==================== design 1
Design 1, metal 3:
(3 px per µm) Cells faint in the background.
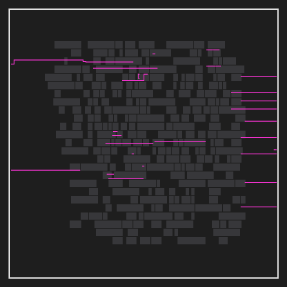

File: config.mk
export PLATFORM = sky130hd
export DESIGN_NAME = wash_phase_timer
export DESIGN_NICKNAME = d
export VERILOG_FILES = /design/src/rtl/wash_phase_timer.sv
export SDC_FILE = /design/constraint.sdc
export NUM_CORES = 1
export LEC_CHECK = 0
export CORE_MARGIN = 10
export CORE_UTILIZATION = 45
export DETAILED_ROUTE_END_ITERATION = 12
export PLACE_DENSITY = 0.68
export SLEW_MARGIN = 20
export SYNTH_ARGS = -nofsm -noshare
export SYNTH_HDL_FRONTEND = slang
export SYNTH_SLANG_ARGS = --single-unit
File: constraint.sdc
create_clock -name Clock -period 2.2 [get_ports Clock]
set_clock_uncertainty 0.05 [all_clocks]
set_input_delay 0.55 -clock Clock [delete_from_list [all_inputs] [get_ports Clock]]
set_output_delay 0.55 -clock Clock [all_outputs]
set_load 0.01 [all_outputs]
File: src/rtl/wash_phase_timer.sv
// wash_phase_timer
//   Sensor and timing stage that sits in front of the washing-machine
//   control FSM. It debounces the raw water-level sensor into Filled and
//   Drained, times the wash and spin phases from the controller's actuator
//   outputs, and runs a fill watchdog that latches Fault.
//
// Ports
//   Clock            system clock
//   Reset            asynchronous, active-low reset
//   Level[7:0]       raw water-level sensor, unsigned
//   Motor_on         wash motor request from the controller
//   Fill_valve_on    fill valve request from the controller
//   Drained_valve_on drain valve request from the controller
//   Door_Lock        0 means the machine is idle/unlocked
//   Filled           debounced Level >= FULL_LEVEL
//   Drained          debounced Level <= EMPTY_LEVEL
//   Cycle_Timeout    one-clock pulse when the wash time has elapsed
//   Spin_Timeout     one-clock pulse when the spin time has elapsed
//   Fault            latched fill-watchdog fault
//   Phase[2:0]       current phase code (debug)
//
// All outputs come straight from flops.

module wash_phase_timer #(
  parameter int PRESCALE    = 100,
  parameter int CYCLE_TICKS = 1000,
  parameter int SPIN_TICKS  = 500,
  parameter int FILL_LIMIT  = 300,
  parameter int FULL_LEVEL  = 200,
  parameter int EMPTY_LEVEL = 10,
  parameter int DEBOUNCE    = 4,
  parameter int TW          = 16
) (
  input  logic       Clock,
  input  logic       Reset,
  input  logic [7:0] Level,
  input  logic       Motor_on,
  input  logic       Fill_valve_on,
  input  logic       Drained_valve_on,
  input  logic       Door_Lock,
  output logic       Filled,
  output logic       Drained,
  output logic       Cycle_Timeout,
  output logic       Spin_Timeout,
  output logic       Fault,
  output logic [2:0] Phase
);

  typedef enum logic [2:0] {
    IDLE  = 3'd0,
    FILL  = 3'd1,
    WASH  = 3'd2,
    DRAIN = 3'd3,
    SPIN  = 3'd4
  } phase_e;

  localparam int PW = $clog2(PRESCALE);
  localparam int DW = $clog2(DEBOUNCE + 1);

  localparam logic [PW-1:0] PRESC_LAST = PW'(PRESCALE - 1);
  localparam logic [DW-1:0] DB_LAST    = DW'(DEBOUNCE - 1);
  localparam logic [7:0]    FULL_TH    = 8'(FULL_LEVEL);
  localparam logic [7:0]    EMPTY_TH   = 8'(EMPTY_LEVEL);
  localparam logic [TW-1:0] FILL_LAST  = TW'(FILL_LIMIT - 1);
  localparam logic [TW-1:0] CYCLE_LAST = TW'(CYCLE_TICKS - 1);
  localparam logic [TW-1:0] SPIN_LAST  = TW'(SPIN_TICKS - 1);

  logic [PW-1:0] presc_q, presc_d;
  logic          tick;

  logic          full_raw_q, full_raw_d;
  logic          empty_raw_q, empty_raw_d;
  logic [DW-1:0] full_cnt_q, full_cnt_d;
  logic [DW-1:0] empty_cnt_q, empty_cnt_d;
  logic          filled_q, filled_d;
  logic          drained_q, drained_d;

  phase_e        state_q, state_d;
  logic [TW-1:0] tcnt_q, tcnt_d, tcnt_inc;
  logic          fault_q, fault_d;
  logic          cycle_to_q, cycle_to_d;
  logic          spin_to_q, spin_to_d;

  // The prescaler only runs while the door is locked, so every phase
  // starts from a prescaler that is already free-running.
  always_comb begin
    tick    = Door_Lock && (presc_q == PRESC_LAST);
    presc_d = presc_q + 1'b1;
    if (!Door_Lock || tick) begin
      presc_d = '0;
    end
  end

  // Level thresholds are registered first; each flag then needs its
  // registered raw value to disagree for DEBOUNCE clocks in a row before
  // it follows, and any agreeing clock restarts the count.
  always_comb begin
    full_raw_d  = (Level >= FULL_TH);
    empty_raw_d = (Level <= EMPTY_TH);

    filled_d   = filled_q;
    full_cnt_d = '0;
    if (full_raw_q != filled_q) begin
      if (full_cnt_q == DB_LAST) begin
        filled_d = full_raw_q;
      end else begin
        full_cnt_d = full_cnt_q + 1'b1;
      end
    end

    drained_d   = drained_q;
    empty_cnt_d = '0;
    if (empty_raw_q != drained_q) begin
      if (empty_cnt_q == DB_LAST) begin
        drained_d = empty_raw_q;
      end else begin
        empty_cnt_d = empty_cnt_q + 1'b1;
      end
    end
  end

  // The shared tick counter saturates instead of wrapping.
  assign tcnt_inc = (&tcnt_q) ? tcnt_q : tcnt_q + 1'b1;

  // Phase FSM. Expiry goes straight back to IDLE, so the pulse clock is
  // always spent in IDLE and the controller cannot re-arm on that clock.
  // Controller requests dropping always win over an expiring tick.
  always_comb begin
    state_d    = state_q;
    tcnt_d     = tcnt_q;
    fault_d    = fault_q;
    cycle_to_d = 1'b0;
    spin_to_d  = 1'b0;

    if (!Door_Lock) begin
      state_d = IDLE;
      tcnt_d  = '0;
      fault_d = 1'b0;
    end else begin
      case (state_q)
        IDLE: begin
          tcnt_d = '0;
          if (Fill_valve_on) begin
            state_d = FILL;
          end else if (Motor_on) begin
            state_d = WASH;
          end else if (Drained_valve_on) begin
            state_d = drained_q ? SPIN : DRAIN;
          end
        end
        FILL: begin
          if (!Fill_valve_on) begin
            state_d = IDLE;
            tcnt_d  = '0;
          end else if (tick) begin
            tcnt_d = tcnt_inc;
            // A tank that reports full on the expiry tick is not a fault.
            if ((tcnt_q == FILL_LAST) && !filled_q) begin
              fault_d = 1'b1;
            end
          end
        end
        WASH: begin
          if (!Motor_on) begin
            state_d = IDLE;
            tcnt_d  = '0;
          end else if (tick) begin
            if (tcnt_q == CYCLE_LAST) begin
              cycle_to_d = 1'b1;
              state_d    = IDLE;
              tcnt_d     = '0;
            end else begin
              tcnt_d = tcnt_inc;
            end
          end
        end
        DRAIN: begin
          if (!Drained_valve_on) begin
            state_d = IDLE;
            tcnt_d  = '0;
          end else if (drained_q) begin
            state_d = SPIN;
            tcnt_d  = '0;
          end
        end
        SPIN: begin
          if (!Drained_valve_on) begin
            state_d = IDLE;
            tcnt_d  = '0;
          end else if (tick && drained_q) begin
            // Spin time only accrues while the tank reads drained.
            if (tcnt_q == SPIN_LAST) begin
              spin_to_d = 1'b1;
              state_d   = IDLE;
              tcnt_d    = '0;
            end else begin
              tcnt_d = tcnt_inc;
            end
          end
        end
        default: begin
          state_d = IDLE;
          tcnt_d  = '0;
        end
      endcase
    end
  end

  always_ff @(posedge Clock or negedge Reset) begin
    if (!Reset) begin
      presc_q     <= '0;
      full_raw_q  <= 1'b0;
      empty_raw_q <= 1'b0;
      full_cnt_q  <= '0;
      empty_cnt_q <= '0;
      filled_q    <= 1'b0;
      drained_q   <= 1'b0;
      state_q     <= IDLE;
      tcnt_q      <= '0;
      fault_q     <= 1'b0;
      cycle_to_q  <= 1'b0;
      spin_to_q   <= 1'b0;
    end else begin
      presc_q     <= presc_d;
      full_raw_q  <= full_raw_d;
      empty_raw_q <= empty_raw_d;
      full_cnt_q  <= full_cnt_d;
      empty_cnt_q <= empty_cnt_d;
      filled_q    <= filled_d;
      drained_q   <= drained_d;
      state_q     <= state_d;
      tcnt_q      <= tcnt_d;
      fault_q     <= fault_d;
      cycle_to_q  <= cycle_to_d;
      spin_to_q   <= spin_to_d;
    end
  end

  assign Filled        = filled_q;
  assign Drained       = drained_q;
  assign Cycle_Timeout = cycle_to_q;
  assign Spin_Timeout  = spin_to_q;
  assign Fault         = fault_q;
  assign Phase         = state_q;

endmodule
==================== design 2
$ cat src/rtl/resp_framer_pkg.sv
// Shared definitions for the response framer: FSM state encoding and default byte width.
// Ports: none (package only).
// Imported by the framer top and its holding-register sub-module.
package resp_framer_pkg;

  localparam int DATA_WIDTH_DEF = 8;

  localparam logic [1:0] ST_IDLE   = 2'd0;
  localparam logic [1:0] ST_ALU_LO = 2'd1;
  localparam logic [1:0] ST_ALU_HI = 2'd2;
  localparam logic [1:0] ST_RD     = 2'd3;

  typedef enum logic [1:0] {
    IDLE   = ST_IDLE,
    ALU_LO = ST_ALU_LO,
    ALU_HI = ST_ALU_HI,
    RD     = ST_RD
  } state_t;

endpackage

$ cat src/rtl/resp_framer_if.sv
// Bundle of result inputs, FIFO write-port outputs and status flags of the response framer.
// Ports: ALU_OUT/ALU_OUT_Valid, Rd_Reg/Rd_Reg_Valid, FIFO_FULL in; FIFO_WR_DATA/FIFO_WR_INC, Busy, Overflow out.
// slave = framer side, master = producer/FIFO side driving the inputs.
interface resp_framer_if #(
  parameter int DATA_WIDTH = 8
);

  logic [2*DATA_WIDTH-1:0] ALU_OUT;
  logic                    ALU_OUT_Valid;
  logic [DATA_WIDTH-1:0]   Rd_Reg;
  logic                    Rd_Reg_Valid;
  logic                    FIFO_FULL;
  logic [DATA_WIDTH-1:0]   FIFO_WR_DATA;
  logic                    FIFO_WR_INC;
  logic                    Busy;
  logic                    Overflow;

  modport slave (
    input  ALU_OUT, ALU_OUT_Valid, Rd_Reg, Rd_Reg_Valid, FIFO_FULL,
    output FIFO_WR_DATA, FIFO_WR_INC, Busy, Overflow
  );

  modport master (
    output ALU_OUT, ALU_OUT_Valid, Rd_Reg, Rd_Reg_Valid, FIFO_FULL,
    input  FIFO_WR_DATA, FIFO_WR_INC, Busy, Overflow
  );

endinterface

$ cat src/rtl/resp_framer_buf.sv
// One-entry holding register (module resp_buf): load sets valid, clear drops it, load onto a full entry is dropped.
// Ports: CLK, RST (async active-low), load/din in, clear in, vld/dat out, drop out (combinational).
// A load in the same cycle as clear is accepted, so a draining entry can be refilled without loss.
module resp_buf #(
  parameter int WIDTH = 8
) (
  input  logic             CLK,
  input  logic             RST,
  input  logic             load,
  input  logic [WIDTH-1:0] din,
  input  logic             clear,
  output logic             vld,
  output logic [WIDTH-1:0] dat,
  output logic             drop
);

  logic accept;

  // Entry occupied and not being drained this cycle: the new value has nowhere to go.
  assign drop   = load & vld & ~clear;
  assign accept = load & ~drop;

  always_ff @(posedge CLK or negedge RST) begin
    if (!RST) begin
      vld <= 1'b0;
      dat <= '0;
    end else if (accept) begin
      vld <= 1'b1;
      dat <= din;
    end else if (clear) begin
      vld <= 1'b0;
    end
  end

endmodule

$ cat src/rtl/resp_framer.sv
// Response framer: buffers one ALU (2 bytes) and one Rd result, serialises them low byte first into the FIFO.
// Ports: CLK, RST (async active-low), bus (resp_framer_if.slave). FIFO_WR_DATA/FIFO_WR_INC registered.
// Strobe-to-write latency 2 cycles; FIFO_FULL stalls the current byte, ALU frames are never split by a Rd byte.
module resp_framer
  import resp_framer_pkg::*;
#(
  parameter int DATA_WIDTH = DATA_WIDTH_DEF
) (
  input  logic          CLK,
  input  logic          RST,
  resp_framer_if.slave  bus
);

  state_t state, cur, nxt;

  logic                    alu_pend, rd_pend;
  logic [2*DATA_WIDTH-1:0] alu_dat;
  logic [DATA_WIDTH-1:0]   rd_dat;
  logic                    alu_drop, rd_drop;
  logic                    alu_clr, rd_clr;
  logic                    wr_inc_d;
  logic [DATA_WIDTH-1:0]   wr_dat_d;

  resp_buf #(.WIDTH(2*DATA_WIDTH)) u_alu_buf (
    .CLK   (CLK),
    .RST   (RST),
    .load  (bus.ALU_OUT_Valid),
    .din   (bus.ALU_OUT),
    .clear (alu_clr),
    .vld   (alu_pend),
    .dat   (alu_dat),
    .drop  (alu_drop)
  );

  resp_buf #(.WIDTH(DATA_WIDTH)) u_rd_buf (
    .CLK   (CLK),
    .RST   (RST),
    .load  (bus.Rd_Reg_Valid),
    .din   (bus.Rd_Reg),
    .clear (rd_clr),
    .vld   (rd_pend),
    .dat   (rd_dat),
    .drop  (rd_drop)
  );

  always_ff @(posedge CLK or negedge RST) begin
    if (!RST) begin
      state <= IDLE;
    end else begin
      state <= nxt;
    end
  end

  always_comb begin
    // IDLE dispatches in the same cycle it sees a pending result, so the first
    // byte is written on the edge right after the capture edge.
    cur = state;
    if (state == IDLE) begin
      if (alu_pend) begin
        cur = ALU_LO;
      end else if (rd_pend) begin
        cur = RD;
      end
    end

    nxt      = cur;
    alu_clr  = 1'b0;
    rd_clr   = 1'b0;
    wr_inc_d = 1'b0;
    wr_dat_d = bus.FIFO_WR_DATA;

    case (cur)
      ALU_LO: begin
        if (!bus.FIFO_FULL) begin
          wr_inc_d = 1'b1;
          wr_dat_d = alu_dat[DATA_WIDTH-1:0];
          nxt      = ALU_HI;
        end
      end
      ALU_HI: begin
        if (!bus.FIFO_FULL) begin
          wr_inc_d = 1'b1;
          wr_dat_d = alu_dat[2*DATA_WIDTH-1:DATA_WIDTH];
          alu_clr  = 1'b1;
          // A strobe this cycle refills the draining ALU entry.
          if (bus.ALU_OUT_Valid) begin
            nxt = ALU_LO;
          end else if (rd_pend) begin
            nxt = RD;
          end else begin
            nxt = IDLE;
          end
        end
      end
      RD: begin
        if (!bus.FIFO_FULL) begin
          wr_inc_d = 1'b1;
          wr_dat_d = rd_dat;
          rd_clr   = 1'b1;
          nxt      = alu_pend ? ALU_LO : IDLE;
        end
      end
      default: nxt = IDLE;
    endcase
  end

  always_ff @(posedge CLK or negedge RST) begin
    if (!RST) begin
      bus.FIFO_WR_INC  <= 1'b0;
      bus.FIFO_WR_DATA <= '0;
      bus.Overflow     <= 1'b0;
    end else begin
      bus.FIFO_WR_INC  <= wr_inc_d;
      bus.FIFO_WR_DATA <= wr_dat_d;
      if (alu_drop || rd_drop) begin
        bus.Overflow <= 1'b1;
      end
    end
  end

  assign bus.Busy = alu_pend | rd_pend | (state != IDLE);

endmodule

$ cat src/flat_wrapper.sv
// flat-port wrapper written by rule: the top's interface ports become plain ports
module resp_framer_flat import resp_framer_pkg::*;
#(
  parameter int DATA_WIDTH = DATA_WIDTH_DEF
)
  (CLK, RST, bus_ALU_OUT, bus_ALU_OUT_Valid, bus_Rd_Reg, bus_Rd_Reg_Valid, bus_FIFO_FULL, bus_FIFO_WR_DATA, bus_FIFO_WR_INC, bus_Busy, bus_Overflow);
  resp_framer_if #(.DATA_WIDTH(DATA_WIDTH)) bus_i ();
  input  logic CLK;
  input  logic RST;
  input wire logic [$bits(bus_i.ALU_OUT)-1:0] bus_ALU_OUT;
  input wire logic [$bits(bus_i.ALU_OUT_Valid)-1:0] bus_ALU_OUT_Valid;
  input wire logic [$bits(bus_i.Rd_Reg)-1:0] bus_Rd_Reg;
  input wire logic [$bits(bus_i.Rd_Reg_Valid)-1:0] bus_Rd_Reg_Valid;
  input wire logic [$bits(bus_i.FIFO_FULL)-1:0] bus_FIFO_FULL;
  output wire logic [$bits(bus_i.FIFO_WR_DATA)-1:0] bus_FIFO_WR_DATA;
  output wire logic [$bits(bus_i.FIFO_WR_INC)-1:0] bus_FIFO_WR_INC;
  output wire logic [$bits(bus_i.Busy)-1:0] bus_Busy;
  output wire logic [$bits(bus_i.Overflow)-1:0] bus_Overflow;
  assign bus_i.ALU_OUT = bus_ALU_OUT;
  assign bus_i.ALU_OUT_Valid = bus_ALU_OUT_Valid;
  assign bus_i.Rd_Reg = bus_Rd_Reg;
  assign bus_i.Rd_Reg_Valid = bus_Rd_Reg_Valid;
  assign bus_i.FIFO_FULL = bus_FIFO_FULL;
  assign bus_FIFO_WR_DATA = bus_i.FIFO_WR_DATA;
  assign bus_FIFO_WR_INC = bus_i.FIFO_WR_INC;
  assign bus_Busy = bus_i.Busy;
  assign bus_Overflow = bus_i.Overflow;
  resp_framer #(.DATA_WIDTH(DATA_WIDTH)) u_core (.CLK(CLK), .RST(RST), .bus(bus_i));
endmodule
$ cat config.mk
export PLATFORM = sky130hd
export DESIGN_NAME = resp_framer_flat
export DESIGN_NICKNAME = d
export VERILOG_FILES = /design/src/rtl/resp_framer_pkg.sv /design/src/rtl/resp_framer_if.sv /design/src/rtl/resp_framer_buf.sv /design/src/rtl/resp_framer.sv /design/src/flat_wrapper.sv
export SDC_FILE = /design/constraint.sdc
export NUM_CORES = 1
export LEC_CHECK = 0
export ABC_AREA = 0
export CAP_MARGIN = 20
export CORE_MARGIN = 2
export CORE_UTILIZATION = 49
export DETAILED_ROUTE_END_ITERATION = 7
export GPL_TIMING_DRIVEN = 1
export PLACE_DENSITY = 0.84
export SYNTH_ARGS = -nofsm -noshare
export SYNTH_HDL_FRONTEND = slang
export SYNTH_SLANG_ARGS = --single-unit
$ cat constraint.sdc
create_clock -name CLK -period 2.1 [get_ports CLK]
set_input_delay 0.21 -clock CLK [delete_from_list [all_inputs] [get_ports CLK]]
set_output_delay 0.21 -clock CLK [all_outputs]
set_load 0.01 [all_outputs]
==================== design 3
[config.mk]
export PLATFORM = sky130hd
export DESIGN_NAME = hqm_system_rf_256x10_fifo_ctl
export DESIGN_NICKNAME = d
export VERILOG_FILES = /design/src/rtl/hqm_system_rf_fifo_pkg.sv /design/src/rtl/hqm_system_rf_fifo_prefetch.sv /design/src/rtl/hqm_system_rf_256x10_fifo_ctl.sv
export SDC_FILE = /design/constraint.sdc
export NUM_CORES = 1
export LEC_CHECK = 0
export CORE_MARGIN = 2
export CORE_UTILIZATION = 40
export CTS_BUF_LIST = sky130_fd_sc_hd__clkbuf_2
export CTS_CLUSTER_DIAMETER = 100
export DETAILED_ROUTE_END_ITERATION = 16
export PLACE_DENSITY = 0.75
export SETUP_SLACK_MARGIN = 0.05
export SYNTH_ARGS = -nofsm -noshare
export SYNTH_HDL_FRONTEND = slang
export SYNTH_SLANG_ARGS = --single-unit
[constraint.sdc]
create_clock -name clk -period 6.1 [get_ports clk]
set_input_delay 0.61 -clock clk [delete_from_list [all_inputs] [get_ports clk]]
set_output_delay 0.61 -clock clk [all_outputs]
set_load 0.02 [all_outputs]
[src/rtl/hqm_system_rf_fifo_pkg.sv]
// Shared constants and types for the 256x10 system-memory RF FIFO controller.
package hqm_system_rf_fifo_pkg;

  localparam int DEPTH  = 256;
  localparam int DWIDTH = 10;
  localparam int AWIDTH = 8;
  localparam int HWM    = 192;

  // RF pointer, RF-resident count (0..DEPTH) and total occupancy (0..DEPTH+2)
  typedef logic [AWIDTH-1:0] rf_ptr_t;
  typedef logic [AWIDTH:0]   rf_cnt_t;
  typedef logic [AWIDTH+1:0] occ_t;
  typedef logic [DWIDTH-1:0] data_t;

  localparam rf_cnt_t RF_FULL  = rf_cnt_t'(DEPTH);
  localparam occ_t    HWM_OCC  = occ_t'(HWM);

  // Underflow checking is armed whenever the error build is selected
  localparam logic    UNF_CHK_EN = 1'b1;

  // Prefetch buffer operation for a cycle: {push, pop}
  typedef enum logic [1:0] {
    PF_IDLE = 2'b00,
    PF_POP  = 2'b01,
    PF_PUSH = 2'b10,
    PF_BOTH = 2'b11
  } pf_op_e;

  // DEPTH is a power of two, so natural overflow performs the DEPTH-1 -> 0 wrap
  function automatic rf_ptr_t ptr_inc(input rf_ptr_t p);
    return p + rf_ptr_t'(1);
  endfunction

endpackage

[src/rtl/hqm_system_rf_fifo_prefetch.sv]
// 2-entry output buffer that holds RF read returns; entry 0 is the FIFO head.
module hqm_system_rf_fifo_prefetch
  import hqm_system_rf_fifo_pkg::*;
(
  input  logic        clk,
  input  logic        rst_n,
  input  logic        push_i,
  input  data_t       push_data_i,
  input  logic        pop_i,
  output data_t       head_o,
  output logic        valid_o,
  output logic [1:0]  cnt_o
);

  logic [1:0] cnt_q, cnt_d;
  data_t      e0_q, e0_d;
  data_t      e1_q, e1_d;
  logic       pop_ok_s;
  logic       push_ok_s;
  pf_op_e     op_s;

  // Qualify requests: never pop an empty buffer, never overfill without a pop
  always_comb begin
    pop_ok_s  = pop_i & (cnt_q != 2'd0);
    push_ok_s = push_i & ((cnt_q != 2'd2) | pop_ok_s);
    op_s      = pf_op_e'({push_ok_s, pop_ok_s});
  end

  // Next-state for the two entries and the count
  always_comb begin
    cnt_d = cnt_q;
    e0_d  = e0_q;
    e1_d  = e1_q;
    case (op_s)
      PF_IDLE: begin
        cnt_d = cnt_q;
      end
      PF_PUSH: begin
        if (cnt_q == 2'd0) begin
          e0_d = push_data_i;
        end else begin
          e1_d = push_data_i;
        end
        cnt_d = cnt_q + 2'd1;
      end
      PF_POP: begin
        e0_d  = e1_q;
        cnt_d = cnt_q - 2'd1;
      end
      PF_BOTH: begin
        // Count is 1 or 2 here; the new entry lands behind whatever remains
        if (cnt_q == 2'd1) begin
          e0_d = push_data_i;
        end else begin
          e0_d = e1_q;
          e1_d = push_data_i;
        end
      end
      default: begin
        cnt_d = cnt_q;
      end
    endcase
  end

  // Buffer state registers with synchronous active-low reset
  always_ff @(posedge clk) begin
    if (!rst_n) begin
      cnt_q <= 2'd0;
      e0_q  <= '0;
      e1_q  <= '0;
    end else begin
      cnt_q <= cnt_d;
      e0_q  <= e0_d;
      e1_q  <= e1_d;
    end
  end

  assign head_o  = e0_q;
  assign valid_o = (cnt_q != 2'd0);
  assign cnt_o   = cnt_q;

endmodule

[src/rtl/hqm_system_rf_256x10_fifo_ctl.sv]
// FIFO controller owning the write/read ports of the 256x10 system RF.
// RF read latency is hidden by a 2-entry prefetch buffer so pops run at full rate.
// Optional sticky error flags are built when HQM_RF_FIFO_ERR_EN is defined;
// otherwise err_ovf/err_unf are tied low.
module hqm_system_rf_256x10_fifo_ctl
  import hqm_system_rf_fifo_pkg::*;
(
  input  logic              clk,
  input  logic              rst_n,
  input  logic              push_v,
  input  logic [DWIDTH-1:0] push_data,
  output logic              push_ready,
  output logic              pop_v,
  output logic [DWIDTH-1:0] pop_data,
  input  logic              pop_ready,
  output logic              rf_we,
  output logic [AWIDTH-1:0] rf_waddr,
  output logic [DWIDTH-1:0] rf_wdata,
  output logic              rf_re,
  output logic [AWIDTH-1:0] rf_raddr,
  input  logic [DWIDTH-1:0] rf_rdata,
  output logic [AWIDTH+1:0] occupancy,
  output logic              hwm,
  output logic              err_ovf,
  output logic              err_unf
);

  rf_ptr_t    wptr_q, wptr_d;
  rf_ptr_t    rptr_q, rptr_d;
  rf_cnt_t    rf_cnt_q, rf_cnt_d;
  logic       inflight_q, inflight_d;
  occ_t       occ_q, occ_d;
  logic       hwm_q, hwm_d;

  logic       push_ready_s;
  logic       push_fire_s;
  logic       pop_fire_s;
  logic       rd_issue_s;
  logic [2:0] pend_s;
  logic [1:0] ob_cnt_s;
  logic       ob_valid_s;
  data_t      ob_head_s;

  // Handshakes and RF read issue; rf_cnt is registered so a just-written entry is never read
  always_comb begin
    push_ready_s = (rf_cnt_q != RF_FULL);
    push_fire_s  = rst_n & push_v & push_ready_s;
    pop_fire_s   = rst_n & ob_valid_s & pop_ready;
    pend_s       = {1'b0, ob_cnt_s} + {2'b00, inflight_q} - {2'b00, pop_fire_s};
    rd_issue_s   = rst_n & (rf_cnt_q != rf_cnt_t'(0)) & (pend_s < 3'd2);
  end

  // Pointer, RF count, in-flight and occupancy next-state
  always_comb begin
    if (push_fire_s) begin
      wptr_d = ptr_inc(wptr_q);
    end else begin
      wptr_d = wptr_q;
    end

    if (rd_issue_s) begin
      rptr_d = ptr_inc(rptr_q);
    end else begin
      rptr_d = rptr_q;
    end

    case ({push_fire_s, rd_issue_s})
      2'b10:   rf_cnt_d = rf_cnt_q + rf_cnt_t'(1);
      2'b01:   rf_cnt_d = rf_cnt_q - rf_cnt_t'(1);
      default: rf_cnt_d = rf_cnt_q;
    endcase

    inflight_d = rd_issue_s;

    case ({push_fire_s, pop_fire_s})
      2'b10:   occ_d = occ_q + occ_t'(1);
      2'b01:   occ_d = occ_q - occ_t'(1);
      default: occ_d = occ_q;
    endcase

    // Computed from next occupancy so hwm and occupancy change on the same edge
    hwm_d = (occ_d >= HWM_OCC);
  end

  // Control state registers; reset discards contents but leaves the RF untouched
  always_ff @(posedge clk) begin
    if (!rst_n) begin
      wptr_q     <= '0;
      rptr_q     <= '0;
      rf_cnt_q   <= '0;
      inflight_q <= 1'b0;
      occ_q      <= '0;
      hwm_q      <= 1'b0;
    end else begin
      wptr_q     <= wptr_d;
      rptr_q     <= rptr_d;
      rf_cnt_q   <= rf_cnt_d;
      inflight_q <= inflight_d;
      occ_q      <= occ_d;
      hwm_q      <= hwm_d;
    end
  end

  // RF returns land in the prefetch buffer the cycle after the read issue
  hqm_system_rf_fifo_prefetch u_prefetch (
    .clk         (clk),
    .rst_n       (rst_n),
    .push_i      (inflight_q),
    .push_data_i (rf_rdata),
    .pop_i       (pop_fire_s),
    .head_o      (ob_head_s),
    .valid_o     (ob_valid_s),
    .cnt_o       (ob_cnt_s)
  );

  assign push_ready = push_ready_s;
  assign pop_v      = ob_valid_s;
  assign pop_data   = ob_head_s;
  assign rf_we      = push_fire_s;
  assign rf_waddr   = wptr_q;
  assign rf_wdata   = push_data;
  assign rf_re      = rd_issue_s;
  assign rf_raddr   = rptr_q;
  assign occupancy  = occ_q;
  assign hwm        = hwm_q;

`ifdef HQM_RF_FIFO_ERR_EN
  logic err_ovf_q;
  logic err_unf_q;

  // Sticky overflow/underflow flags, cleared only by reset
  always_ff @(posedge clk) begin
    if (!rst_n) begin
      err_ovf_q <= 1'b0;
      err_unf_q <= 1'b0;
    end else begin
      if (push_v & ~push_ready_s) begin
        err_ovf_q <= 1'b1;
      end else begin
        err_ovf_q <= err_ovf_q;
      end
      if (UNF_CHK_EN & pop_ready & ~ob_valid_s) begin
        err_unf_q <= 1'b1;
      end else begin
        err_unf_q <= err_unf_q;
      end
    end
  end

  assign err_ovf = err_ovf_q;
  assign err_unf = err_unf_q;
`else
  assign err_ovf = 1'b0;
  assign err_unf = 1'b0;
`endif

endmodule

Design 2, placed standard cells:
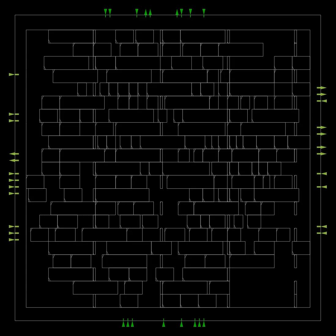
final core utilization: 67.0%
Tapcell Cnt: 46

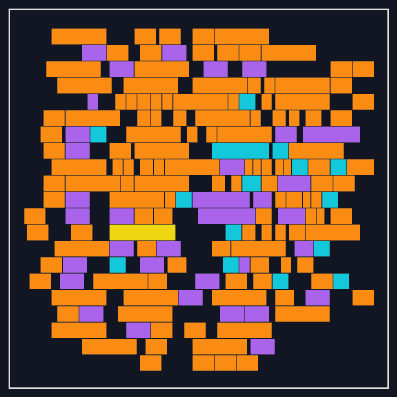
Design 2: cell sizes after repair
(6 px per µm)
cyan -> x3 and x4  # cells 15, share 8.4%
yellow -> x6 and larger  # cells 1, share 0.56%
orange -> x1 and smaller  # cells 129, share 72%
purple -> x2  # cells 34, share 19%
Worst Setup Slack, final: 332 ps
post-route standard cell area excluding fillers: 0.00224 mm²
Buffers, non-clock: 47
Area growth syn-to-layout: 31.5%

==> report_table.html, design 2 <==
<h3>Run summary</h3>
<table>
<tr><th>Metric</th><th>Value</th></tr>
<tr><th colspan="2">Power</th></tr>
<tr><td>Ratio of total power to cell area</td><td>1270 mW/mm²</td></tr>
<tr><td>Sequential power share</td><td>45.1%</td></tr>
<tr><th colspan="2">Routing</th></tr>
<tr><td>Vias post-DR</td><td>approximately 1,300</td></tr>
<tr><td>Count of TritonRoute iterations in the first routing pass</td><td>4</td></tr>
<tr><th colspan="2">Worst setup path</th></tr>
<tr><td>Required @ worst endpoint</td><td>2320 ps</td></tr>
<tr><th colspan="2">Placed design</th></tr>
<tr><td>Cell count after placement</td><td>213</td></tr>
<tr><th colspan="2">Logic synthesis</th></tr>
<tr><td>Sequential-to-total area share from yosys stat</td><td>55.9%</td></tr>
<tr><td>Area fraction in compound gates after synthesis</td><td>18.5%</td></tr>
<tr><td>Number of nets in the synthesized netlist</td><td>between 150 and 200</td></tr>
<tr><th colspan="2">Global route</th></tr>
<tr><td>Met2 routing resource usage after global routing</td><td>32.8%</td></tr>
<tr><td>Initial antenna violation count</td><td>0</td></tr>
<tr><td>Largest net degree at the start of global routing</td><td>39</td></tr>
<tr><th colspan="2">Flow run</th></tr>
<tr><td>OpenROAD warning count</td><td>26</td></tr>
<tr><th colspan="2">Finish</th></tr>
<tr><td>Number of non-filler instances in the completed layout</td><td>between 200 and 250</td></tr>
<tr><th colspan="2">Timing</th></tr>
<tr><td>Worst max-slew margin expressed relative to the limit</td><td>between 50 and 60%</td></tr>
<tr><th colspan="2">Run status</th></tr>
<tr><td>Status</td><td>complete, no violations</td></tr>
<tr><th colspan="2">CTS</th></tr>
<tr><td>Number of setup buffers added after CTS</td><td>2</td></tr>
</table>
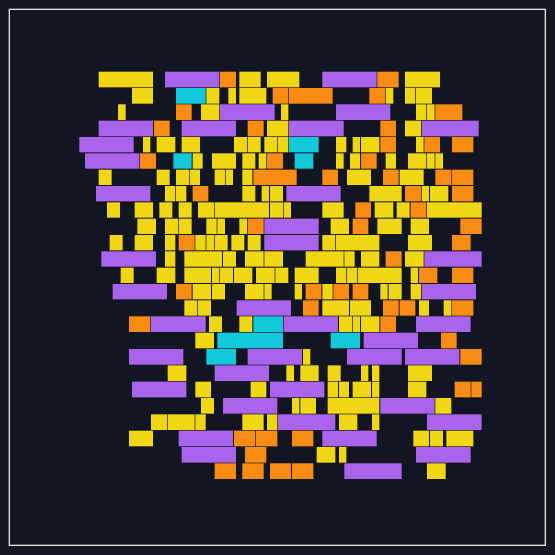
Design 1: cell classes on the final placement
(6 px per µm)
purple -> registers  # cells 39, share of their area 35%
orange -> remaining buffers and delay cells  # cells 56, share of their area 17%
yellow -> remaining logic cells  # cells 165, share of their area 44%
cyan -> clock drivers and dummy loads  # cells 8, share of their area 4.1%
final core utilization: 62.3%
Std-Cell Core Area: 0.00466 mm²
post-route standard cell area excluding fillers: 0.00290 mm²
proportion of cell area occupied by registers: 33.8%

## Picture notes: 'metal 3' of design 1
nets with wire on the layer = 21
longest straight run = 23.0 µm
wire length on this layer = 268 µm
share of all routed wire = 5.4%
vias post-DR: 1,802
wire length after detailed routing: 4.95 mm
Global Route met3 Usage: 3.37%

==> report_table.html, design 1 <==
<h3>Run summary</h3>
<table>
<tr><th>Metric</th><th>Value</th></tr>
<tr><th colspan="2">Power</th></tr>
<tr><td>Sequential power share</td><td>45.2%</td></tr>
<tr><td>Ratio of total power to cell area</td><td>a little over 600 mW/mm²</td></tr>
<tr><th colspan="2">Finish</th></tr>
<tr><td>Max FFs per register</td><td>16</td></tr>
<tr><td>Non-clock inverter count in the final layout</td><td>5</td></tr>
<tr><td>Layout fillers</td><td>just under 400</td></tr>
<tr><th colspan="2">Worst setup path</th></tr>
<tr><td>Worst setup path class</td><td>register to register</td></tr>
<tr><td>Origin of the critical flop-to-flop path</td><td>Phase[1]</td></tr>
<tr><td>R2R setup slack</td><td>~35 ps</td></tr>
<tr><th colspan="2">Die</th></tr>
<tr><td>Area of the chip</td><td>just under 0.008 mm²</td></tr>
<tr><td>Chip Height</td><td>roughly 90 µm</td></tr>
<tr><th colspan="2">Hold path</th></tr>
<tr><td>Tightest Hold Check Type</td><td>input port to asynchronous set/reset pin</td></tr>
<tr><th colspan="2">Routing</th></tr>
<tr><td>Count of TritonRoute iterations in the first routing pass</td><td>4</td></tr>
<tr><td>Per-cell routed wire length</td><td>~15 µm</td></tr>
<tr><th colspan="2">CTS</th></tr>
<tr><td>Number of levels the H-tree was split into</td><td>2</td></tr>
<tr><td>Cts repair resizes</td><td>10</td></tr>
<tr><th colspan="2">Logic synthesis</th></tr>
<tr><td>Mux share</td><td>~3.0%</td></tr>
<tr><td>Top cell type's share of synthesized area</td><td>between 40% and 50%</td></tr>
<tr><td>Synth Instances</td><td>between 200 and 250</td></tr>
<tr><th colspan="2">Run status</th></tr>
<tr><td>Status</td><td>complete, no violations</td></tr>
<tr><th colspan="2">Placed design</th></tr>
<tr><td>Worst setup slack after placement</td><td>-427 ps</td></tr>
<tr><th colspan="2">Timing</th></tr>
<tr><td>Worst-Margin Slew</td><td>just under 500 ps</td></tr>
<tr><td>Final period util</td><td>98.4%</td></tr>
<tr><td>Aggregate negative setup slack</td><td>0 ps</td></tr>
<tr><td>Setup Viol. Count Final</td><td>0</td></tr>
<tr><th colspan="2">Global route</th></tr>
<tr><td>Via count of the first global-routing pass</td><td>1,861</td></tr>
</table>
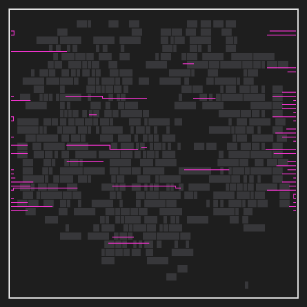
Design 3: metal 3
(3 px per µm) Cells faint in the background.
main direction = horizontal
longest straight run = 21.2 µm
wire length on this layer = 373 µm
wire length after detailed routing: 6.96 mm
vias post-DR: 2,716
Global Route met3 Usage: 5.64%

==> report_table.html, design 3 <==
<h3>Run summary</h3>
<table>
<tr><th>Metric</th><th>Value</th></tr>
<tr><th colspan="2">Finish</th></tr>
<tr><td>Multi-input gate area in the final layout</td><td>0.00198 mm²</td></tr>
<tr><td>Num sequential</td><td>between 50 and 60</td></tr>
<tr><td>Clock network area share</td><td>about 2.8%</td></tr>
<tr><th colspan="2">Logic synthesis</th></tr>
<tr><td>Post-Synth XOR/XNOR Area</td><td>6.24%</td></tr>
<tr><td>Total cell area reported by yosys after synthesis</td><td>0.00337 mm²</td></tr>
<tr><td>Top cell type's share of synthesized area</td><td>a little over a third</td></tr>
<tr><td>Synth cell count leaders</td><td>sky130_fd_sc_hd__nor2_1, sky130_fd_sc_hd__dfxtp_1, sky130_fd_sc_hd__mux2i_1</td></tr>
<tr><td>Most common cell in the netlist</td><td>sky130_fd_sc_hd__nor2_1</td></tr>
<tr><th colspan="2">Routing</th></tr>
<tr><td>Amount of wire on met3 after detailed routing</td><td>around 370 µm</td></tr>
<tr><td>Met2 Routed Length</td><td>3.15 mm</td></tr>
<tr><td>Per-cell routed wire length</td><td>13.2 µm</td></tr>
<tr><th colspan="2">Power</th></tr>
<tr><td>Sequential power</td><td>0.537 mW</td></tr>
<tr><td>P_comb</td><td>around 0.8 mW</td></tr>
<tr><td>Sequential power share</td><td>approximately a third</td></tr>
<tr><td>Switching part of the total</td><td>between 40% and 50%</td></tr>
<tr><td>Overall Power</td><td>1.58 mW</td></tr>
<tr><td>Peak supply drop</td><td>about 0.00019 V</td></tr>
<tr><th colspan="2">Global route</th></tr>
<tr><td>Total Routing Usage GR</td><td>roughly 16%</td></tr>
<tr><td>Global-route wire length before repair</td><td>around 12 mm</td></tr>
<tr><th colspan="2">Die</th></tr>
<tr><td>I/O pin total</td><td>77</td></tr>
<tr><td>FP Rows</td><td>33</td></tr>
<tr><th colspan="2">Worst setup path</th></tr>
<tr><td>R2R setup slack</td><td>roughly 1300 ps</td></tr>
<tr><td>Total number of cells along the worst setup path</td><td>17</td></tr>
<tr><th colspan="2">Hold path</th></tr>
<tr><td>Tightest Hold Check Type</td><td>register to register</td></tr>
<tr><th colspan="2">CTS</th></tr>
<tr><td>Cts repair resizes</td><td>0</td></tr>
<tr><td>Number of buffers inserted by hold repair at cts</td><td>0</td></tr>
<tr><td>Clock slew at reported path FFs</td><td>roughly 180 ps</td></tr>
<tr><td>Number of levels the H-tree was split into</td><td>3</td></tr>
<tr><th colspan="2">Timing</th></tr>
<tr><td>Final Max Tran Viols</td><td>0</td></tr>
<tr><td>Worst-Margin Slew</td><td>932 ps</td></tr>
<tr><td>Worst Setup Slack, final</td><td>around 1300 ps</td></tr>
<tr><th colspan="2">Run status</th></tr>
<tr><td>Status</td><td>complete, no violations</td></tr>
</table>

==================== design 4
Design 4, placed standard cells:
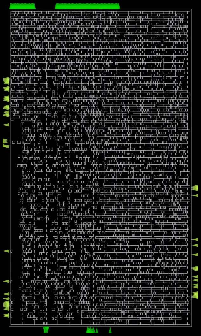

`src/rtl/dds_nco_multich.sv`:
```
// -----------------------------------------------------------------------------
// dds_nco_multich
//   Time-multiplexed multi-channel NCO. NUM_CH phase accumulators share one
//   quarter-wave cosine table. Each output cycle services one channel and
//   produces both cos and sin for it. Frequency and phase words are
//   double-buffered: LoadF/LoadP write a channel's shadow register, and
//   Commit moves every shadow into the active set at once. Sync realigns the
//   phase of all channels.
//
// Ports
//   clk, rst   : clock, synchronous active-high reset
//   Enable     : advances slot counter, accumulators and pipeline (0 = hold)
//   LoadF/LoadP: write FreqPhase into freq/phase shadow of channel ChSel
//   Commit     : copy all shadows to the active registers
//   Sync       : clear all accumulators and the slot counter
//   ChSel      : channel addressed by LoadF/LoadP (>= NUM_CH is ignored)
//   FreqPhase  : tuning word / phase offset (unsigned)
//   Cos_Out    : packed signed cos, channel c at [c*DATA_WIDTH +: DATA_WIDTH]
//   Sin_Out    : packed signed sin, same packing
//   Out_Valid  : one-cycle strobe, slice Out_Ch was just updated
//   Out_Ch     : channel updated this cycle
//   io_oeb     : pad output enables, tied low
// -----------------------------------------------------------------------------
module dds_nco_multich #(
    parameter int DATA_WIDTH = 16,
    parameter int ACC_WIDTH  = 24,
    parameter int LUT_AW     = 8,
    parameter int NUM_CH     = 4,
    parameter int CH_W       = 2
) (
    input  logic                         clk,
    input  logic                         rst,
    input  logic                         Enable,
    input  logic                         LoadF,
    input  logic                         LoadP,
    input  logic                         Commit,
    input  logic                         Sync,
    input  logic [CH_W-1:0]              ChSel,
    input  logic [ACC_WIDTH-1:0]         FreqPhase,
    output logic [NUM_CH*DATA_WIDTH-1:0] Cos_Out,
    output logic [NUM_CH*DATA_WIDTH-1:0] Sin_Out,
    output logic                         Out_Valid,
    output logic [CH_W-1:0]              Out_Ch,
    output logic [15:0]                  io_oeb
);

    localparam int N        = 1 << LUT_AW;
    localparam int FRAC_LSB = ACC_WIDTH - LUT_AW - 2;

    // Quarter-wave entry k = round(A*cos(pi/2*(k+0.5)/N)), A = 2^(DATA_WIDTH-1)-1.
    // Evaluated at elaboration with a Q60 fixed-point Taylor series so the
    // table needs no external image file. Partial sums may go negative; the
    // modular 128-bit arithmetic still lands on the correct positive result.
    function automatic logic [DATA_WIDTH-1:0] lut_entry(input int k);
        logic [127:0] x, x2, term, sum, amp, prod;
        x    = (128'h3243F6A8885A308D * 128'(2 * k + 1)) / 128'(4 * N);
        x2   = (x * x) >> 60;
        term = 128'(1) << 60;
        sum  = term;
        for (int n = 1; n <= 20; n++) begin
            term = ((term * x2) >> 60) / 128'((2 * n - 1) * (2 * n));
            if (n % 2 == 1) sum = sum - term;
            else            sum = sum + term;
        end
        amp  = (128'(1) << (DATA_WIDTH - 1)) - 128'(1);
        prod = (amp * sum + (128'(1) << 59)) >> 60;
        return DATA_WIDTH'(prod);
    endfunction

    // Quadrant reconstruction from L[idx] (a) and L[~idx] (b). |L| <= A, so
    // negation cannot overflow.
    function automatic logic signed [DATA_WIDTH-1:0] cos_val(
        input logic [1:0] q, input logic signed [DATA_WIDTH-1:0] a, b);
        logic signed [DATA_WIDTH-1:0] r;
        case (q)
            2'd0:    r = a;
            2'd1:    r = -b;
            2'd2:    r = -a;
            default: r = b;
        endcase
        return r;
    endfunction

    function automatic logic signed [DATA_WIDTH-1:0] sin_val(
        input logic [1:0] q, input logic signed [DATA_WIDTH-1:0] a, b);
        logic signed [DATA_WIDTH-1:0] r;
        case (q)
            2'd0:    r = b;
            2'd1:    r = a;
            2'd2:    r = -b;
            default: r = -a;
        endcase
        return r;
    endfunction

    logic signed [DATA_WIDTH-1:0] rom [N];
    for (genvar k = 0; k < N; k++) begin : g_rom
        localparam logic [DATA_WIDTH-1:0] LV = lut_entry(k);
        assign rom[k] = LV;
    end

    logic [ACC_WIDTH-1:0] freq_sh_q  [NUM_CH];
    logic [ACC_WIDTH-1:0] phase_sh_q [NUM_CH];
    logic [ACC_WIDTH-1:0] freq_act_q [NUM_CH];
    logic [ACC_WIDTH-1:0] phase_act_q[NUM_CH];
    logic [ACC_WIDTH-1:0] acc_q      [NUM_CH];
    logic [CH_W-1:0]      slot_q, slot_d;

    logic [1:0]                   quad_p0, quad_p1;
    logic [LUT_AW-1:0]            idx_p0;
    logic [CH_W-1:0]              ch_p0, ch_p1;
    logic                         vld_p0, vld_p1;
    logic signed [DATA_WIDTH-1:0] lut_a_p1, lut_b_p1;

    logic [NUM_CH*DATA_WIDTH-1:0] cos_q, sin_q;
    logic                         out_vld_q;
    logic [CH_W-1:0]              out_ch_q;

    logic [ACC_WIDTH-1:0] acc_sel, phase_sel, phase_sum;
    logic                 unused_frac;

    always_comb begin
        slot_d = slot_q;
        if (Sync)
            slot_d = '0;
        else if (Enable)
            slot_d = (slot_q == CH_W'(NUM_CH - 1)) ? '0 : slot_q + CH_W'(1);

        acc_sel   = '0;
        phase_sel = '0;
        for (int c = 0; c < NUM_CH; c++) begin
            if (slot_q == CH_W'(c)) begin
                acc_sel   = acc_q[c];
                phase_sel = phase_act_q[c];
            end
        end
        // Pre-update accumulator plus offset, wrapping mod 2^ACC_WIDTH.
        phase_sum = acc_sel + phase_sel;
    end

    // Bits below the table index are truncated on purpose.
    assign unused_frac = ^phase_sum[FRAC_LSB-1:0];

    always_ff @(posedge clk) begin
        if (rst) begin
            for (int c = 0; c < NUM_CH; c++) begin
                freq_sh_q[c]   <= '0;
                phase_sh_q[c]  <= '0;
                freq_act_q[c]  <= '0;
                phase_act_q[c] <= '0;
                acc_q[c]       <= '0;
            end
            slot_q    <= '0;
            quad_p0   <= '0;
            idx_p0    <= '0;
            ch_p0     <= '0;
            vld_p0    <= 1'b0;
            quad_p1   <= '0;
            ch_p1     <= '0;
            vld_p1    <= 1'b0;
            lut_a_p1  <= '0;
            lut_b_p1  <= '0;
            cos_q     <= '0;
            sin_q     <= '0;
            out_vld_q <= 1'b0;
            out_ch_q  <= '0;
        end else begin
            slot_q <= slot_d;
            for (int c = 0; c < NUM_CH; c++) begin
                if (LoadF && ChSel == CH_W'(c)) freq_sh_q[c]  <= FreqPhase;
                if (LoadP && ChSel == CH_W'(c)) phase_sh_q[c] <= FreqPhase;
                // Commit samples the shadows before this edge's loads land.
                if (Commit) begin
                    freq_act_q[c]  <= freq_sh_q[c];
                    phase_act_q[c] <= phase_sh_q[c];
                end
                if (Sync)
                    acc_q[c] <= '0;
                else if (Enable && slot_q == CH_W'(c))
                    acc_q[c] <= acc_q[c] + freq_act_q[c];
            end

            out_vld_q <= 1'b0;
            if (Enable) begin
                // Stage 0: phase of the current slot -> quadrant and index
                quad_p0 <= phase_sum[ACC_WIDTH-1 -: 2];
                idx_p0  <= phase_sum[ACC_WIDTH-3 -: LUT_AW];
                ch_p0   <= slot_q;
                vld_p0  <= 1'b1;
                // Stage 1: dual-port table read
                lut_a_p1 <= rom[idx_p0];
                lut_b_p1 <= rom[~idx_p0];
                quad_p1  <= quad_p0;
                ch_p1    <= ch_p0;
                vld_p1   <= vld_p0;
                // Stage 2: quadrant fold into the channel's output slice
                out_vld_q <= vld_p1;
                if (vld_p1) begin
                    out_ch_q <= ch_p1;
                    for (int c = 0; c < NUM_CH; c++) begin
                        if (ch_p1 == CH_W'(c)) begin
                            cos_q[c*DATA_WIDTH +: DATA_WIDTH] <= cos_val(quad_p1, lut_a_p1, lut_b_p1);
                            sin_q[c*DATA_WIDTH +: DATA_WIDTH] <= sin_val(quad_p1, lut_a_p1, lut_b_p1);
                        end
                    end
                end
            end
        end
    end

    assign Cos_Out   = cos_q;
    assign Sin_Out   = sin_q;
    assign Out_Valid = out_vld_q;
    assign Out_Ch    = out_ch_q;
    assign io_oeb    = 16'h0000;

endmodule

```
`config.mk`:
```
export PLATFORM = sky130hd
export DESIGN_NAME = dds_nco_multich
export DESIGN_NICKNAME = d
export VERILOG_FILES = /design/src/rtl/dds_nco_multich.sv
export SDC_FILE = /design/constraint.sdc
export NUM_CORES = 2
export LEC_CHECK = 0
export ABC_CLOCK_PERIOD_IN_PS = 12700
export CORE_ASPECT_RATIO = 1.75
export CORE_MARGIN = 2
export CORE_UTILIZATION = 50
export DETAILED_ROUTE_END_ITERATION = 6
export MAX_ROUTING_LAYER = met4
export PLACE_DENSITY = 0.78
export SLEW_MARGIN = 10
export SYNTH_ARGS = -nofsm -noshare
export SYNTH_HDL_FRONTEND = slang
export SYNTH_SLANG_ARGS = --single-unit
```
`constraint.sdc`:
```
create_clock -name clk -period 12.7 [get_ports clk]
set_input_delay 2.54 -clock clk [delete_from_list [all_inputs] [get_ports clk]]
set_output_delay 2.54 -clock clk [all_outputs]
set_load 0.005 [all_outputs]
```
==================== design 5
$ cat config.mk
export PLATFORM = sky130hd
export DESIGN_NAME = sfr_bitreg_bank
export DESIGN_NICKNAME = d
export VERILOG_FILES = /design/src/rtl/sfr_bitreg_bank.sv
export SDC_FILE = /design/constraint.sdc
export NUM_CORES = 1
export LEC_CHECK = 0
export ABC_CLOCK_PERIOD_IN_PS = 2150
export CELL_PAD_IN_SITES_DETAIL_PLACEMENT = 1
export CELL_PAD_IN_SITES_GLOBAL_PLACEMENT = 1
export CORE_MARGIN = 2
export CORE_UTILIZATION = 30
export DETAILED_ROUTE_END_ITERATION = 6
export PLACE_DENSITY = 0.77
export SETUP_SLACK_MARGIN = 0.15
export SLEW_MARGIN = 0
export SYNTH_ARGS = -nofsm -noshare
export SYNTH_HDL_FRONTEND = slang
export SYNTH_SLANG_ARGS = --single-unit
$ cat constraint.sdc
create_clock -name clock -period 2.15 [get_ports clock]
set_input_delay 0.645 -clock clock [delete_from_list [all_inputs] [get_ports clock]]
set_output_delay 0.645 -clock clock [all_outputs]
set_load 0.005 [all_outputs]
$ cat src/rtl/sfr_bitreg_bank.sv
// sfr_bitreg_bank: bank of NUM_REGS bit-addressable 8-bit SFRs for the 8051 core.
//
// Register i lives at byte address BASE_ADDR + 8*i. Core writes may be byte
// writes or bit writes. Per-register hardware loads take priority below
// software writes. The read path is registered, read-before-write.
//
// Optional build macro: SFR_TIMED_ACCESS_EN
//   Compiles in a timed-access unlock FSM (AAh, 55h to TA_ADDR) that guards
//   registers selected by LOCK_MASK. Without it, every register is freely
//   writable and ta_open / wr_denied are tied low.
//
// Ports:
//   clock, reset  system clock, synchronous active-high reset
//   addr          byte address, or bit address when wr_bit_en is set
//   data_in       byte write data
//   wr_en         write strobe
//   wr_bit_en     bit mode qualifier for both write and read
//   bit_in        bit write data
//   rd_en         read strobe
//   rd_data       registered read byte
//   rd_bit        registered read bit (bit mode only)
//   rd_hit        registered: last read decoded to this bank
//   hw_we         per-register hardware load enable
//   hw_data       per-register hardware load data, flat
//   regs          current register contents, flat
//   parity        per-register XOR of regs
//   ta_open       timed-access write window open
//   wr_denied     one-cycle pulse after a protected write was dropped
module sfr_bitreg_bank #(
    parameter int unsigned           NUM_REGS  = 4,
    parameter logic [7:0]            BASE_ADDR = 8'hE0,
    parameter logic [8*NUM_REGS-1:0] RESET_VAL = '0,
    parameter logic [NUM_REGS-1:0]   LOCK_MASK = '0,
    parameter logic [7:0]            TA_ADDR   = 8'hC7,
    parameter int unsigned           TA_WINDOW = 4
) (
    input  logic                    clock,
    input  logic                    reset,
    input  logic [7:0]              addr,
    input  logic [7:0]              data_in,
    input  logic                    wr_en,
    input  logic                    wr_bit_en,
    input  logic                    bit_in,
    input  logic                    rd_en,
    output logic [7:0]              rd_data,
    output logic                    rd_bit,
    output logic                    rd_hit,
    input  logic [NUM_REGS-1:0]     hw_we,
    input  logic [8*NUM_REGS-1:0]   hw_data,
    output logic [8*NUM_REGS-1:0]   regs,
    output logic [NUM_REGS-1:0]     parity,
    output logic                    ta_open,
    output logic                    wr_denied
);

    logic [7:0]          regs_q [NUM_REGS];
    logic [7:0]          regs_d [NUM_REGS];
    logic [NUM_REGS-1:0] byte_hit;
    logic [NUM_REGS-1:0] bit_hit;
    logic [NUM_REGS-1:0] any_hit;
    logic [NUM_REGS-1:0] wr_ok;

    logic [7:0] rd_data_q, rd_data_d;
    logic       rd_bit_q, rd_bit_d;
    logic       rd_hit_q, rd_hit_d;

    // Address decode. Bit mode matches on addr[7:3]; addr[2:0] is the bit.
    for (genvar i = 0; i < NUM_REGS; i++) begin : g_dec
        localparam logic [7:0] RegAddr = BASE_ADDR + 8'(8 * i);
        assign byte_hit[i] = !wr_bit_en && (addr == RegAddr);
        assign bit_hit[i]  = wr_bit_en && (addr[7:3] == RegAddr[7:3]);
    end
    assign any_hit = byte_hit | bit_hit;

`ifdef SFR_TIMED_ACCESS_EN
    localparam int unsigned CntW = $clog2(TA_WINDOW + 1);

    typedef enum logic [1:0] {StIdle, StArmed, StOpen} ta_state_e;

    ta_state_e     state_q, state_d;
    logic [CntW-1:0] cnt_q, cnt_d;
    logic          wr_denied_q, wr_denied_d;
    logic          key_wr;
    logic          locked_wr;
    logic          window_open;

    assign key_wr    = wr_en && !wr_bit_en && (addr == TA_ADDR);
    assign locked_wr = wr_en && |(any_hit & LOCK_MASK);

    // State register
    always_ff @(posedge clock) begin
        if (reset) begin
            state_q     <= StIdle;
            cnt_q       <= '0;
            wr_denied_q <= 1'b0;
        end else begin
            state_q     <= state_d;
            cnt_q       <= cnt_d;
            wr_denied_q <= wr_denied_d;
        end
    end

    // Next-state logic
    always_comb begin
        state_d = state_q;
        cnt_d   = cnt_q;
        unique case (state_q)
            StIdle: begin
                if (key_wr && data_in == 8'hAA) state_d = StArmed;
            end
            StArmed: begin
                // Any write other than the second key byte breaks the sequence.
                if (wr_en) begin
                    if (key_wr && data_in == 8'h55) begin
                        state_d = StOpen;
                        cnt_d   = CntW'(TA_WINDOW);
                    end else begin
                        state_d = StIdle;
                    end
                end
            end
            StOpen: begin
                cnt_d = cnt_q - 1'b1;
                // The window is single-use: the first protected write closes it.
                if (locked_wr) begin
                    state_d = StIdle;
                end else if (key_wr && data_in == 8'hAA) begin
                    state_d = StArmed;
                end else if (cnt_q == CntW'(1)) begin
                    state_d = StIdle;
                end
            end
            default: state_d = StIdle;
        endcase
    end

    // Output logic
    always_comb begin
        window_open = (state_q == StOpen);
        wr_denied_d = locked_wr && !window_open;
        wr_ok       = wr_en ? (any_hit & (~LOCK_MASK | {NUM_REGS{window_open}})) : '0;
    end

    assign ta_open   = window_open;
    assign wr_denied = wr_denied_q;
`else
    logic unused_ta_cfg;
    assign unused_ta_cfg = ^{LOCK_MASK, TA_ADDR, TA_WINDOW};

    assign wr_ok     = wr_en ? any_hit : '0;
    assign ta_open   = 1'b0;
    assign wr_denied = 1'b0;
`endif

    // Next-state merge: hardware load first, software write layered on top.
    // A bit write keeps the other seven bits from the hardware load if present.
    always_comb begin
        for (int unsigned i = 0; i < NUM_REGS; i++) begin
            regs_d[i] = hw_we[i] ? hw_data[8*i +: 8] : regs_q[i];
            if (wr_ok[i]) begin
                if (byte_hit[i]) begin
                    regs_d[i] = data_in;
                end else begin
                    regs_d[i][addr[2:0]] = bit_in;
                end
            end
        end
    end

    // Read mux sees the pre-write value so a same-cycle write is not visible.
    always_comb begin
        rd_data_d = '0;
        rd_bit_d  = 1'b0;
        rd_hit_d  = 1'b0;
        if (rd_en) begin
            for (int unsigned i = 0; i < NUM_REGS; i++) begin
                if (any_hit[i]) begin
                    rd_hit_d  = 1'b1;
                    rd_data_d = regs_q[i];
                    rd_bit_d  = wr_bit_en & regs_q[i][addr[2:0]];
                end
            end
        end
    end

    always_ff @(posedge clock) begin
        if (reset) begin
            for (int unsigned i = 0; i < NUM_REGS; i++) begin
                regs_q[i] <= RESET_VAL[8*i +: 8];
            end
            rd_data_q <= '0;
            rd_bit_q  <= 1'b0;
            rd_hit_q  <= 1'b0;
        end else begin
            for (int unsigned i = 0; i < NUM_REGS; i++) begin
                regs_q[i] <= regs_d[i];
            end
            rd_data_q <= rd_data_d;
            rd_bit_q  <= rd_bit_d;
            rd_hit_q  <= rd_hit_d;
        end
    end

    for (genvar i = 0; i < NUM_REGS; i++) begin : g_out
        assign regs[8*i +: 8] = regs_q[i];
        assign parity[i]      = ^regs_q[i];
    end

    assign rd_data = rd_data_q;
    assign rd_bit  = rd_bit_q;
    assign rd_hit  = rd_hit_q;

endmodule

Design 5, register map, names as in the netlist:
(3 px per µm) Other sequential cells in the stronger grey, the rest of the logic in the fainter grey.
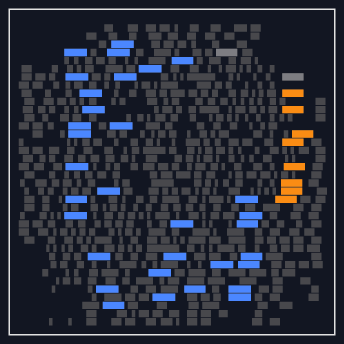
orange -> `rd_data`  # sequential cells 8, where east
blue -> `regs_q`  # sequential cells 32
not coloured = 2
sequential power: 0.859 mW
Register Area: 872 µm²
proportion of cell area occupied by registers: 15.8%

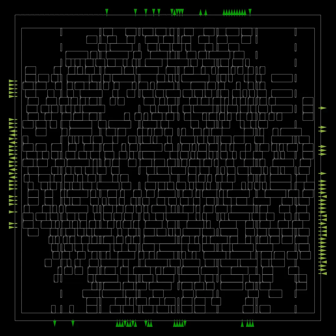
Design 5: placed standard cells
num sequential: 42
Tapcell Cnt: 136
final core utilization: 52.9%
Layout fillers: 1,242

==> report_table.html, design 5 <==
<h3>Run summary</h3>
<table>
<tr><th>Metric</th><th>Value</th></tr>
<tr><th colspan="2">Run status</th></tr>
<tr><td>Status</td><td>complete, no violations</td></tr>
<tr><th colspan="2">Die</th></tr>
<tr><td>Floorplan core density</td><td>roughly 31%</td></tr>
<tr><td>Die width</td><td>108 µm</td></tr>
<tr><td>Chip Height</td><td>~110 µm</td></tr>
<tr><th colspan="2">Finish</th></tr>
<tr><td>Buffers, non-clock</td><td>around 210</td></tr>
<tr><td>Largest class</td><td>multi-input combinational cells</td></tr>
<tr><td>Area growth syn-to-layout</td><td>69.7%</td></tr>
<tr><td>Post-route standard cell area excluding fillers</td><td>~0.0055 mm²</td></tr>
<tr><th colspan="2">Global route</th></tr>
<tr><td>Initial antenna violation count</td><td>0</td></tr>
<tr><td>GR Layer Usage met1</td><td>about 34%</td></tr>
<tr><td>Gr busiest metal</td><td>met2</td></tr>
<tr><td>Met2 routing resource usage after global routing</td><td>47.3%</td></tr>
<tr><th colspan="2">Logic synthesis</th></tr>
<tr><td>Top logic cell family in the synthesized netlist</td><td>AND-OR/OR-AND gates</td></tr>
<tr><td>Post-synthesis async set-or-reset flop share</td><td>0%</td></tr>
<tr><td>Area fraction in compound gates after synthesis</td><td>about a quarter</td></tr>
<tr><td>Top cell type's share of synthesized area</td><td>between 20 and 30%</td></tr>
<tr><th colspan="2">Flow run</th></tr>
<tr><td>Max-cap violations</td><td>0</td></tr>
<tr><th colspan="2">Routing</th></tr>
<tr><td>Number of DRC violations after detailed-routing iteration 0</td><td>286</td></tr>
<tr><td>Residual DRC count</td><td>0</td></tr>
<tr><th colspan="2">CTS</th></tr>
<tr><td>CTS Buf Count</td><td>5</td></tr>
<tr><td>Worst skew pair latency</td><td>310 ps</td></tr>
<tr><th colspan="2">Timing</th></tr>
<tr><td>Setup repair after global routing missed its margin</td><td>yes</td></tr>
<tr><th colspan="2">Hold path</th></tr>
<tr><td>Tightest Hold Check Type</td><td>register to register</td></tr>
<tr><th colspan="2">Worst setup path</th></tr>
<tr><td>CP max stage delay</td><td>500 ps</td></tr>
<tr><th colspan="2">Power</th></tr>
<tr><td>Heaviest power group</td><td>combinational logic</td></tr>
<tr><td>Internal portion of total power</td><td>between 1.5 and 2 mW</td></tr>
<tr><td>Part of the total power dissipated in combinational logic</td><td>about 38%</td></tr>
</table>
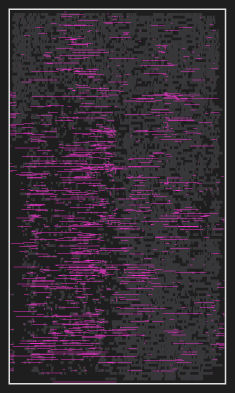
Design 4: metal 3
(1 px per µm) Cells faint in the background.
longest straight run = 77.3 µm
main direction = horizontal
Global Route met3 Usage: 6.49%
wire length after detailed routing: 167 mm
vias post-DR: 34,700

## Picture notes: 'placed standard cells' of design 4
FP Rows: 135
Layout fillers: 6,887
num sequential: 661

==> report_table.html, design 4 <==
<h3>Run summary</h3>
<table>
<tr><th>Metric</th><th>Value</th></tr>
<tr><th colspan="2">Global route</th></tr>
<tr><td>Gr busiest metal</td><td>met2</td></tr>
<tr><td>Met2 routing resource usage after global routing</td><td>69.0%</td></tr>
<tr><td>Congestion Overflow GR</td><td>0</td></tr>
<tr><th colspan="2">Placed design</th></tr>
<tr><td>Area after DPL</td><td>slightly above 0.04 mm²</td></tr>
<tr><th colspan="2">Power</th></tr>
<tr><td>Peak supply drop</td><td>between 0.0001 and 0.00015 V</td></tr>
<tr><td>Internal portion of total power</td><td>approximately 3.8 mW</td></tr>
<tr><td>Overall Power</td><td>5.84 mW</td></tr>
<tr><td>Proportion of power drawn by the clock network</td><td>a little under a third</td></tr>
<tr><th colspan="2">Worst setup path</th></tr>
<tr><td>Critical path capture point type</td><td>register</td></tr>
<tr><td>End point of the critical path</td><td>lut_b_p1[7]</td></tr>
<tr><td>R2R setup slack</td><td>~7500 ps</td></tr>
<tr><td>Kind of cell adding the most delay to the critical path</td><td>AND-OR/OR-AND gates</td></tr>
<tr><th colspan="2">Finish</th></tr>
<tr><td>Post-route standard cell area excluding fillers</td><td>roughly 0.043 mm²</td></tr>
<tr><td>Most numerous logic cells after layout</td><td>sky130_fd_sc_hd__edfxtp_1, sky130_fd_sc_hd__nand2_1, sky130_fd_sc_hd__nor2_1, sky130_fd_sc_hd__a21oi_1, sky130_fd_sc_hd__and2_1</td></tr>
<tr><th colspan="2">Logic synthesis</th></tr>
<tr><td>Most common cell in the netlist</td><td>sky130_fd_sc_hd__edfxtp_1</td></tr>
<tr><td>#FFs+latches synth</td><td>661</td></tr>
<tr><td>Post-synthesis share of cell area spent on and, or, nand and nor gates</td><td>between 20% and 30%</td></tr>
<tr><td>Synth cell count leaders</td><td>sky130_fd_sc_hd__edfxtp_1, sky130_fd_sc_hd__nand2_1, sky130_fd_sc_hd__nor2_1</td></tr>
<tr><th colspan="2">Run status</th></tr>
<tr><td>Status</td><td>complete, no violations</td></tr>
<tr><th colspan="2">Routing</th></tr>
<tr><td>Per-cell routed wire length</td><td>between 30 and 40 µm</td></tr>
<tr><td>Count of TritonRoute iterations in the first routing pass</td><td>6</td></tr>
<tr><td>Number of DRC violations after detailed-routing iteration 0</td><td>around 3,500</td></tr>
<tr><th colspan="2">CTS</th></tr>
<tr><td>CTS Buf Count</td><td>roughly 60</td></tr>
</table>

==================== design 6
===== config.mk =====
export PLATFORM = sky130hd
export DESIGN_NAME = register_file
export DESIGN_NICKNAME = d
export VERILOG_FILES = /design/src/rtl/gb80_pkg.sv /design/src/rtl/pair_incdec.sv /design/src/rtl/register_file.sv
export SDC_FILE = /design/constraint.sdc
export NUM_CORES = 1
export LEC_CHECK = 0
export ABC_AREA = 0
export ABC_CLOCK_PERIOD_IN_PS = 5660
export CAP_MARGIN = 20
export CORE_MARGIN = 2
export CORE_UTILIZATION = 30
export DETAILED_ROUTE_END_ITERATION = 12
export PLACE_DENSITY_LB_ADDON = 0.08
export RECOVER_POWER = 25
export SLEW_MARGIN = 30
export SYNTH_ARGS = -nofsm -noshare
export SYNTH_HDL_FRONTEND = slang
export SYNTH_SLANG_ARGS = --single-unit
export TNS_END_PERCENT = 30

===== constraint.sdc =====
create_clock -name i_clk -period 5.66 [get_ports i_clk]
set_input_delay 0.566 -clock i_clk [delete_from_list [all_inputs] [get_ports i_clk]]
set_output_delay 0.566 -clock i_clk [all_outputs]
set_load 0.02 [all_outputs]

===== src/rtl/gb80_pkg.sv =====
// rtl/gb80_pkg.sv - shared GB80 register-file encodings and pair indices
package gb80_pkg;

    localparam logic [1:0] PAIR_OP_NONE = 2'b00;
    localparam logic [1:0] PAIR_OP_INC  = 2'b01;
    localparam logic [1:0] PAIR_OP_DEC  = 2'b10;
    localparam logic [1:0] PAIR_OP_RSVD = 2'b11;

    // Pair indices for the NUM_REGS=8 build; even register of each pair is the high byte
    localparam int PAIR_BC = 0;
    localparam int PAIR_DE = 1;
    localparam int PAIR_HL = 2;
    localparam int PAIR_AF = 3;

endpackage


===== src/rtl/pair_incdec.sv =====
// rtl/pair_incdec.sv - combinational modulo increment/decrement of a register pair
module pair_incdec
    import gb80_pkg::*;
#(
    parameter int WIDTH = 16
) (
    input  logic [WIDTH-1:0] value,
    input  logic [1:0]       op,
    output logic [WIDTH-1:0] result,
    output logic             wrap
);

    always_comb begin
        result = value;
        wrap   = 1'b0;
        case (op)
            PAIR_OP_INC: {wrap, result} = {1'b0, value} + {{WIDTH{1'b0}}, 1'b1};
            PAIR_OP_DEC: begin
                result = value - {{(WIDTH-1){1'b0}}, 1'b1};
                wrap   = (value == '0);
            end
            default: ;
        endcase
    end

endmodule


===== src/rtl/register_file.sv =====
// rtl/register_file.sv - GB80 byte/pair register file; REGFILE_BYPASS_EN forwards same-cycle writes to reads
module register_file
    import gb80_pkg::*;
#(
    parameter int DATA_WIDTH = 8,
    parameter int NUM_REGS   = 8,
    parameter int ADDR_WIDTH = $clog2(NUM_REGS)
) (
    input  logic                      i_clk,
    input  logic                      i_reset,
    input  logic                      i_we,
    input  logic [ADDR_WIDTH-1:0]     i_waddr,
    input  logic [DATA_WIDTH-1:0]     i_wdata,
    input  logic                      i_pair_we,
    input  logic [ADDR_WIDTH-2:0]     i_pair_wsel,
    input  logic [2*DATA_WIDTH-1:0]   i_pair_wdata,
    input  logic [1:0]                i_pair_op,
    input  logic [ADDR_WIDTH-2:0]     i_pair_osel,
    input  logic [ADDR_WIDTH-1:0]     i_raddr_a,
    input  logic [ADDR_WIDTH-1:0]     i_raddr_b,
    input  logic [ADDR_WIDTH-2:0]     i_pair_rsel,
    output logic [DATA_WIDTH-1:0]     o_rdata_a,
    output logic [DATA_WIDTH-1:0]     o_rdata_b,
    output logic [2*DATA_WIDTH-1:0]   o_pair_rdata,
    output logic                      o_wrap
);

    logic [DATA_WIDTH-1:0]   regs      [NUM_REGS];
    logic [DATA_WIDTH-1:0]   next_regs [NUM_REGS];
    logic [DATA_WIDTH-1:0]   view      [NUM_REGS];
    logic [2*DATA_WIDTH-1:0] op_value;
    logic [2*DATA_WIDTH-1:0] op_result;
    logic                    op_wrap;

    assign op_value = {regs[{i_pair_osel, 1'b0}], regs[{i_pair_osel, 1'b1}]};

    pair_incdec #(
        .WIDTH (2*DATA_WIDTH)
    ) u_pair_incdec (
        .value  (op_value),
        .op     (i_pair_op),
        .result (op_result),
        .wrap   (op_wrap)
    );

    // Later assignments win: op result, then pair write, then byte write
    always_comb begin
        for (int i = 0; i < NUM_REGS; i++) begin
            next_regs[i] = regs[i];
        end
        next_regs[{i_pair_osel, 1'b0}] = op_result[2*DATA_WIDTH-1:DATA_WIDTH];
        next_regs[{i_pair_osel, 1'b1}] = op_result[DATA_WIDTH-1:0];
        if (i_pair_we) begin
            next_regs[{i_pair_wsel, 1'b0}] = i_pair_wdata[2*DATA_WIDTH-1:DATA_WIDTH];
            next_regs[{i_pair_wsel, 1'b1}] = i_pair_wdata[DATA_WIDTH-1:0];
        end
        if (i_we) begin
            next_regs[i_waddr] = i_wdata;
        end
    end

    always_ff @(posedge i_clk or posedge i_reset) begin
        if (i_reset) begin
            for (int i = 0; i < NUM_REGS; i++) begin
                regs[i] <= '0;
            end
            o_wrap <= 1'b0;
        end else begin
            for (int i = 0; i < NUM_REGS; i++) begin
                regs[i] <= next_regs[i];
            end
            o_wrap <= op_wrap;
        end
    end

    always_comb begin
        for (int i = 0; i < NUM_REGS; i++) begin
`ifdef REGFILE_BYPASS_EN
            view[i] = next_regs[i];
`else
            view[i] = regs[i];
`endif
        end
    end

    assign o_rdata_a    = view[i_raddr_a];
    assign o_rdata_b    = view[i_raddr_b];
    assign o_pair_rdata = {view[{i_pair_rsel, 1'b0}], view[{i_pair_rsel, 1'b1}]};

endmodule


==================== design 7
==> config.mk <==
export PLATFORM = sky130hd
export DESIGN_NAME = tmr_scrub_ctrl
export DESIGN_NICKNAME = d
export VERILOG_FILES = /design/src/rtl/tmr_pkg.sv /design/src/rtl/tmr_vote.sv /design/src/rtl/tmr_scrub_ctrl.sv
export SDC_FILE = /design/constraint.sdc
export NUM_CORES = 1
export LEC_CHECK = 0
export ABC_AREA = 1
export CAP_MARGIN = 20
export CORE_MARGIN = 8
export CORE_UTILIZATION = 35
export CTS_CLUSTER_SIZE = 20
export DETAILED_ROUTE_END_ITERATION = 10
export DONT_BUFFER_PORTS = 1
export PLACE_DENSITY = 0.45
export SETUP_SLACK_MARGIN = 0.1
export SYNTH_ARGS = -nofsm -noshare
export SYNTH_HDL_FRONTEND = slang
export SYNTH_SLANG_ARGS = --single-unit
==> constraint.sdc <==
create_clock -name clk -period 3.3 [get_ports clk]
set_input_delay 0.66 -clock clk [delete_from_list [all_inputs] [get_ports clk]]
set_output_delay 0.66 -clock clk [all_outputs]
set_load 0.1 [all_outputs]
==> src/rtl/tmr_pkg.sv <==
// Shared scrubber state encoding and the bitwise majority primitive for the TMR register bank.
package tmr_pkg;

    typedef enum logic [2:0] {
        IDLE,
        WAIT,
        CHECK,
        FIX,
        NEXT
    } scrub_state_e;

    function automatic logic maj3(input logic a, input logic b, input logic c);
        return (a & b) | (b & c) | (c & a);
    endfunction

endpackage

==> src/rtl/tmr_vote.sv <==
// Majority voter over three copies of a word, with a flag raised when any copy disagrees.
module tmr_vote
    import tmr_pkg::*;
#(
    parameter int unsigned WIDTH = 8
) (
    input  logic [WIDTH-1:0] c0_i,
    input  logic [WIDTH-1:0] c1_i,
    input  logic [WIDTH-1:0] c2_i,
    output logic [WIDTH-1:0] vote_o,
    output logic             mismatch_o
);

    always_comb begin
        vote_o = '0;
        for (int unsigned i = 0; i < WIDTH; i++) begin
            vote_o[i] = maj3(c0_i[i], c1_i[i], c2_i[i]);
        end
        mismatch_o = (c0_i != c1_i) || (c1_i != c2_i);
    end

endmodule

==> src/rtl/tmr_scrub_ctrl.sv <==
// Triplicated register bank with voted reads and a background scrubber that repairs disagreeing copies.
// Define TMR_FAULT_INJECT_EN to add the single-bit fault injection ports.
module tmr_scrub_ctrl
    import tmr_pkg::*;
#(
    parameter int unsigned      DEPTH     = 8,
    parameter int unsigned      WIDTH     = 8,
    parameter logic [WIDTH-1:0] RESET_VAL = '0,
    parameter int unsigned      CNT_W     = 8,
    localparam int unsigned     AW        = $clog2(DEPTH)
) (
    input  logic                     clk,
    input  logic                     rstn,
    input  logic                     wr_en,
    input  logic [AW-1:0]            wr_addr,
    input  logic [WIDTH-1:0]         wr_data,
    input  logic [AW-1:0]            rd_addr,
    output logic [WIDTH-1:0]         rd_data,
    input  logic                     scrub_en,
    input  logic [CNT_W-1:0]         scrub_period,
    output logic                     busy,
    output logic                     err_pulse,
    output logic [AW-1:0]            err_addr,
`ifdef TMR_FAULT_INJECT_EN
    input  logic                     inj_en,
    input  logic [AW-1:0]            inj_addr,
    input  logic [1:0]               inj_copy,
    input  logic [$clog2(WIDTH)-1:0] inj_bit,
`endif
    output logic [CNT_W-1:0]         err_cnt
);

    scrub_state_e                 state_q, state_d;
    logic [DEPTH-1:0][WIDTH-1:0]  cp0_q, cp1_q, cp2_q;
    logic [DEPTH-1:0][WIDTH-1:0]  cp0_d, cp1_d, cp2_d;
    logic [AW-1:0]                addr_q, addr_d;
    logic [CNT_W-1:0]             ctr_q, ctr_d;
    logic [CNT_W-1:0]             err_cnt_q, err_cnt_d;
    logic [AW-1:0]                err_addr_q, err_addr_d;
    logic [WIDTH-1:0]             sc_vote;
    logic                         sc_mismatch;
    logic                         rd_mismatch_unused;
    logic                         wr_hit;

    tmr_vote #(.WIDTH(WIDTH)) u_rd_vote (
        .c0_i       (cp0_q[rd_addr]),
        .c1_i       (cp1_q[rd_addr]),
        .c2_i       (cp2_q[rd_addr]),
        .vote_o     (rd_data),
        .mismatch_o (rd_mismatch_unused)
    );

    tmr_vote #(.WIDTH(WIDTH)) u_sc_vote (
        .c0_i       (cp0_q[addr_q]),
        .c1_i       (cp1_q[addr_q]),
        .c2_i       (cp2_q[addr_q]),
        .vote_o     (sc_vote),
        .mismatch_o (sc_mismatch)
    );

    assign wr_hit = wr_en && (wr_addr == addr_q);

    always_ff @(posedge clk) begin
        if (!rstn) state_q <= IDLE;
        else       state_q <= state_d;
    end

    // A host write to the word under check makes the repair moot, so it skips FIX.
    always_comb begin
        state_d = state_q;
        case (state_q)
            IDLE:    if (scrub_en) state_d = WAIT;
            WAIT:    if (ctr_q == '0) state_d = CHECK;
            CHECK:   state_d = (sc_mismatch && !wr_hit) ? FIX : NEXT;
            FIX:     state_d = NEXT;
            NEXT:    state_d = scrub_en ? WAIT : IDLE;
            default: state_d = IDLE;
        endcase
    end

    always_comb begin
        busy      = (state_q != IDLE);
        err_pulse = (state_q == FIX);
    end

    always_comb begin
        ctr_d      = ctr_q;
        addr_d     = addr_q;
        err_cnt_d  = err_cnt_q;
        err_addr_d = err_addr_q;
        cp0_d      = cp0_q;
        cp1_d      = cp1_q;
        cp2_d      = cp2_q;
        if ((state_q == IDLE || state_q == NEXT) && scrub_en) begin
            ctr_d = scrub_period;
        end else if (state_q == WAIT && ctr_q != '0) begin
            ctr_d = ctr_q - CNT_W'(1);
        end
        if (state_q == NEXT) begin
            addr_d = (addr_q == AW'(DEPTH - 1)) ? '0 : addr_q + AW'(1);
        end
        // Counter and address update on entry to FIX so they are visible alongside err_pulse.
        if (state_q == CHECK && state_d == FIX) begin
            err_addr_d = addr_q;
            if (err_cnt_q != '1) err_cnt_d = err_cnt_q + CNT_W'(1);
        end
        if (state_q == FIX) begin
            cp0_d[addr_q] = sc_vote;
            cp1_d[addr_q] = sc_vote;
            cp2_d[addr_q] = sc_vote;
        end
`ifdef TMR_FAULT_INJECT_EN
        if (inj_en) begin
            case (inj_copy)
                2'd0:    cp0_d[inj_addr][inj_bit] = ~cp0_d[inj_addr][inj_bit];
                2'd1:    cp1_d[inj_addr][inj_bit] = ~cp1_d[inj_addr][inj_bit];
                2'd2:    cp2_d[inj_addr][inj_bit] = ~cp2_d[inj_addr][inj_bit];
                default: ;
            endcase
        end
`endif
        // Host write is applied last so it overrides both a repair and an injection.
        if (wr_en) begin
            cp0_d[wr_addr] = wr_data;
            cp1_d[wr_addr] = wr_data;
            cp2_d[wr_addr] = wr_data;
        end
    end

    always_ff @(posedge clk) begin
        if (!rstn) begin
            cp0_q      <= {DEPTH{RESET_VAL}};
            cp1_q      <= {DEPTH{RESET_VAL}};
            cp2_q      <= {DEPTH{RESET_VAL}};
            addr_q     <= '0;
            ctr_q      <= '0;
            err_cnt_q  <= '0;
            err_addr_q <= '0;
        end else begin
            cp0_q      <= cp0_d;
            cp1_q      <= cp1_d;
            cp2_q      <= cp2_d;
            addr_q     <= addr_d;
            ctr_q      <= ctr_d;
            err_cnt_q  <= err_cnt_d;
            err_addr_q <= err_addr_d;
        end
    end

    assign err_addr = err_addr_q;
    assign err_cnt  = err_cnt_q;

endmodule

Design 7, cell sizes after repair:
(2 px per µm)
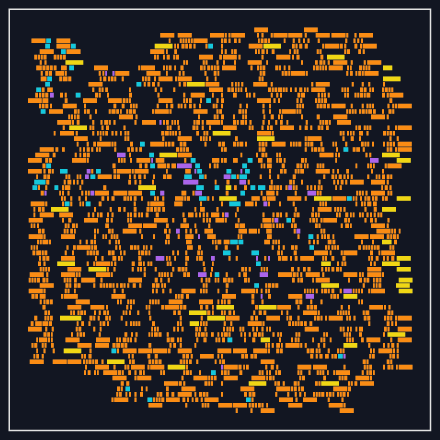
purple -> x2  # cells 38, share 1.7%
yellow -> x6 and larger  # cells 46, share 2.1%
cyan -> x3 and x4  # cells 63, share 2.8%
orange -> x1 and smaller  # cells 2,065, share 93%
Buffers, non-clock: 61
post-route standard cell area excluding fillers: 0.0147 mm²
Area growth syn-to-layout: 11.9%
Worst Setup Slack, final: 301 ps

==> report_table.html, design 7 <==
<h3>Run summary</h3>
<table>
<tr><th>Metric</th><th>Value</th></tr>
<tr><th colspan="2">Logic synthesis</th></tr>
<tr><td>Most common flop cell mapped by yosys</td><td>sky130_fd_sc_hd__dfxtp_1</td></tr>
<tr><td>Library cell occupying the most area in the post-synthesis netlist</td><td>sky130_fd_sc_hd__dfxtp_1</td></tr>
<tr><td>Sequential-to-total area share from yosys stat</td><td>between 30 and 40%</td></tr>
<tr><td>Combined area of all synthesized cells</td><td>0.0132 mm²</td></tr>
<tr><th colspan="2">Global route</th></tr>
<tr><td>Gr busiest metal</td><td>met2</td></tr>
<tr><th colspan="2">CTS</th></tr>
<tr><td>Cts repair resizes</td><td>0</td></tr>
<tr><td>Number of levels the H-tree was split into</td><td>1</td></tr>
<tr><td>TritonCTS clock tree</td><td>built</td></tr>
<tr><td>Number of setup buffers added after CTS</td><td>0</td></tr>
<tr><th colspan="2">Run status</th></tr>
<tr><td>Status</td><td>complete, no violations</td></tr>
<tr><th colspan="2">Routing</th></tr>
<tr><td>Residual DRC count</td><td>0</td></tr>
<tr><td>Met1 Routed Length</td><td>~23 mm</td></tr>
<tr><td>Via count normalized by instance count</td><td>5.16</td></tr>
<tr><th colspan="2">Die</th></tr>
<tr><td>Area of the chip</td><td>roughly 0.044 mm²</td></tr>
<tr><th colspan="2">Power</th></tr>
<tr><td>Heaviest power group</td><td>the clock network</td></tr>
<tr><td>Switching part of the total</td><td>about 29%</td></tr>
<tr><td>Clock network power</td><td>just under 3 mW</td></tr>
<tr><th colspan="2">Worst setup path</th></tr>
<tr><td>Startpoint class of the critical path</td><td>input port</td></tr>
<tr><td>Setup crit start</td><td>rd_addr[1]</td></tr>
<tr><th colspan="2">Timing</th></tr>
<tr><td>Worst Hold Margin</td><td>220 ps</td></tr>
<tr><td>Highest Clock Rate</td><td>approximately 330 MHz</td></tr>
<tr><th colspan="2">Finish</th></tr>
<tr><td>Most numerous logic cell after layout</td><td>sky130_fd_sc_hd__nand2_1</td></tr>
<tr><td>Nets</td><td>2,247</td></tr>
<tr><th colspan="2">Hold path</th></tr>
<tr><td>Worst hold path stage count</td><td>2</td></tr>
</table>
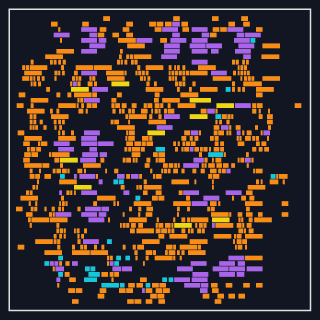
Design 6: cell sizes after repair
(2 px per µm)
yellow -> x6 and larger  # cells 10, share 1.3%
orange -> x1 and smaller  # cells 609, share 81%
purple -> x2  # cells 103, share 14%
cyan -> x3 and x4  # cells 26, share 3.5%
post-route standard cell area excluding fillers: 0.00768 mm²
Area growth syn-to-layout: 20.4%

==> report_table.html, design 6 <==
<h3>Run summary</h3>
<table>
<tr><th>Metric</th><th>Value</th></tr>
<tr><th colspan="2">Finish</th></tr>
<tr><td>Layout fillers</td><td>roughly 2,200</td></tr>
<tr><td>Proportion of cell area occupied by registers</td><td>around a fifth</td></tr>
<tr><td>Num sequential</td><td>around 65</td></tr>
<tr><td>Nets</td><td>~800</td></tr>
<tr><td>Final core utilization</td><td>36.7%</td></tr>
<tr><th colspan="2">Logic synthesis</th></tr>
<tr><td>Area fraction in compound gates after synthesis</td><td>between 20% and 30%</td></tr>
<tr><td>Combined area of all synthesized cells</td><td>about 0.0064 mm²</td></tr>
<tr><td>Most common flop cell mapped by yosys</td><td>sky130_fd_sc_hd__dfrtp_1</td></tr>
<tr><td>Total cell area reported by yosys after synthesis</td><td>0.00638 mm²</td></tr>
<tr><td>Top cells, area</td><td>sky130_fd_sc_hd__dfrtp_1, sky130_fd_sc_hd__mux4_2, sky130_fd_sc_hd__a21oi_1</td></tr>
<tr><th colspan="2">Timing</th></tr>
<tr><td>Final Max Tran Viols</td><td>around 66</td></tr>
<tr><td>Setup repair after global routing missed its margin</td><td>no</td></tr>
<tr><td>Aggregate negative setup slack</td><td>0 ps</td></tr>
<tr><th colspan="2">Run status</th></tr>
<tr><td>Status</td><td>finished with violations</td></tr>
<tr><td>Violations in the final reports</td><td>capacitance limit, slew limit</td></tr>
<tr><th colspan="2">Power</th></tr>
<tr><td>Sequential power share</td><td>30.7%</td></tr>
<tr><th colspan="2">Flow run</th></tr>
<tr><td>Max-cap violations</td><td>1</td></tr>
<tr><th colspan="2">CTS</th></tr>
<tr><td>Number of clock sinks</td><td>approximately 65</td></tr>
<tr><td>Library cell used as clock root buffer</td><td>sky130_fd_sc_hd__clkbuf_16</td></tr>
<tr><th colspan="2">Global route</th></tr>
<tr><td>Met2 routing resource usage after global routing</td><td>about two fifths</td></tr>
<tr><td>Largest net degree at the start of global routing</td><td>66</td></tr>
<tr><td>Global-route wire length before repair</td><td>43.3 mm</td></tr>
<tr><td>Gr busiest metal</td><td>met2</td></tr>
<tr><th colspan="2">Worst setup path</th></tr>
<tr><td>Kind of cell adding the most delay to the critical path</td><td>buffers and inverters</td></tr>
<tr><td>CP Data Arrival Time</td><td>about 3900 ps</td></tr>
<tr><th colspan="2">Placed design</th></tr>
<tr><td>Cell count after placement</td><td>1,007</td></tr>
</table>

==> screenshots <==
Metal 3.
Plate I
(2 px per µm) Cells faint in the background.
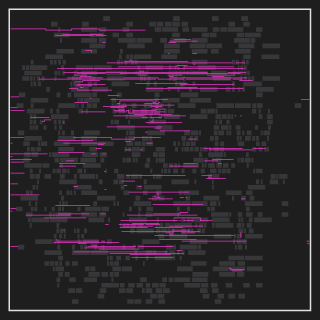
Plate II
(1.5 px per µm) Cells faint in the background.
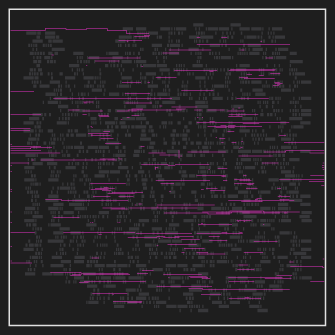
| from | picture |
|---|---|
| design 7 | Plate II |
| design 6 | Plate I |
Of these, largest die: Plate II

Key to Plate I:
wire length on this layer = 2,460 µm
main direction = horizontal
share of all routed wire = 8.4%
nets with wire on the layer = 115
longest straight run = 93.4 µm


==================== design 8
Design 8, metal 3:
(3 px per µm) Cells faint in the background.
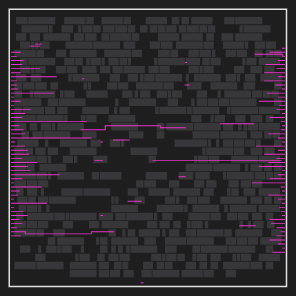

**config.mk**
```make
export PLATFORM = sky130hd
export DESIGN_NAME = mem_wb_pipeline_reg
export DESIGN_NICKNAME = d
export VERILOG_FILES = /design/src/rtl/mem_wb_pipeline_reg.sv
export SDC_FILE = /design/constraint.sdc
export NUM_CORES = 1
export LEC_CHECK = 0
export CORE_UTILIZATION = 40
export CTS_CLUSTER_DIAMETER = 40
export DETAILED_ROUTE_END_ITERATION = 16
export HOLD_SLACK_MARGIN = 0.06
export PLACE_DENSITY = 0.85
export SLEW_MARGIN = 20
export SYNTH_ARGS = -nofsm -noshare
export SYNTH_HDL_FRONTEND = slang
export SYNTH_SLANG_ARGS = --single-unit
export TNS_END_PERCENT = 1
```
**constraint.sdc**
```tcl
create_clock -name CLK -period 2.7 [get_ports CLK]
set_clock_uncertainty 0.05 [all_clocks]
set_input_delay 0.675 -clock CLK [delete_from_list [all_inputs] [get_ports CLK]]
set_output_delay 0.675 -clock CLK [all_outputs]
set_load 0.1 [all_outputs]
```
**src/rtl/mem_wb_pipeline_reg.sv**
```systemverilog
// ---------------------------------------------------------------------------
// mem_wb_pipeline_reg
//
// MEM/WB pipeline register of the RV32IM five-stage pipeline. Captures the
// memory-stage results on each rising clock edge and holds them for the
// write-back stage. Also selects the write-back data, which the forwarding
// unit can observe as well.
//
// Update priority on a rising edge (with Reset high): Flush > Stall > capture.
//   Flush : load a bubble (every field zero), regardless of Stall
//   Stall : every field keeps its value
//   else  : every field takes its input as sampled at the edge
//
// Ports
//   CLK                clock, all state updates on the rising edge
//   Reset              asynchronous active-low reset, clears all state
//   Stall              hold all registered outputs
//   Flush              insert a bubble on the next edge
//   Write_enable       register-file write enable from MEM
//   Memory_access      instruction is a load (write-back takes memory data)
//   Memory_Data        data read from data memory
//   ALU_Output         ALU / address result from MEM
//   Write_Address      destination register rd
//   Write_Enable_Out   registered write enable (forced low for rd == x0)
//   Memory_access_Out  registered load flag
//   Memory_Data_Out    registered memory data
//   ALU_Output_Out     registered ALU result
//   Write_Address_out  registered rd (captured unchanged, even for x0)
//   Write_Data_Out     combinational write-back data select
// ---------------------------------------------------------------------------
module mem_wb_pipeline_reg #(
  parameter int unsigned DATA_WIDTH     = 32,
  parameter int unsigned REG_ADDR_WIDTH = 5
) (
  input  logic                      CLK,
  input  logic                      Reset,
  input  logic                      Stall,
  input  logic                      Flush,
  input  logic                      Write_enable,
  input  logic                      Memory_access,
  input  logic [DATA_WIDTH-1:0]     Memory_Data,
  input  logic [DATA_WIDTH-1:0]     ALU_Output,
  input  logic [REG_ADDR_WIDTH-1:0] Write_Address,
  output logic                      Write_Enable_Out,
  output logic                      Memory_access_Out,
  output logic [DATA_WIDTH-1:0]     Memory_Data_Out,
  output logic [DATA_WIDTH-1:0]     ALU_Output_Out,
  output logic [REG_ADDR_WIDTH-1:0] Write_Address_out,
  output logic [DATA_WIDTH-1:0]     Write_Data_Out
);

  // -------------------------------------------------------------------------
  // Pipeline state
  // -------------------------------------------------------------------------
  logic                      wr_en_q,    wr_en_d;
  logic                      mem_acc_q,  mem_acc_d;
  logic [DATA_WIDTH-1:0]     mem_data_q, mem_data_d;
  logic [DATA_WIDTH-1:0]     alu_q,      alu_d;
  logic [REG_ADDR_WIDTH-1:0] wr_addr_q,  wr_addr_d;

  // Writes to x0 are architecturally discarded; dropping the enable here keeps
  // the register file and the forwarding unit from ever seeing an x0 write.
  logic wr_addr_nonzero;
  logic wr_en_qualified;

  assign wr_addr_nonzero = |Write_Address;
  assign wr_en_qualified = Write_enable & wr_addr_nonzero;

  // -------------------------------------------------------------------------
  // Next-state selection: bubble, hold or capture
  // -------------------------------------------------------------------------
  always_comb begin
    // Default: capture the MEM-stage values.
    wr_en_d    = wr_en_qualified;
    mem_acc_d  = Memory_access;
    mem_data_d = Memory_Data;
    alu_d      = ALU_Output;
    wr_addr_d  = Write_Address;

    if (Flush) begin
      // A bubble has no side effects: all fields cleared.
      wr_en_d    = 1'b0;
      mem_acc_d  = 1'b0;
      mem_data_d = '0;
      alu_d      = '0;
      wr_addr_d  = '0;
    end else if (Stall) begin
      wr_en_d    = wr_en_q;
      mem_acc_d  = mem_acc_q;
      mem_data_d = mem_data_q;
      alu_d      = alu_q;
      wr_addr_d  = wr_addr_q;
    end
  end

  // -------------------------------------------------------------------------
  // State register
  // -------------------------------------------------------------------------
  always_ff @(posedge CLK or negedge Reset) begin
    if (!Reset) begin
      wr_en_q    <= 1'b0;
      mem_acc_q  <= 1'b0;
      mem_data_q <= '0;
      alu_q      <= '0;
      wr_addr_q  <= '0;
    end else begin
      wr_en_q    <= wr_en_d;
      mem_acc_q  <= mem_acc_d;
      mem_data_q <= mem_data_d;
      alu_q      <= alu_d;
      wr_addr_q  <= wr_addr_d;
    end
  end

  // -------------------------------------------------------------------------
  // Outputs
  // -------------------------------------------------------------------------
  assign Write_Enable_Out  = wr_en_q;
  assign Memory_access_Out = mem_acc_q;
  assign Memory_Data_Out   = mem_data_q;
  assign ALU_Output_Out    = alu_q;
  assign Write_Address_out = wr_addr_q;

  // Driven only from registered values, so it moves only when state moves.
  always_comb begin
    Write_Data_Out = alu_q;
    if (mem_acc_q) begin
      Write_Data_Out = mem_data_q;
    end
  end

endmodule

```
==================== design 9
==> config.mk <==
export PLATFORM = sky130hd
export DESIGN_NAME = io_timer
export DESIGN_NICKNAME = d
export VERILOG_FILES = /design/src/rtl/io_pkg.sv /design/src/rtl/io_prescaler.sv /design/src/rtl/io_timer.sv
export SDC_FILE = /design/constraint.sdc
export NUM_CORES = 1
export LEC_CHECK = 0
export ABC_AREA = 0
export CORE_MARGIN = 3
export CORE_UTILIZATION = 40
export CTS_CLUSTER_DIAMETER = 120
export CTS_CLUSTER_SIZE = 30
export DETAILED_ROUTE_END_ITERATION = 7
export PLACE_DENSITY_LB_ADDON = 0.12
export RECOVER_POWER = 25
export REMOVE_ABC_BUFFERS = 1
export SLEW_MARGIN = 0
export SYNTH_ARGS = -nofsm -noshare
export SYNTH_HDL_FRONTEND = slang
export SYNTH_SLANG_ARGS = --single-unit
export TNS_END_PERCENT = 5
==> constraint.sdc <==
create_clock -name clk -period 4.18 [get_ports clk]
set_input_delay 0.418 -clock clk [delete_from_list [all_inputs] [get_ports clk]]
set_output_delay 0.418 -clock clk [all_outputs]
set_load 0.01 [all_outputs]
==> src/rtl/io_pkg.sv <==
// io_pkg: definitions shared by the dma_io peripherals (io_timer, io_led).
//  - IO_WIN_WORDS: size of the word window each peripheral decodes.
//  - TMR_*: io_timer register offsets from its base word address.
//  - CTRL_*: bit positions inside the io_timer CTRL register.
//  - io_chain_rdata: the read-data daisy-chain convention. A device drives its
//    own registered read data when it owns the address, otherwise it passes
//    the upstream device's data through combinationally.
package io_pkg;

  localparam int unsigned IO_WIN_WORDS = 8;

  localparam logic [2:0] TMR_CTRL = 3'd0;
  localparam logic [2:0] TMR_PS   = 3'd1;
  localparam logic [2:0] TMR_CNT  = 3'd2;
  localparam logic [2:0] TMR_CMP  = 3'd3;
  localparam logic [2:0] TMR_STAT = 3'd4;

  localparam int CTRL_EN = 0;
  localparam int CTRL_AR = 1;
  localparam int CTRL_IE = 2;

  function automatic logic [31:0] io_chain_rdata(input logic        hit,
                                                 input logic [31:0] own_data,
                                                 input logic [31:0] rdata_in);
    return hit ? own_data : rdata_in;
  endfunction

endpackage

==> src/rtl/io_prescaler.sv <==
// io_prescaler: divides the clock down to a single-cycle tick.
//  clk, rst_n : clock, synchronous active-low reset
//  en         : counting enable; while low the counter is held at zero
//  clr        : restart the division from zero (register reprogramming)
//  limit      : tick every limit+1 enabled cycles (limit=0 ticks every cycle)
//  tick       : one-cycle pulse when the counter reaches limit
module io_prescaler #(
  parameter int PS_WIDTH = 16
) (
  input  logic                clk,
  input  logic                rst_n,
  input  logic                en,
  input  logic                clr,
  input  logic [PS_WIDTH-1:0] limit,
  output logic                tick
);

  localparam logic [PS_WIDTH-1:0] PS_ONE = 1;

  logic [PS_WIDTH-1:0] ps_cnt_q;
  logic [PS_WIDTH-1:0] ps_cnt_d;

  // The tick still fires on a cycle that also clears: the clear only restarts
  // the division for the following cycles.
  assign tick = en && (ps_cnt_q == limit);

  always_comb begin
    ps_cnt_d = ps_cnt_q + PS_ONE;
    if (!en || clr || tick) begin
      ps_cnt_d = '0;
    end
  end

  always_ff @(posedge clk) begin
    if (!rst_n) begin
      ps_cnt_q <= '0;
    end else begin
      ps_cnt_q <= ps_cnt_d;
    end
  end

endmodule

==> src/rtl/io_timer.sv <==
// io_timer: memory-mapped 32-bit timer/compare peripheral on the dma_io bus.
// Registers (word offsets from IO_BASE):
//   +0 CTRL     [0]=en [1]=autoreload [2]=ie
//   +1 PRESCALE [PS_WIDTH-1:0]
//   +2 COUNT    32-bit up counter, advances once per prescaler tick
//   +3 COMPARE  32-bit match value
//   +4 STATUS   [0]=pending, write 1 to clear
//   +5..+7      reserved, read 0, writes ignored
// Ports:
//   clk, rst_n       clock, synchronous active-low reset
//   dma_io_we        single-cycle write strobe with dma_io_wadr/dma_io_wdata
//   dma_io_radr      read word address; data appears one cycle later
//   dma_io_rdata_in  read data from the upstream device in the chain
//   dma_io_rdata     chained read data to the downstream device / CPU
//   timer_irq        level interrupt = pending & ie
// Bus semantics: the dma_io bus has no handshake. A write is accepted at the
// posedge where dma_io_we is high; a read always completes with fixed
// one-cycle latency and never stalls.
module io_timer
  import io_pkg::*;
#(
  parameter logic [13:0] IO_BASE  = 14'h0100,
  parameter int          PS_WIDTH = 16
) (
  input  logic        clk,
  input  logic        rst_n,
  input  logic        dma_io_we,
  input  logic [13:0] dma_io_wadr,
  input  logic [31:0] dma_io_wdata,
  input  logic [13:0] dma_io_radr,
  input  logic [31:0] dma_io_rdata_in,
  output logic [31:0] dma_io_rdata,
  output logic        timer_irq
);

  // ---------------------------------------------------------------------------
  // Address decode. Offsets are taken relative to IO_BASE so the window need
  // not be aligned; the unsigned wrap makes addresses below the base miss.
  // ---------------------------------------------------------------------------
  logic [13:0] woff;
  logic [13:0] roff;
  logic        w_hit;
  logic        r_hit;
  logic        wr_ctrl;
  logic        wr_ps;
  logic        wr_cnt;
  logic        wr_cmp;
  logic        wr_stat;

  assign woff  = dma_io_wadr - IO_BASE;
  assign roff  = dma_io_radr - IO_BASE;
  assign w_hit = dma_io_we && (woff < 14'(IO_WIN_WORDS));
  assign r_hit = (roff < 14'(IO_WIN_WORDS));

  assign wr_ctrl = w_hit && (woff[2:0] == TMR_CTRL);
  assign wr_ps   = w_hit && (woff[2:0] == TMR_PS);
  assign wr_cnt  = w_hit && (woff[2:0] == TMR_CNT);
  assign wr_cmp  = w_hit && (woff[2:0] == TMR_CMP);
  assign wr_stat = w_hit && (woff[2:0] == TMR_STAT);

  // ---------------------------------------------------------------------------
  // Register state
  // ---------------------------------------------------------------------------
  logic [2:0]          ctrl_q,   ctrl_d;
  logic [PS_WIDTH-1:0] ps_q,     ps_d;
  logic [31:0]         count_q,  count_d;
  logic [31:0]         cmp_q,    cmp_d;
  logic                pend_q,   pend_d;
  logic                rd_hit_q, rd_hit_d;
  logic [31:0]         rd_reg_q, rd_reg_d;

  // ---------------------------------------------------------------------------
  // Prescaler. Reprogramming CTRL or PRESCALE restarts the division so the
  // first tick after a write is a full period away.
  // ---------------------------------------------------------------------------
  logic tick;

  io_prescaler #(
    .PS_WIDTH(PS_WIDTH)
  ) u_prescaler (
    .clk  (clk),
    .rst_n(rst_n),
    .en   (ctrl_q[CTRL_EN]),
    .clr  (wr_ctrl || wr_ps),
    .limit(ps_q),
    .tick (tick)
  );

  // Match is evaluated against the current COUNT/COMPARE, so a COMPARE write
  // only influences the next cycle's test.
  logic match;
  assign match = tick && (count_q == cmp_q);

  // ---------------------------------------------------------------------------
  // Next-state logic for the register file and counter
  // ---------------------------------------------------------------------------
  always_comb begin
    ctrl_d  = ctrl_q;
    ps_d    = ps_q;
    count_d = count_q;
    cmp_d   = cmp_q;
    pend_d  = pend_q;

    if (wr_ctrl) begin
      ctrl_d = dma_io_wdata[2:0];
    end
    if (wr_ps) begin
      ps_d = dma_io_wdata[PS_WIDTH-1:0];
    end
    if (wr_cmp) begin
      cmp_d = dma_io_wdata;
    end

    // COUNT wraps naturally from all-ones to zero.
    if (tick) begin
      if (match && ctrl_q[CTRL_AR]) begin
        count_d = '0;
      end else begin
        count_d = count_q + 32'd1;
      end
    end
    // A firmware write overrides whatever the tick would have done.
    if (wr_cnt) begin
      count_d = dma_io_wdata;
    end

    // Set is ordered after clear so a same-cycle match is never lost.
    if (wr_stat && dma_io_wdata[0]) begin
      pend_d = 1'b0;
    end
    if (match) begin
      pend_d = 1'b1;
    end
  end

  // ---------------------------------------------------------------------------
  // Read path: capture hit and data at the address cycle, mux one cycle later.
  // ---------------------------------------------------------------------------
  always_comb begin
    rd_hit_d = r_hit;
    rd_reg_d = '0;
    if (r_hit) begin
      case (roff[2:0])
        TMR_CTRL: rd_reg_d = {29'd0, ctrl_q};
        TMR_PS:   rd_reg_d = 32'(ps_q);
        TMR_CNT:  rd_reg_d = count_q;
        TMR_CMP:  rd_reg_d = cmp_q;
        TMR_STAT: rd_reg_d = {31'd0, pend_q};
        default:  rd_reg_d = '0;
      endcase
    end
  end

  always_ff @(posedge clk) begin
    if (!rst_n) begin
      ctrl_q   <= '0;
      ps_q     <= '0;
      count_q  <= '0;
      cmp_q    <= 32'hFFFF_FFFF;
      pend_q   <= 1'b0;
      rd_hit_q <= 1'b0;
      rd_reg_q <= '0;
    end else begin
      ctrl_q   <= ctrl_d;
      ps_q     <= ps_d;
      count_q  <= count_d;
      cmp_q    <= cmp_d;
      pend_q   <= pend_d;
      rd_hit_q <= rd_hit_d;
      rd_reg_q <= rd_reg_d;
    end
  end

  // ---------------------------------------------------------------------------
  // Outputs
  // ---------------------------------------------------------------------------
  assign dma_io_rdata = io_chain_rdata(rd_hit_q, rd_reg_q, dma_io_rdata_in);
  assign timer_irq    = pend_q && ctrl_q[CTRL_IE];

endmodule
==================== design 10
### src/rtl/bcd_scan_pkg.sv
// Shared types and constants for the 4-digit BCD scan counter.
// Imported by bcd_digit_cell and bcd_scan_counter.
package bcd_scan_pkg;

    localparam int NUM_DIGITS = 4;

    typedef logic [3:0] bcd_t;

    localparam bcd_t       BCD_MAX = 4'd9;
    localparam logic [3:0] SEL_OFF = 4'b1111;

    // Active-low select pattern for one scan slot.
    function automatic logic [3:0] sel_onehot(
        input logic [1:0] idx
    );
        logic [3:0] s;
        s = SEL_OFF;
        unique case (idx)
            2'd0: s = 4'b1110;
            2'd1: s = 4'b1101;
            2'd2: s = 4'b1011;
            2'd3: s = 4'b0111;
        endcase
        return s;
    endfunction

endpackage

### src/rtl/bcd_digit_cell.sv
// One decade of the BCD counter chain.
// cout asserts when this digit rolls 9 -> 0 on an incoming carry.
module bcd_digit_cell
    import bcd_scan_pkg::*;
(
    input  logic clk,
    input  logic rst_n,
    input  logic clr,
    input  logic cin,
    output bcd_t q,
    output logic cout
);

    assign cout = cin & (q == BCD_MAX);

    // Digit register: reset and clear win over the carry-in.
    always_ff @(posedge clk) begin
        if (!rst_n) begin
            q <= '0;
        end else if (clr) begin
            q <= '0;
        end else if (cin) begin
            q <= (q == BCD_MAX) ? '0 : q + 4'd1;
        end
    end

endmodule

### src/rtl/bcd_scan_counter.sv
// 4-digit BCD event counter with multiplexed display scan.
// Define BCD_LEADING_ZERO_BLANK_EN to blank leading zero digits.
module bcd_scan_counter
    import bcd_scan_pkg::*;
#(
    parameter int SCAN_DIV = 50000
) (
    input  logic       clk,
    input  logic       rst_n,
    input  logic       inc,
    input  logic       clr,
    output logic [3:0] hex,
    output logic [3:0] digit_sel,
    output logic       carry
);

    localparam int PW = (SCAN_DIV > 1) ? $clog2(SCAN_DIV) : 1;
    localparam logic [PW-1:0] PRE_LAST = PW'(SCAN_DIV - 1);

    logic [PW-1:0]         presc;
    logic [1:0]            scan_idx;
    bcd_t                  digits [NUM_DIGITS];
    logic [NUM_DIGITS:0]   chain;
    logic [NUM_DIGITS-1:0] blank;
    bcd_t                  hex_nxt;
    logic [3:0]            sel_nxt;

    assign chain[0] = inc;

    for (genvar i = 0; i < NUM_DIGITS; i++) begin : g_dig
        bcd_digit_cell u_cell (
            .clk   (clk),
            .rst_n (rst_n),
            .clr   (clr),
            .cin   (chain[i]),
            .q     (digits[i]),
            .cout  (chain[i+1])
        );
    end

`ifdef BCD_LEADING_ZERO_BLANK_EN
    // Blank digit i when it and every higher digit are zero.
    always_comb begin
        logic zero_above;
        blank      = '0;
        zero_above = 1'b1;
        for (int i = NUM_DIGITS - 1; i >= 1; i--) begin
            zero_above = zero_above & (digits[i] == 4'd0);
            blank[i]   = zero_above;
        end
    end
`else
    // Every digit is always shown.
    always_comb begin
        blank = '0;
    end
`endif

    // Select the digit and enable for the current scan slot.
    always_comb begin
        hex_nxt = digits[scan_idx];
        sel_nxt = sel_onehot(scan_idx);
        if (blank[scan_idx]) begin
            hex_nxt = '0;
            sel_nxt = SEL_OFF;
        end
    end

    // Prescaler paces the scan; slot index wraps 3 -> 0.
    always_ff @(posedge clk) begin
        if (!rst_n) begin
            presc    <= '0;
            scan_idx <= '0;
        end else if (presc == PRE_LAST) begin
            presc    <= '0;
            scan_idx <= scan_idx + 2'd1;
        end else begin
            presc    <= presc + 1'b1;
        end
    end

    // Registered display outputs, one cycle behind slot/digits.
    always_ff @(posedge clk) begin
        if (!rst_n) begin
            hex       <= '0;
            digit_sel <= SEL_OFF;
        end else begin
            hex       <= hex_nxt;
            digit_sel <= sel_nxt;
        end
    end

    // Wrap pulse: carry out of the top digit, suppressed by clear.
    always_ff @(posedge clk) begin
        if (!rst_n) begin
            carry <= 1'b0;
        end else if (clr) begin
            carry <= 1'b0;
        end else begin
            carry <= chain[NUM_DIGITS];
        end
    end

endmodule

### config.mk
export PLATFORM = sky130hd
export DESIGN_NAME = bcd_scan_counter
export DESIGN_NICKNAME = d
export VERILOG_FILES = /design/src/rtl/bcd_scan_pkg.sv /design/src/rtl/bcd_digit_cell.sv /design/src/rtl/bcd_scan_counter.sv
export SDC_FILE = /design/constraint.sdc
export NUM_CORES = 1
export LEC_CHECK = 0
export CORE_MARGIN = 1
export CORE_UTILIZATION = 62
export DETAILED_ROUTE_END_ITERATION = 16
export PLACE_DENSITY = 0.83
export SLEW_MARGIN = 5
export SYNTH_ARGS = -nofsm -noshare
export SYNTH_HDL_FRONTEND = slang
export SYNTH_SLANG_ARGS = --single-unit
### constraint.sdc
create_clock -name clk -period 2.35 [get_ports clk]
set_clock_uncertainty 0.1 [all_clocks]
set_input_delay 0.47 -clock clk [delete_from_list [all_inputs] [get_ports clk]]
set_output_delay 0.47 -clock clk [all_outputs]
set_load 0.005 [all_outputs]
==================== design 11
===== config.mk =====
export PLATFORM = sky130hd
export DESIGN_NAME = div_c_seq
export DESIGN_NICKNAME = d
export VERILOG_FILES = /design/src/rtl/div_c_pkg.sv /design/src/rtl/div_c_seq_udiv_core.sv /design/src/rtl/div_c_seq.sv
export SDC_FILE = /design/constraint.sdc
export NUM_CORES = 1
export LEC_CHECK = 0
export CAP_MARGIN = 20
export CORE_AREA = 2 2 284 286
export CTS_CLUSTER_DIAMETER = 80
export DETAILED_ROUTE_END_ITERATION = 7
export DIE_AREA = 0 0 286 288
export GPL_TIMING_DRIVEN = 0
export PLACE_DENSITY_LB_ADDON = 0.3
export SYNTH_ARGS = -nofsm -noshare
export SYNTH_HDL_FRONTEND = slang
export SYNTH_HIERARCHICAL = 1
export SYNTH_SLANG_ARGS = --single-unit

===== constraint.sdc =====
create_clock -name clk -period 2.5 [get_ports clk]
set_input_delay 0.625 -clock clk [delete_from_list [all_inputs] [get_ports clk]]
set_output_delay 0.625 -clock clk [all_outputs]
set_load 0.005 [all_outputs]

===== src/rtl/div_c_pkg.sv =====
// Shared types and helpers for the sequential complex divider.
// DIV_C_SAT_EN selects saturating quotient packing instead of two's-complement wrap.
package div_c_pkg;

   localparam int unsigned DEF_PART_LEN = 8;

   typedef enum logic [1:0] {
      IDLE,
      PREP,
      DIV,
      DONE
   } state_e;

   // Applies the sign to a quotient magnitude and reduces it to plen bits.
   // The result is returned zero-extended; callers keep the low plen bits.
   function automatic logic [31:0] pack_part(input logic        neg,
                                             input logic [30:0] mag,
                                             input int unsigned plen);
      logic signed [31:0] sq;
      logic        [31:0] mask;
      sq = neg ? -$signed({1'b0, mag}) : $signed({1'b0, mag});
`ifdef DIV_C_SAT_EN
      if (sq > ((32'sd1 <<< (plen - 1)) - 32'sd1)) begin
         sq = (32'sd1 <<< (plen - 1)) - 32'sd1;
      end else if (sq < -(32'sd1 <<< (plen - 1))) begin
         sq = -(32'sd1 <<< (plen - 1));
      end
`endif
      mask = (32'd1 << plen) - 32'd1;
      return sq & mask;
   endfunction

endpackage


===== src/rtl/div_c_seq_udiv_core.sv =====
// Unsigned restoring divider datapath: one quotient bit per enabled cycle, MSB first.
module udiv_core
   import div_c_pkg::*;
#(
   parameter int unsigned W = 2 * DEF_PART_LEN
) (
   input  logic         clk,
   input  logic         rst_n,
   input  logic         load_i,
   input  logic         en_i,
   input  logic [W-1:0] dvd_i,
   input  logic [W-1:0] dvs_i,
   output logic [W-1:0] quo_o
);

   logic [W-1:0] rem_q, rem_d;
   // Dividend bits shift out of the top while quotient bits shift in at the bottom.
   logic [W-1:0] qd_q, qd_d;
   logic [W:0]   rem_sh;
   logic         ge;

   always_comb begin
      rem_d  = rem_q;
      qd_d   = qd_q;
      rem_sh = {rem_q, qd_q[W-1]};
      ge     = (rem_sh >= {1'b0, dvs_i});
      if (load_i) begin
         rem_d = '0;
         qd_d  = dvd_i;
      end else if (en_i) begin
         rem_d = ge ? (rem_sh[W-1:0] - dvs_i) : rem_sh[W-1:0];
         qd_d  = {qd_q[W-2:0], ge};
      end
   end

   always_ff @(posedge clk or negedge rst_n) begin
      if (!rst_n) begin
         rem_q <= '0;
         qd_q  <= '0;
      end else begin
         rem_q <= rem_d;
         qd_q  <= qd_d;
      end
   end

   assign quo_o = qd_q;

endmodule


===== src/rtl/div_c_seq.sv =====
// Sequential complex divider res = a*conj(b)/|b|^2 behind valid/ready handshakes.
// Define DIV_C_SAT_EN to saturate each quotient field instead of wrapping it.
module div_c_seq
   import div_c_pkg::*;
#(
   parameter int unsigned PART_LEN = DEF_PART_LEN
) (
   input  logic                  clk,
   input  logic                  rst_n,
   input  logic                  in_valid,
   output logic                  in_ready,
   input  logic [2*PART_LEN-1:0] a,
   input  logic [2*PART_LEN-1:0] b,
   output logic                  out_valid,
   input  logic                  out_ready,
   output logic [2*PART_LEN-1:0] res,
   output logic                  div_zero
);

   localparam int unsigned W  = 2 * PART_LEN;
   localparam int unsigned CW = $clog2(W);

   state_e          state_q, state_d;
   logic [CW-1:0]   cnt_q, cnt_d;
   logic signed [W:0] num_r_q, num_i_q, num_r_d, num_i_d;
   logic [W-1:0]    den_q, den_d;
   logic            accept, load, step;

   logic signed [PART_LEN-1:0] ra, ia, rb, ib;
   logic signed [W:0]          rax, iax, rbx, ibx;
   logic signed [W-1:0]        rbw, ibw;
   logic [W-1:0]               mag_r, mag_i, quo_r, quo_i;
   logic [PART_LEN-1:0]        rq, iq;
   logic                       den_zero;

   assign ra  = a[W-1:PART_LEN];
   assign ia  = a[PART_LEN-1:0];
   assign rb  = b[W-1:PART_LEN];
   assign ib  = b[PART_LEN-1:0];
   assign rax = (W+1)'(ra);
   assign iax = (W+1)'(ia);
   assign rbx = (W+1)'(rb);
   assign ibx = (W+1)'(ib);
   assign rbw = W'(rb);
   assign ibw = W'(ib);

   // Operands are only guaranteed during the accepting cycle, so the
   // numerators and |b|^2 are formed and captured on that edge.
   assign num_r_d = rax * rbx + iax * ibx;
   assign num_i_d = iax * rbx - rax * ibx;
   assign den_d   = rbw * rbw + ibw * ibw;

   assign mag_r = num_r_q[W] ? (~num_r_q[W-1:0] + W'(1)) : num_r_q[W-1:0];
   assign mag_i = num_i_q[W] ? (~num_i_q[W-1:0] + W'(1)) : num_i_q[W-1:0];

   udiv_core #(.W(W)) u_div_re (
      .clk    (clk),
      .rst_n  (rst_n),
      .load_i (load),
      .en_i   (step),
      .dvd_i  (mag_r),
      .dvs_i  (den_q),
      .quo_o  (quo_r)
   );

   udiv_core #(.W(W)) u_div_im (
      .clk    (clk),
      .rst_n  (rst_n),
      .load_i (load),
      .en_i   (step),
      .dvd_i  (mag_i),
      .dvs_i  (den_q),
      .quo_o  (quo_i)
   );

   assign rq       = PART_LEN'(pack_part(num_r_q[W], {{(31-W){1'b0}}, quo_r}, PART_LEN));
   assign iq       = PART_LEN'(pack_part(num_i_q[W], {{(31-W){1'b0}}, quo_i}, PART_LEN));
   assign den_zero = (den_q == '0);

   always_comb begin
      state_d   = state_q;
      cnt_d     = cnt_q;
      accept    = 1'b0;
      load      = 1'b0;
      step      = 1'b0;
      in_ready  = 1'b0;
      out_valid = 1'b0;
      div_zero  = 1'b0;
      res       = '0;
      case (state_q)
         IDLE: begin
            in_ready = 1'b1;
            if (in_valid) begin
               accept  = 1'b1;
               state_d = PREP;
            end
         end
         PREP: begin
            load    = 1'b1;
            cnt_d   = '0;
            state_d = DIV;
         end
         DIV: begin
            step = 1'b1;
            if (cnt_q == CW'(W - 1)) begin
               cnt_d   = '0;
               state_d = DONE;
            end else begin
               cnt_d = cnt_q + CW'(1);
            end
         end
         DONE: begin
            out_valid = 1'b1;
            div_zero  = den_zero;
            res       = den_zero ? '0 : {rq, iq};
            if (out_ready) begin
               state_d = IDLE;
            end
         end
         default: state_d = IDLE;
      endcase
   end

   always_ff @(posedge clk or negedge rst_n) begin
      if (!rst_n) begin
         state_q <= IDLE;
         cnt_q   <= '0;
         num_r_q <= '0;
         num_i_q <= '0;
         den_q   <= '0;
      end else begin
         state_q <= state_d;
         cnt_q   <= cnt_d;
         if (accept) begin
            num_r_q <= num_r_d;
            num_i_q <= num_i_d;
            den_q   <= den_d;
         end
      end
   end

endmodule


## Gallery

Cell classes on the final placement.
image #1
(3 px per µm)
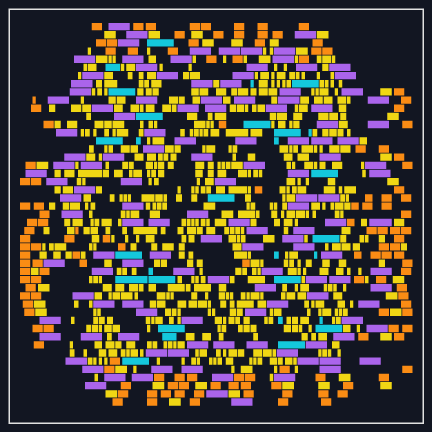
image #2
(4 px per µm)
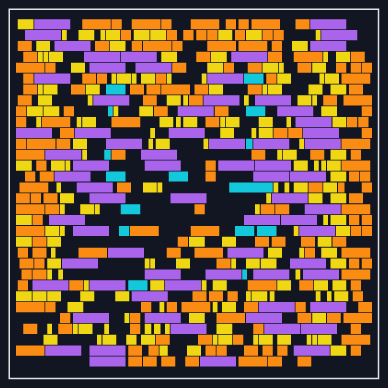
image #3
(1.5 px per µm)
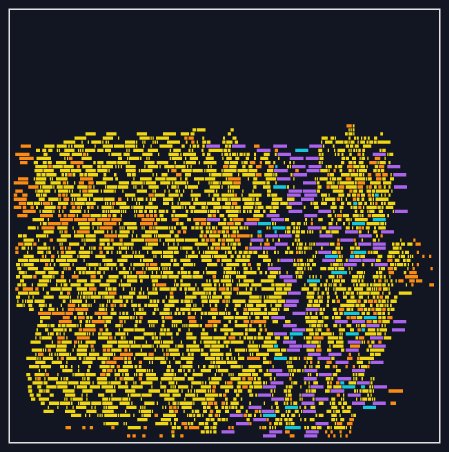
image #4
(8 px per µm)
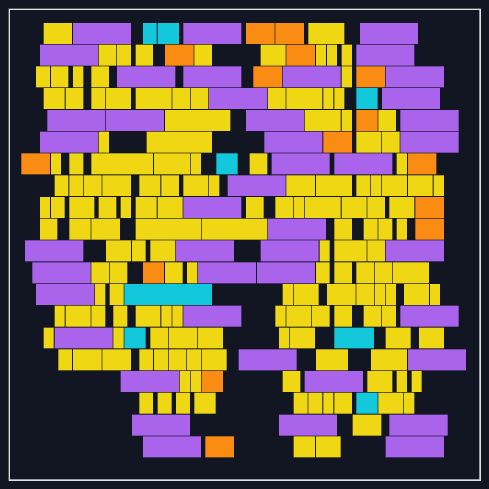
Of these, smallest die: image #4
Of these, fewest sequential cells: image #4
Design 10 is image #4.
Design 9 is image #1.
Design 8 is image #2.
Design 11 is image #3.

Key to image #2:
yellow -> remaining logic cells  # cells 177, share of their area 26%
purple -> registers  # cells 71, share of their area 34%
cyan -> clock drivers and dummy loads  # cells 15, share of their area 3.4%
orange -> remaining buffers and delay cells  # cells 182, share of their area 38%

Design 11, register map, names as in the netlist:
(1 px per µm) Other sequential cells in the stronger grey, the rest of the logic in the fainter grey.
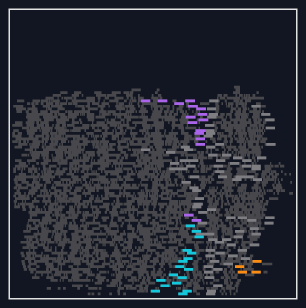
orange -> `cnt_q`  # sequential cells 4, where south-east
cyan -> `num_r_q`  # sequential cells 17, where south
purple -> `den_q`  # sequential cells 16
final core utilization: 39.5%
Register Area: 0.00303 mm²
proportion of cell area occupied by registers: 9.61%

==> report_table.html, design 11 <==
<h3>Run summary</h3>
<table>
<tr><th>Metric</th><th>Value</th></tr>
<tr><th colspan="2">Run status</th></tr>
<tr><td>Status</td><td>finished with violations</td></tr>
<tr><td>Violations in the final reports</td><td>setup timing</td></tr>
<tr><th colspan="2">Routing</th></tr>
<tr><td>Detail Route Antenna Nets</td><td>0</td></tr>
<tr><td>Number of DRC violations after detailed-routing iteration 0</td><td>about 1,300</td></tr>
<tr><td>Residual DRC count</td><td>0</td></tr>
<tr><td>Vias post-DR</td><td>18,800</td></tr>
<tr><th colspan="2">Die</th></tr>
<tr><td>Std-Cell Core Area</td><td>0.0796 mm²</td></tr>
<tr><th colspan="2">Finish</th></tr>
<tr><td>Multi-input gates</td><td>between 1,500 and 2,000</td></tr>
<tr><td>Largest class</td><td>multi-input combinational cells</td></tr>
<tr><td>Share of post-route cells with drive strength above 1</td><td>29.2%</td></tr>
<tr><td>Num sequential</td><td>roughly 120</td></tr>
<tr><td>Comb/total area</td><td>about 66%</td></tr>
<tr><th colspan="2">CTS</th></tr>
<tr><td>TritonCTS clock tree</td><td>built</td></tr>
<tr><th colspan="2">Logic synthesis</th></tr>
<tr><td>Sequential-to-total area share from yosys stat</td><td>around 13%</td></tr>
<tr><td>Synth Instances</td><td>approximately 2,600</td></tr>
<tr><td>Syn_area_per_cell</td><td>9.04 µm²</td></tr>
<tr><td>Cells in synth_stat.txt</td><td>roughly 2,600</td></tr>
<tr><td>Most common flop cell mapped by yosys</td><td>sky130_fd_sc_hd__dfrtp_1</td></tr>
<tr><td>Top cell type's share of synthesized area</td><td>33.8%</td></tr>
<tr><th colspan="2">Placed design</th></tr>
<tr><td>Worst setup slack after placement</td><td>-4820 ps</td></tr>
<tr><td>Area after DPL</td><td>between 0.02 and 0.03 mm²</td></tr>
<tr><th colspan="2">Global route</th></tr>
<tr><td>Global Route met3 Usage</td><td>2.24%</td></tr>
<tr><th colspan="2">Timing</th></tr>
<tr><td>Setup Viol. Count Final</td><td>92</td></tr>
<tr><td>Final Max Tran Viols</td><td>0</td></tr>
<tr><td>Worst-Margin Slew</td><td>between 900 and 1000 ps</td></tr>
<tr><td>Worst Hold Margin</td><td>between 60 and 70 ps</td></tr>
<tr><td>Worst Setup Slack, final</td><td>-2920 ps</td></tr>
<tr><th colspan="2">Worst setup path</th></tr>
<tr><td>R2R setup slack</td><td>-270 ps</td></tr>
<tr><td>Kind of cell adding the most delay to the critical path</td><td>adder cells</td></tr>
<tr><th colspan="2">Hold path</th></tr>
<tr><td>Tightest Hold Check Type</td><td>input port to asynchronous set/reset pin</td></tr>
</table>
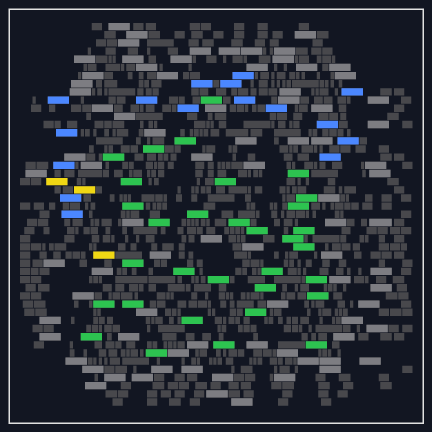
Design 9: register map, names as in the netlist
(3 px per µm) Other sequential cells in the stronger grey, the rest of the logic in the fainter grey.
green -> `count_q`  # sequential cells 32
yellow -> `ctrl_q`  # sequential cells 3
blue -> `ps_q`  # sequential cells 16
not coloured = 82
Register Area: 0.00266 mm²
proportion of cell area occupied by registers: 30.2%
final core utilization: 52.6%

==> report_table.html, design 9 <==
<h3>Run summary</h3>
<table>
<tr><th>Metric</th><th>Value</th></tr>
<tr><th colspan="2">Run status</th></tr>
<tr><td>Status</td><td>complete, no violations</td></tr>
<tr><th colspan="2">Die</th></tr>
<tr><td>I/O pin total</td><td>roughly 130</td></tr>
<tr><td>Floorplan core density</td><td>about two fifths</td></tr>
<tr><td>Tapcell Cnt</td><td>220</td></tr>
<tr><th colspan="2">Finish</th></tr>
<tr><td>Clock buffer count in the final layout</td><td>23</td></tr>
<tr><td>Most numerous logic cell after layout</td><td>sky130_fd_sc_hd__dfxtp_1</td></tr>
<tr><th colspan="2">Routing</th></tr>
<tr><td>Number of DRC violations after detailed-routing iteration 0</td><td>roughly 570</td></tr>
<tr><th colspan="2">Placed design</th></tr>
<tr><td>Estimated wirelength of the detail-placed design</td><td>14.4 mm</td></tr>
<tr><td>Area after DPL</td><td>approximately 0.0083 mm²</td></tr>
<tr><td>GP Congestion</td><td>0.844</td></tr>
<tr><th colspan="2">Logic synthesis</th></tr>
<tr><td>Top logic cell family in the synthesized netlist</td><td>simple AND/OR/NAND/NOR gates</td></tr>
<tr><td>Post-synthesis share of cell area spent on and, or, nand and nor gates</td><td>25.7%</td></tr>
<tr><td>Top cell type's share of synthesized area</td><td>38.5%</td></tr>
<tr><th colspan="2">Worst setup path</th></tr>
<tr><td>CP max stage delay</td><td>710 ps</td></tr>
<tr><td>Required @ worst endpoint</td><td>roughly 4500 ps</td></tr>
<tr><th colspan="2">Timing</th></tr>
<tr><td>Worst max-slew margin expressed relative to the limit</td><td>around 17%</td></tr>
<tr><th colspan="2">CTS</th></tr>
<tr><td>Maximum number of buffers from clock root to sink</td><td>2</td></tr>
<tr><td>Clock slew at reported path FFs</td><td>around 60 ps</td></tr>
</table>
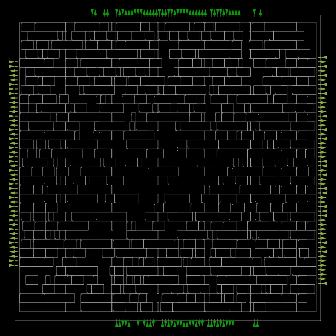
Design 8: placed standard cells
final core utilization: 69.9%
Tapcell Cnt: 102

## Picture notes: 'metal 3' of design 8
share of all routed wire = 6.5%
wire length on this layer = 576 µm
nets with wire on the layer = 103
main direction = horizontal
vias post-DR: 2,692
Global Route met3 Usage: 4.64%

==> report_table.html, design 8 <==
<h3>Run summary</h3>
<table>
<tr><th>Metric</th><th>Value</th></tr>
<tr><th colspan="2">Run status</th></tr>
<tr><td>Status</td><td>complete, no violations</td></tr>
<tr><th colspan="2">Worst setup path</th></tr>
<tr><td>Kind of cell adding the most delay to the critical path</td><td>buffers and inverters</td></tr>
<tr><td>End of the worst register-to-register path</td><td>Memory_access_Out</td></tr>
<tr><td>R2R setup slack</td><td>about 1700 ps</td></tr>
<tr><td>Startpoint class of the critical path</td><td>register</td></tr>
<tr><th colspan="2">Routing</th></tr>
<tr><td>Via count normalized by instance count</td><td>4.92</td></tr>
<tr><td>Topmost layer with routed signal wires</td><td>met4</td></tr>
<tr><th colspan="2">Finish</th></tr>
<tr><td>Register Area</td><td>~0.0018 mm²</td></tr>
<tr><td>Non-clock inverter count in the final layout</td><td>0</td></tr>
<tr><td>Clock network area share</td><td>3.30%</td></tr>
<tr><td>Num sequential</td><td>71</td></tr>
<tr><td>Area growth syn-to-layout</td><td>67.6%</td></tr>
<tr><td>Multi-input gate area in the final layout</td><td>between 0.001 and 0.0015 mm²</td></tr>
<tr><td>Number of non-filler instances in the completed layout</td><td>around 550</td></tr>
<tr><th colspan="2">Flow run</th></tr>
<tr><td>Max-cap violations</td><td>0</td></tr>
<tr><th colspan="2">CTS</th></tr>
<tr><td>Number of buffers inserted by hold repair at cts</td><td>0</td></tr>
<tr><td>Number of levels the H-tree was split into</td><td>3</td></tr>
<tr><td>TritonCTS clock tree</td><td>built</td></tr>
<tr><th colspan="2">Logic synthesis</th></tr>
<tr><td>Most common cell in the netlist</td><td>sky130_fd_sc_hd__dfrtp_1</td></tr>
<tr><td>Post-synthesis share of cell area spent on and, or, nand and nor gates</td><td>under 10%</td></tr>
<tr><td>Number of flops mapped to enable cells by yosys</td><td>0</td></tr>
<tr><td>Distinct cells, synth</td><td>12</td></tr>
<tr><td>Top cell type's share of synthesized area</td><td>a little over half</td></tr>
<tr><td>Total of warnings raised by yosys</td><td>0</td></tr>
<tr><td>Total cell area reported by yosys after synthesis</td><td>between 0.003 and 0.004 mm²</td></tr>
<tr><th colspan="2">Timing</th></tr>
<tr><td>Setup repair after global routing missed its margin</td><td>no</td></tr>
<tr><td>Final period util</td><td>a little under nine tenths</td></tr>
<tr><td>Highest Clock Rate</td><td>436 MHz</td></tr>
<tr><th colspan="2">Global route</th></tr>
<tr><td>GR Layer Usage met1</td><td>28.8%</td></tr>
<tr><td>Via count of the first global-routing pass</td><td>around 2,800</td></tr>
</table>
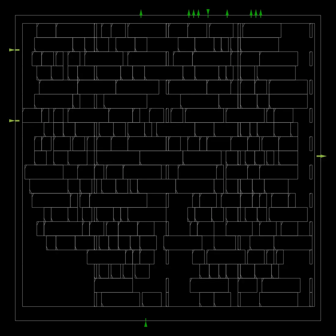
Design 10: placed standard cells
FP Rows: 20
num sequential: 43
Tapcell Cnt: 44
Std-Cell Core Area: 0.00305 mm²
number of non-filler instances in the completed layout: 265

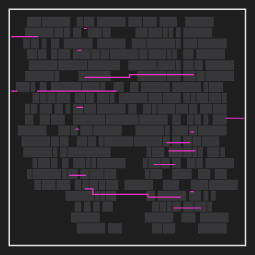
Design 10: metal 3
(4 px per µm) Cells faint in the background.
wire length on this layer = 115 µm
nets with wire on the layer = 9
vias post-DR: 1,511
wire length after detailed routing: 3.96 mm
Global Route met3 Usage: 7.69%

==> report_table.html, design 10 <==
<h3>Run summary</h3>
<table>
<tr><th>Metric</th><th>Value</th></tr>
<tr><th colspan="2">Run status</th></tr>
<tr><td>Status</td><td>complete, no violations</td></tr>
<tr><th colspan="2">Worst setup path</th></tr>
<tr><td>End point of the critical path</td><td>g_dig[3].u_cell.q[2]</td></tr>
<tr><td>Setup crit start</td><td>inc</td></tr>
<tr><td>End of the worst register-to-register path</td><td>presc[6]</td></tr>
<tr><td>CP max stage delay</td><td>slightly below 500 ps</td></tr>
<tr><th colspan="2">Finish</th></tr>
<tr><td>Share of post-route cells with drive strength above 1</td><td>approximately 12%</td></tr>
<tr><td>Buffers, non-clock</td><td>15</td></tr>
<tr><td>Largest registers ranked by flip-flop count</td><td>g_dig.u_cell.q x16, presc x16</td></tr>
<tr><td>Layout fillers</td><td>233</td></tr>
<tr><th colspan="2">Placed design</th></tr>
<tr><td>GP Congestion</td><td>a little under 0.9</td></tr>
<tr><td>Estimated wirelength of the detail-placed design</td><td>~2.9 mm</td></tr>
<tr><td>Area after DPL</td><td>roughly 0.0021 mm²</td></tr>
<tr><td>Worst setup slack after placement</td><td>about 40 ps</td></tr>
<tr><th colspan="2">CTS</th></tr>
<tr><td>Library cell used as clock root buffer</td><td>sky130_fd_sc_hd__clkbuf_4</td></tr>
<tr><td>TritonCTS clock tree</td><td>built</td></tr>
<tr><td>CTS Buf Count</td><td>5</td></tr>
<tr><th colspan="2">Logic synthesis</th></tr>
<tr><td>Area fraction in compound gates after synthesis</td><td>~6.1%</td></tr>
<tr><td>#FFs+latches synth</td><td>between 40 and 50</td></tr>
<tr><td>Distinct cells, synth</td><td>44</td></tr>
<tr><td>Syn_area_per_cell</td><td>about 9.7 µm²</td></tr>
<tr><td>Total of warnings raised by yosys</td><td>0</td></tr>
<tr><th colspan="2">Hold path</th></tr>
<tr><td>Worst hold endpoint</td><td>presc[0]</td></tr>
<tr><td>Worst hold path stage count</td><td>1</td></tr>
<tr><th colspan="2">Routing</th></tr>
<tr><td>Count of TritonRoute iterations in the first routing pass</td><td>4</td></tr>
<tr><td>Met1 Routed Length</td><td>roughly 1.6 mm</td></tr>
<tr><th colspan="2">Timing</th></tr>
<tr><td>Worst max-slew margin expressed relative to the limit</td><td>66.4%</td></tr>
<tr><td>Final Max Tran Viols</td><td>0</td></tr>
<tr><th colspan="2">Flow run</th></tr>
<tr><td>Max-cap violations</td><td>0</td></tr>
</table>


==> screenshots <==
Register map, names as in the netlist.
panel A
(4 px per µm) Other sequential cells in the stronger grey, the rest of the logic in the fainter grey.
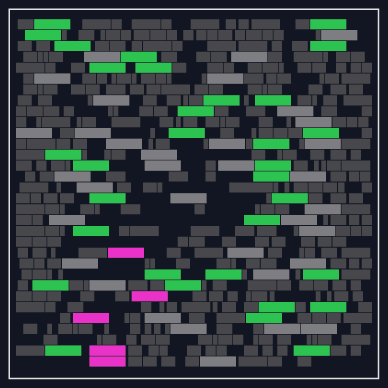
panel B
(2 px per µm) Other sequential cells in the stronger grey, the rest of the logic in the fainter grey.
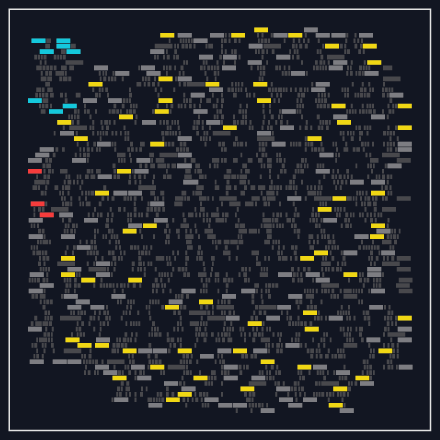
panel C
(1.5 px per µm) Other sequential cells in the stronger grey, the rest of the logic in the fainter grey.
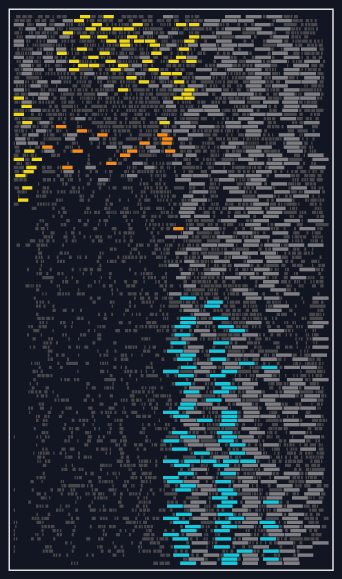
panel D
(4 px per µm) Other sequential cells in the stronger grey, the rest of the logic in the fainter grey.
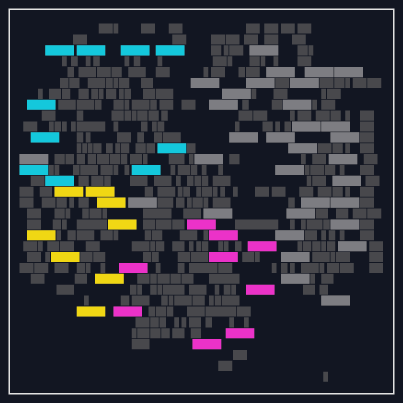
panel E
(6 px per µm) Other sequential cells in the stronger grey, the rest of the logic in the fainter grey.
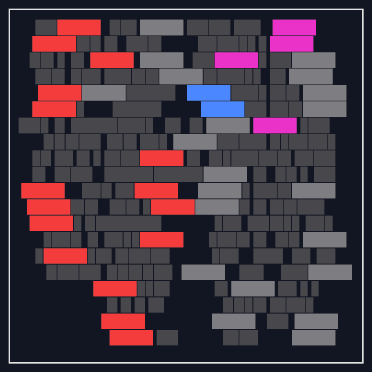
panel F
(4 px per µm) Other sequential cells in the stronger grey, the rest of the logic in the fainter grey.
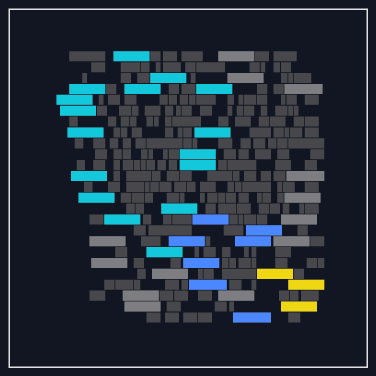
panel C: design 4
panel E: design 10
panel F: design 1
panel D: design 3
panel A: design 8
panel B: design 7
Of these, smallest die: panel E

Key to panel E:
red -> `g_dig.u_cell.q`  # sequential cells 16
blue -> `scan_idx`  # sequential cells 2
magenta -> `digit_sel`  # sequential cells 4, where north-east


==> notes/layouts.md <==
Pictures saved along the way, in no particular order.

Metal 3.
picture 1
(2 px per µm) Cells faint in the background.
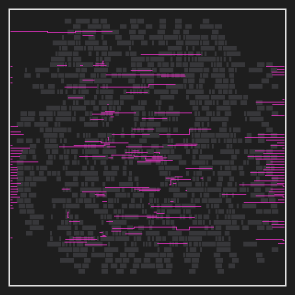
picture 2
(1 px per µm) Cells faint in the background.
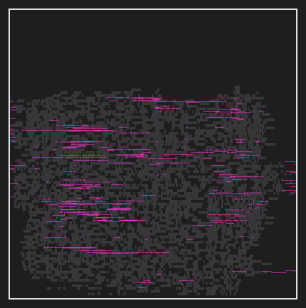
picture 3
(2 px per µm) Cells faint in the background.
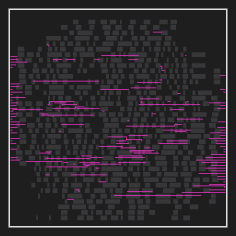
picture 4
(4 px per µm) Cells faint in the background.
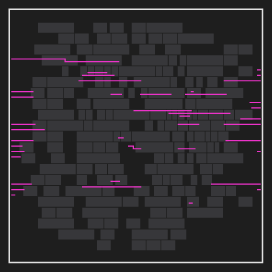
The one with the smallest die is picture 4.
Design 9 is picture 1.
Design 11 is picture 2.
Design 2 is picture 4.
Design 5 is picture 3.

Power figures rest on the tool's default switching activity, not on a simulated workload.
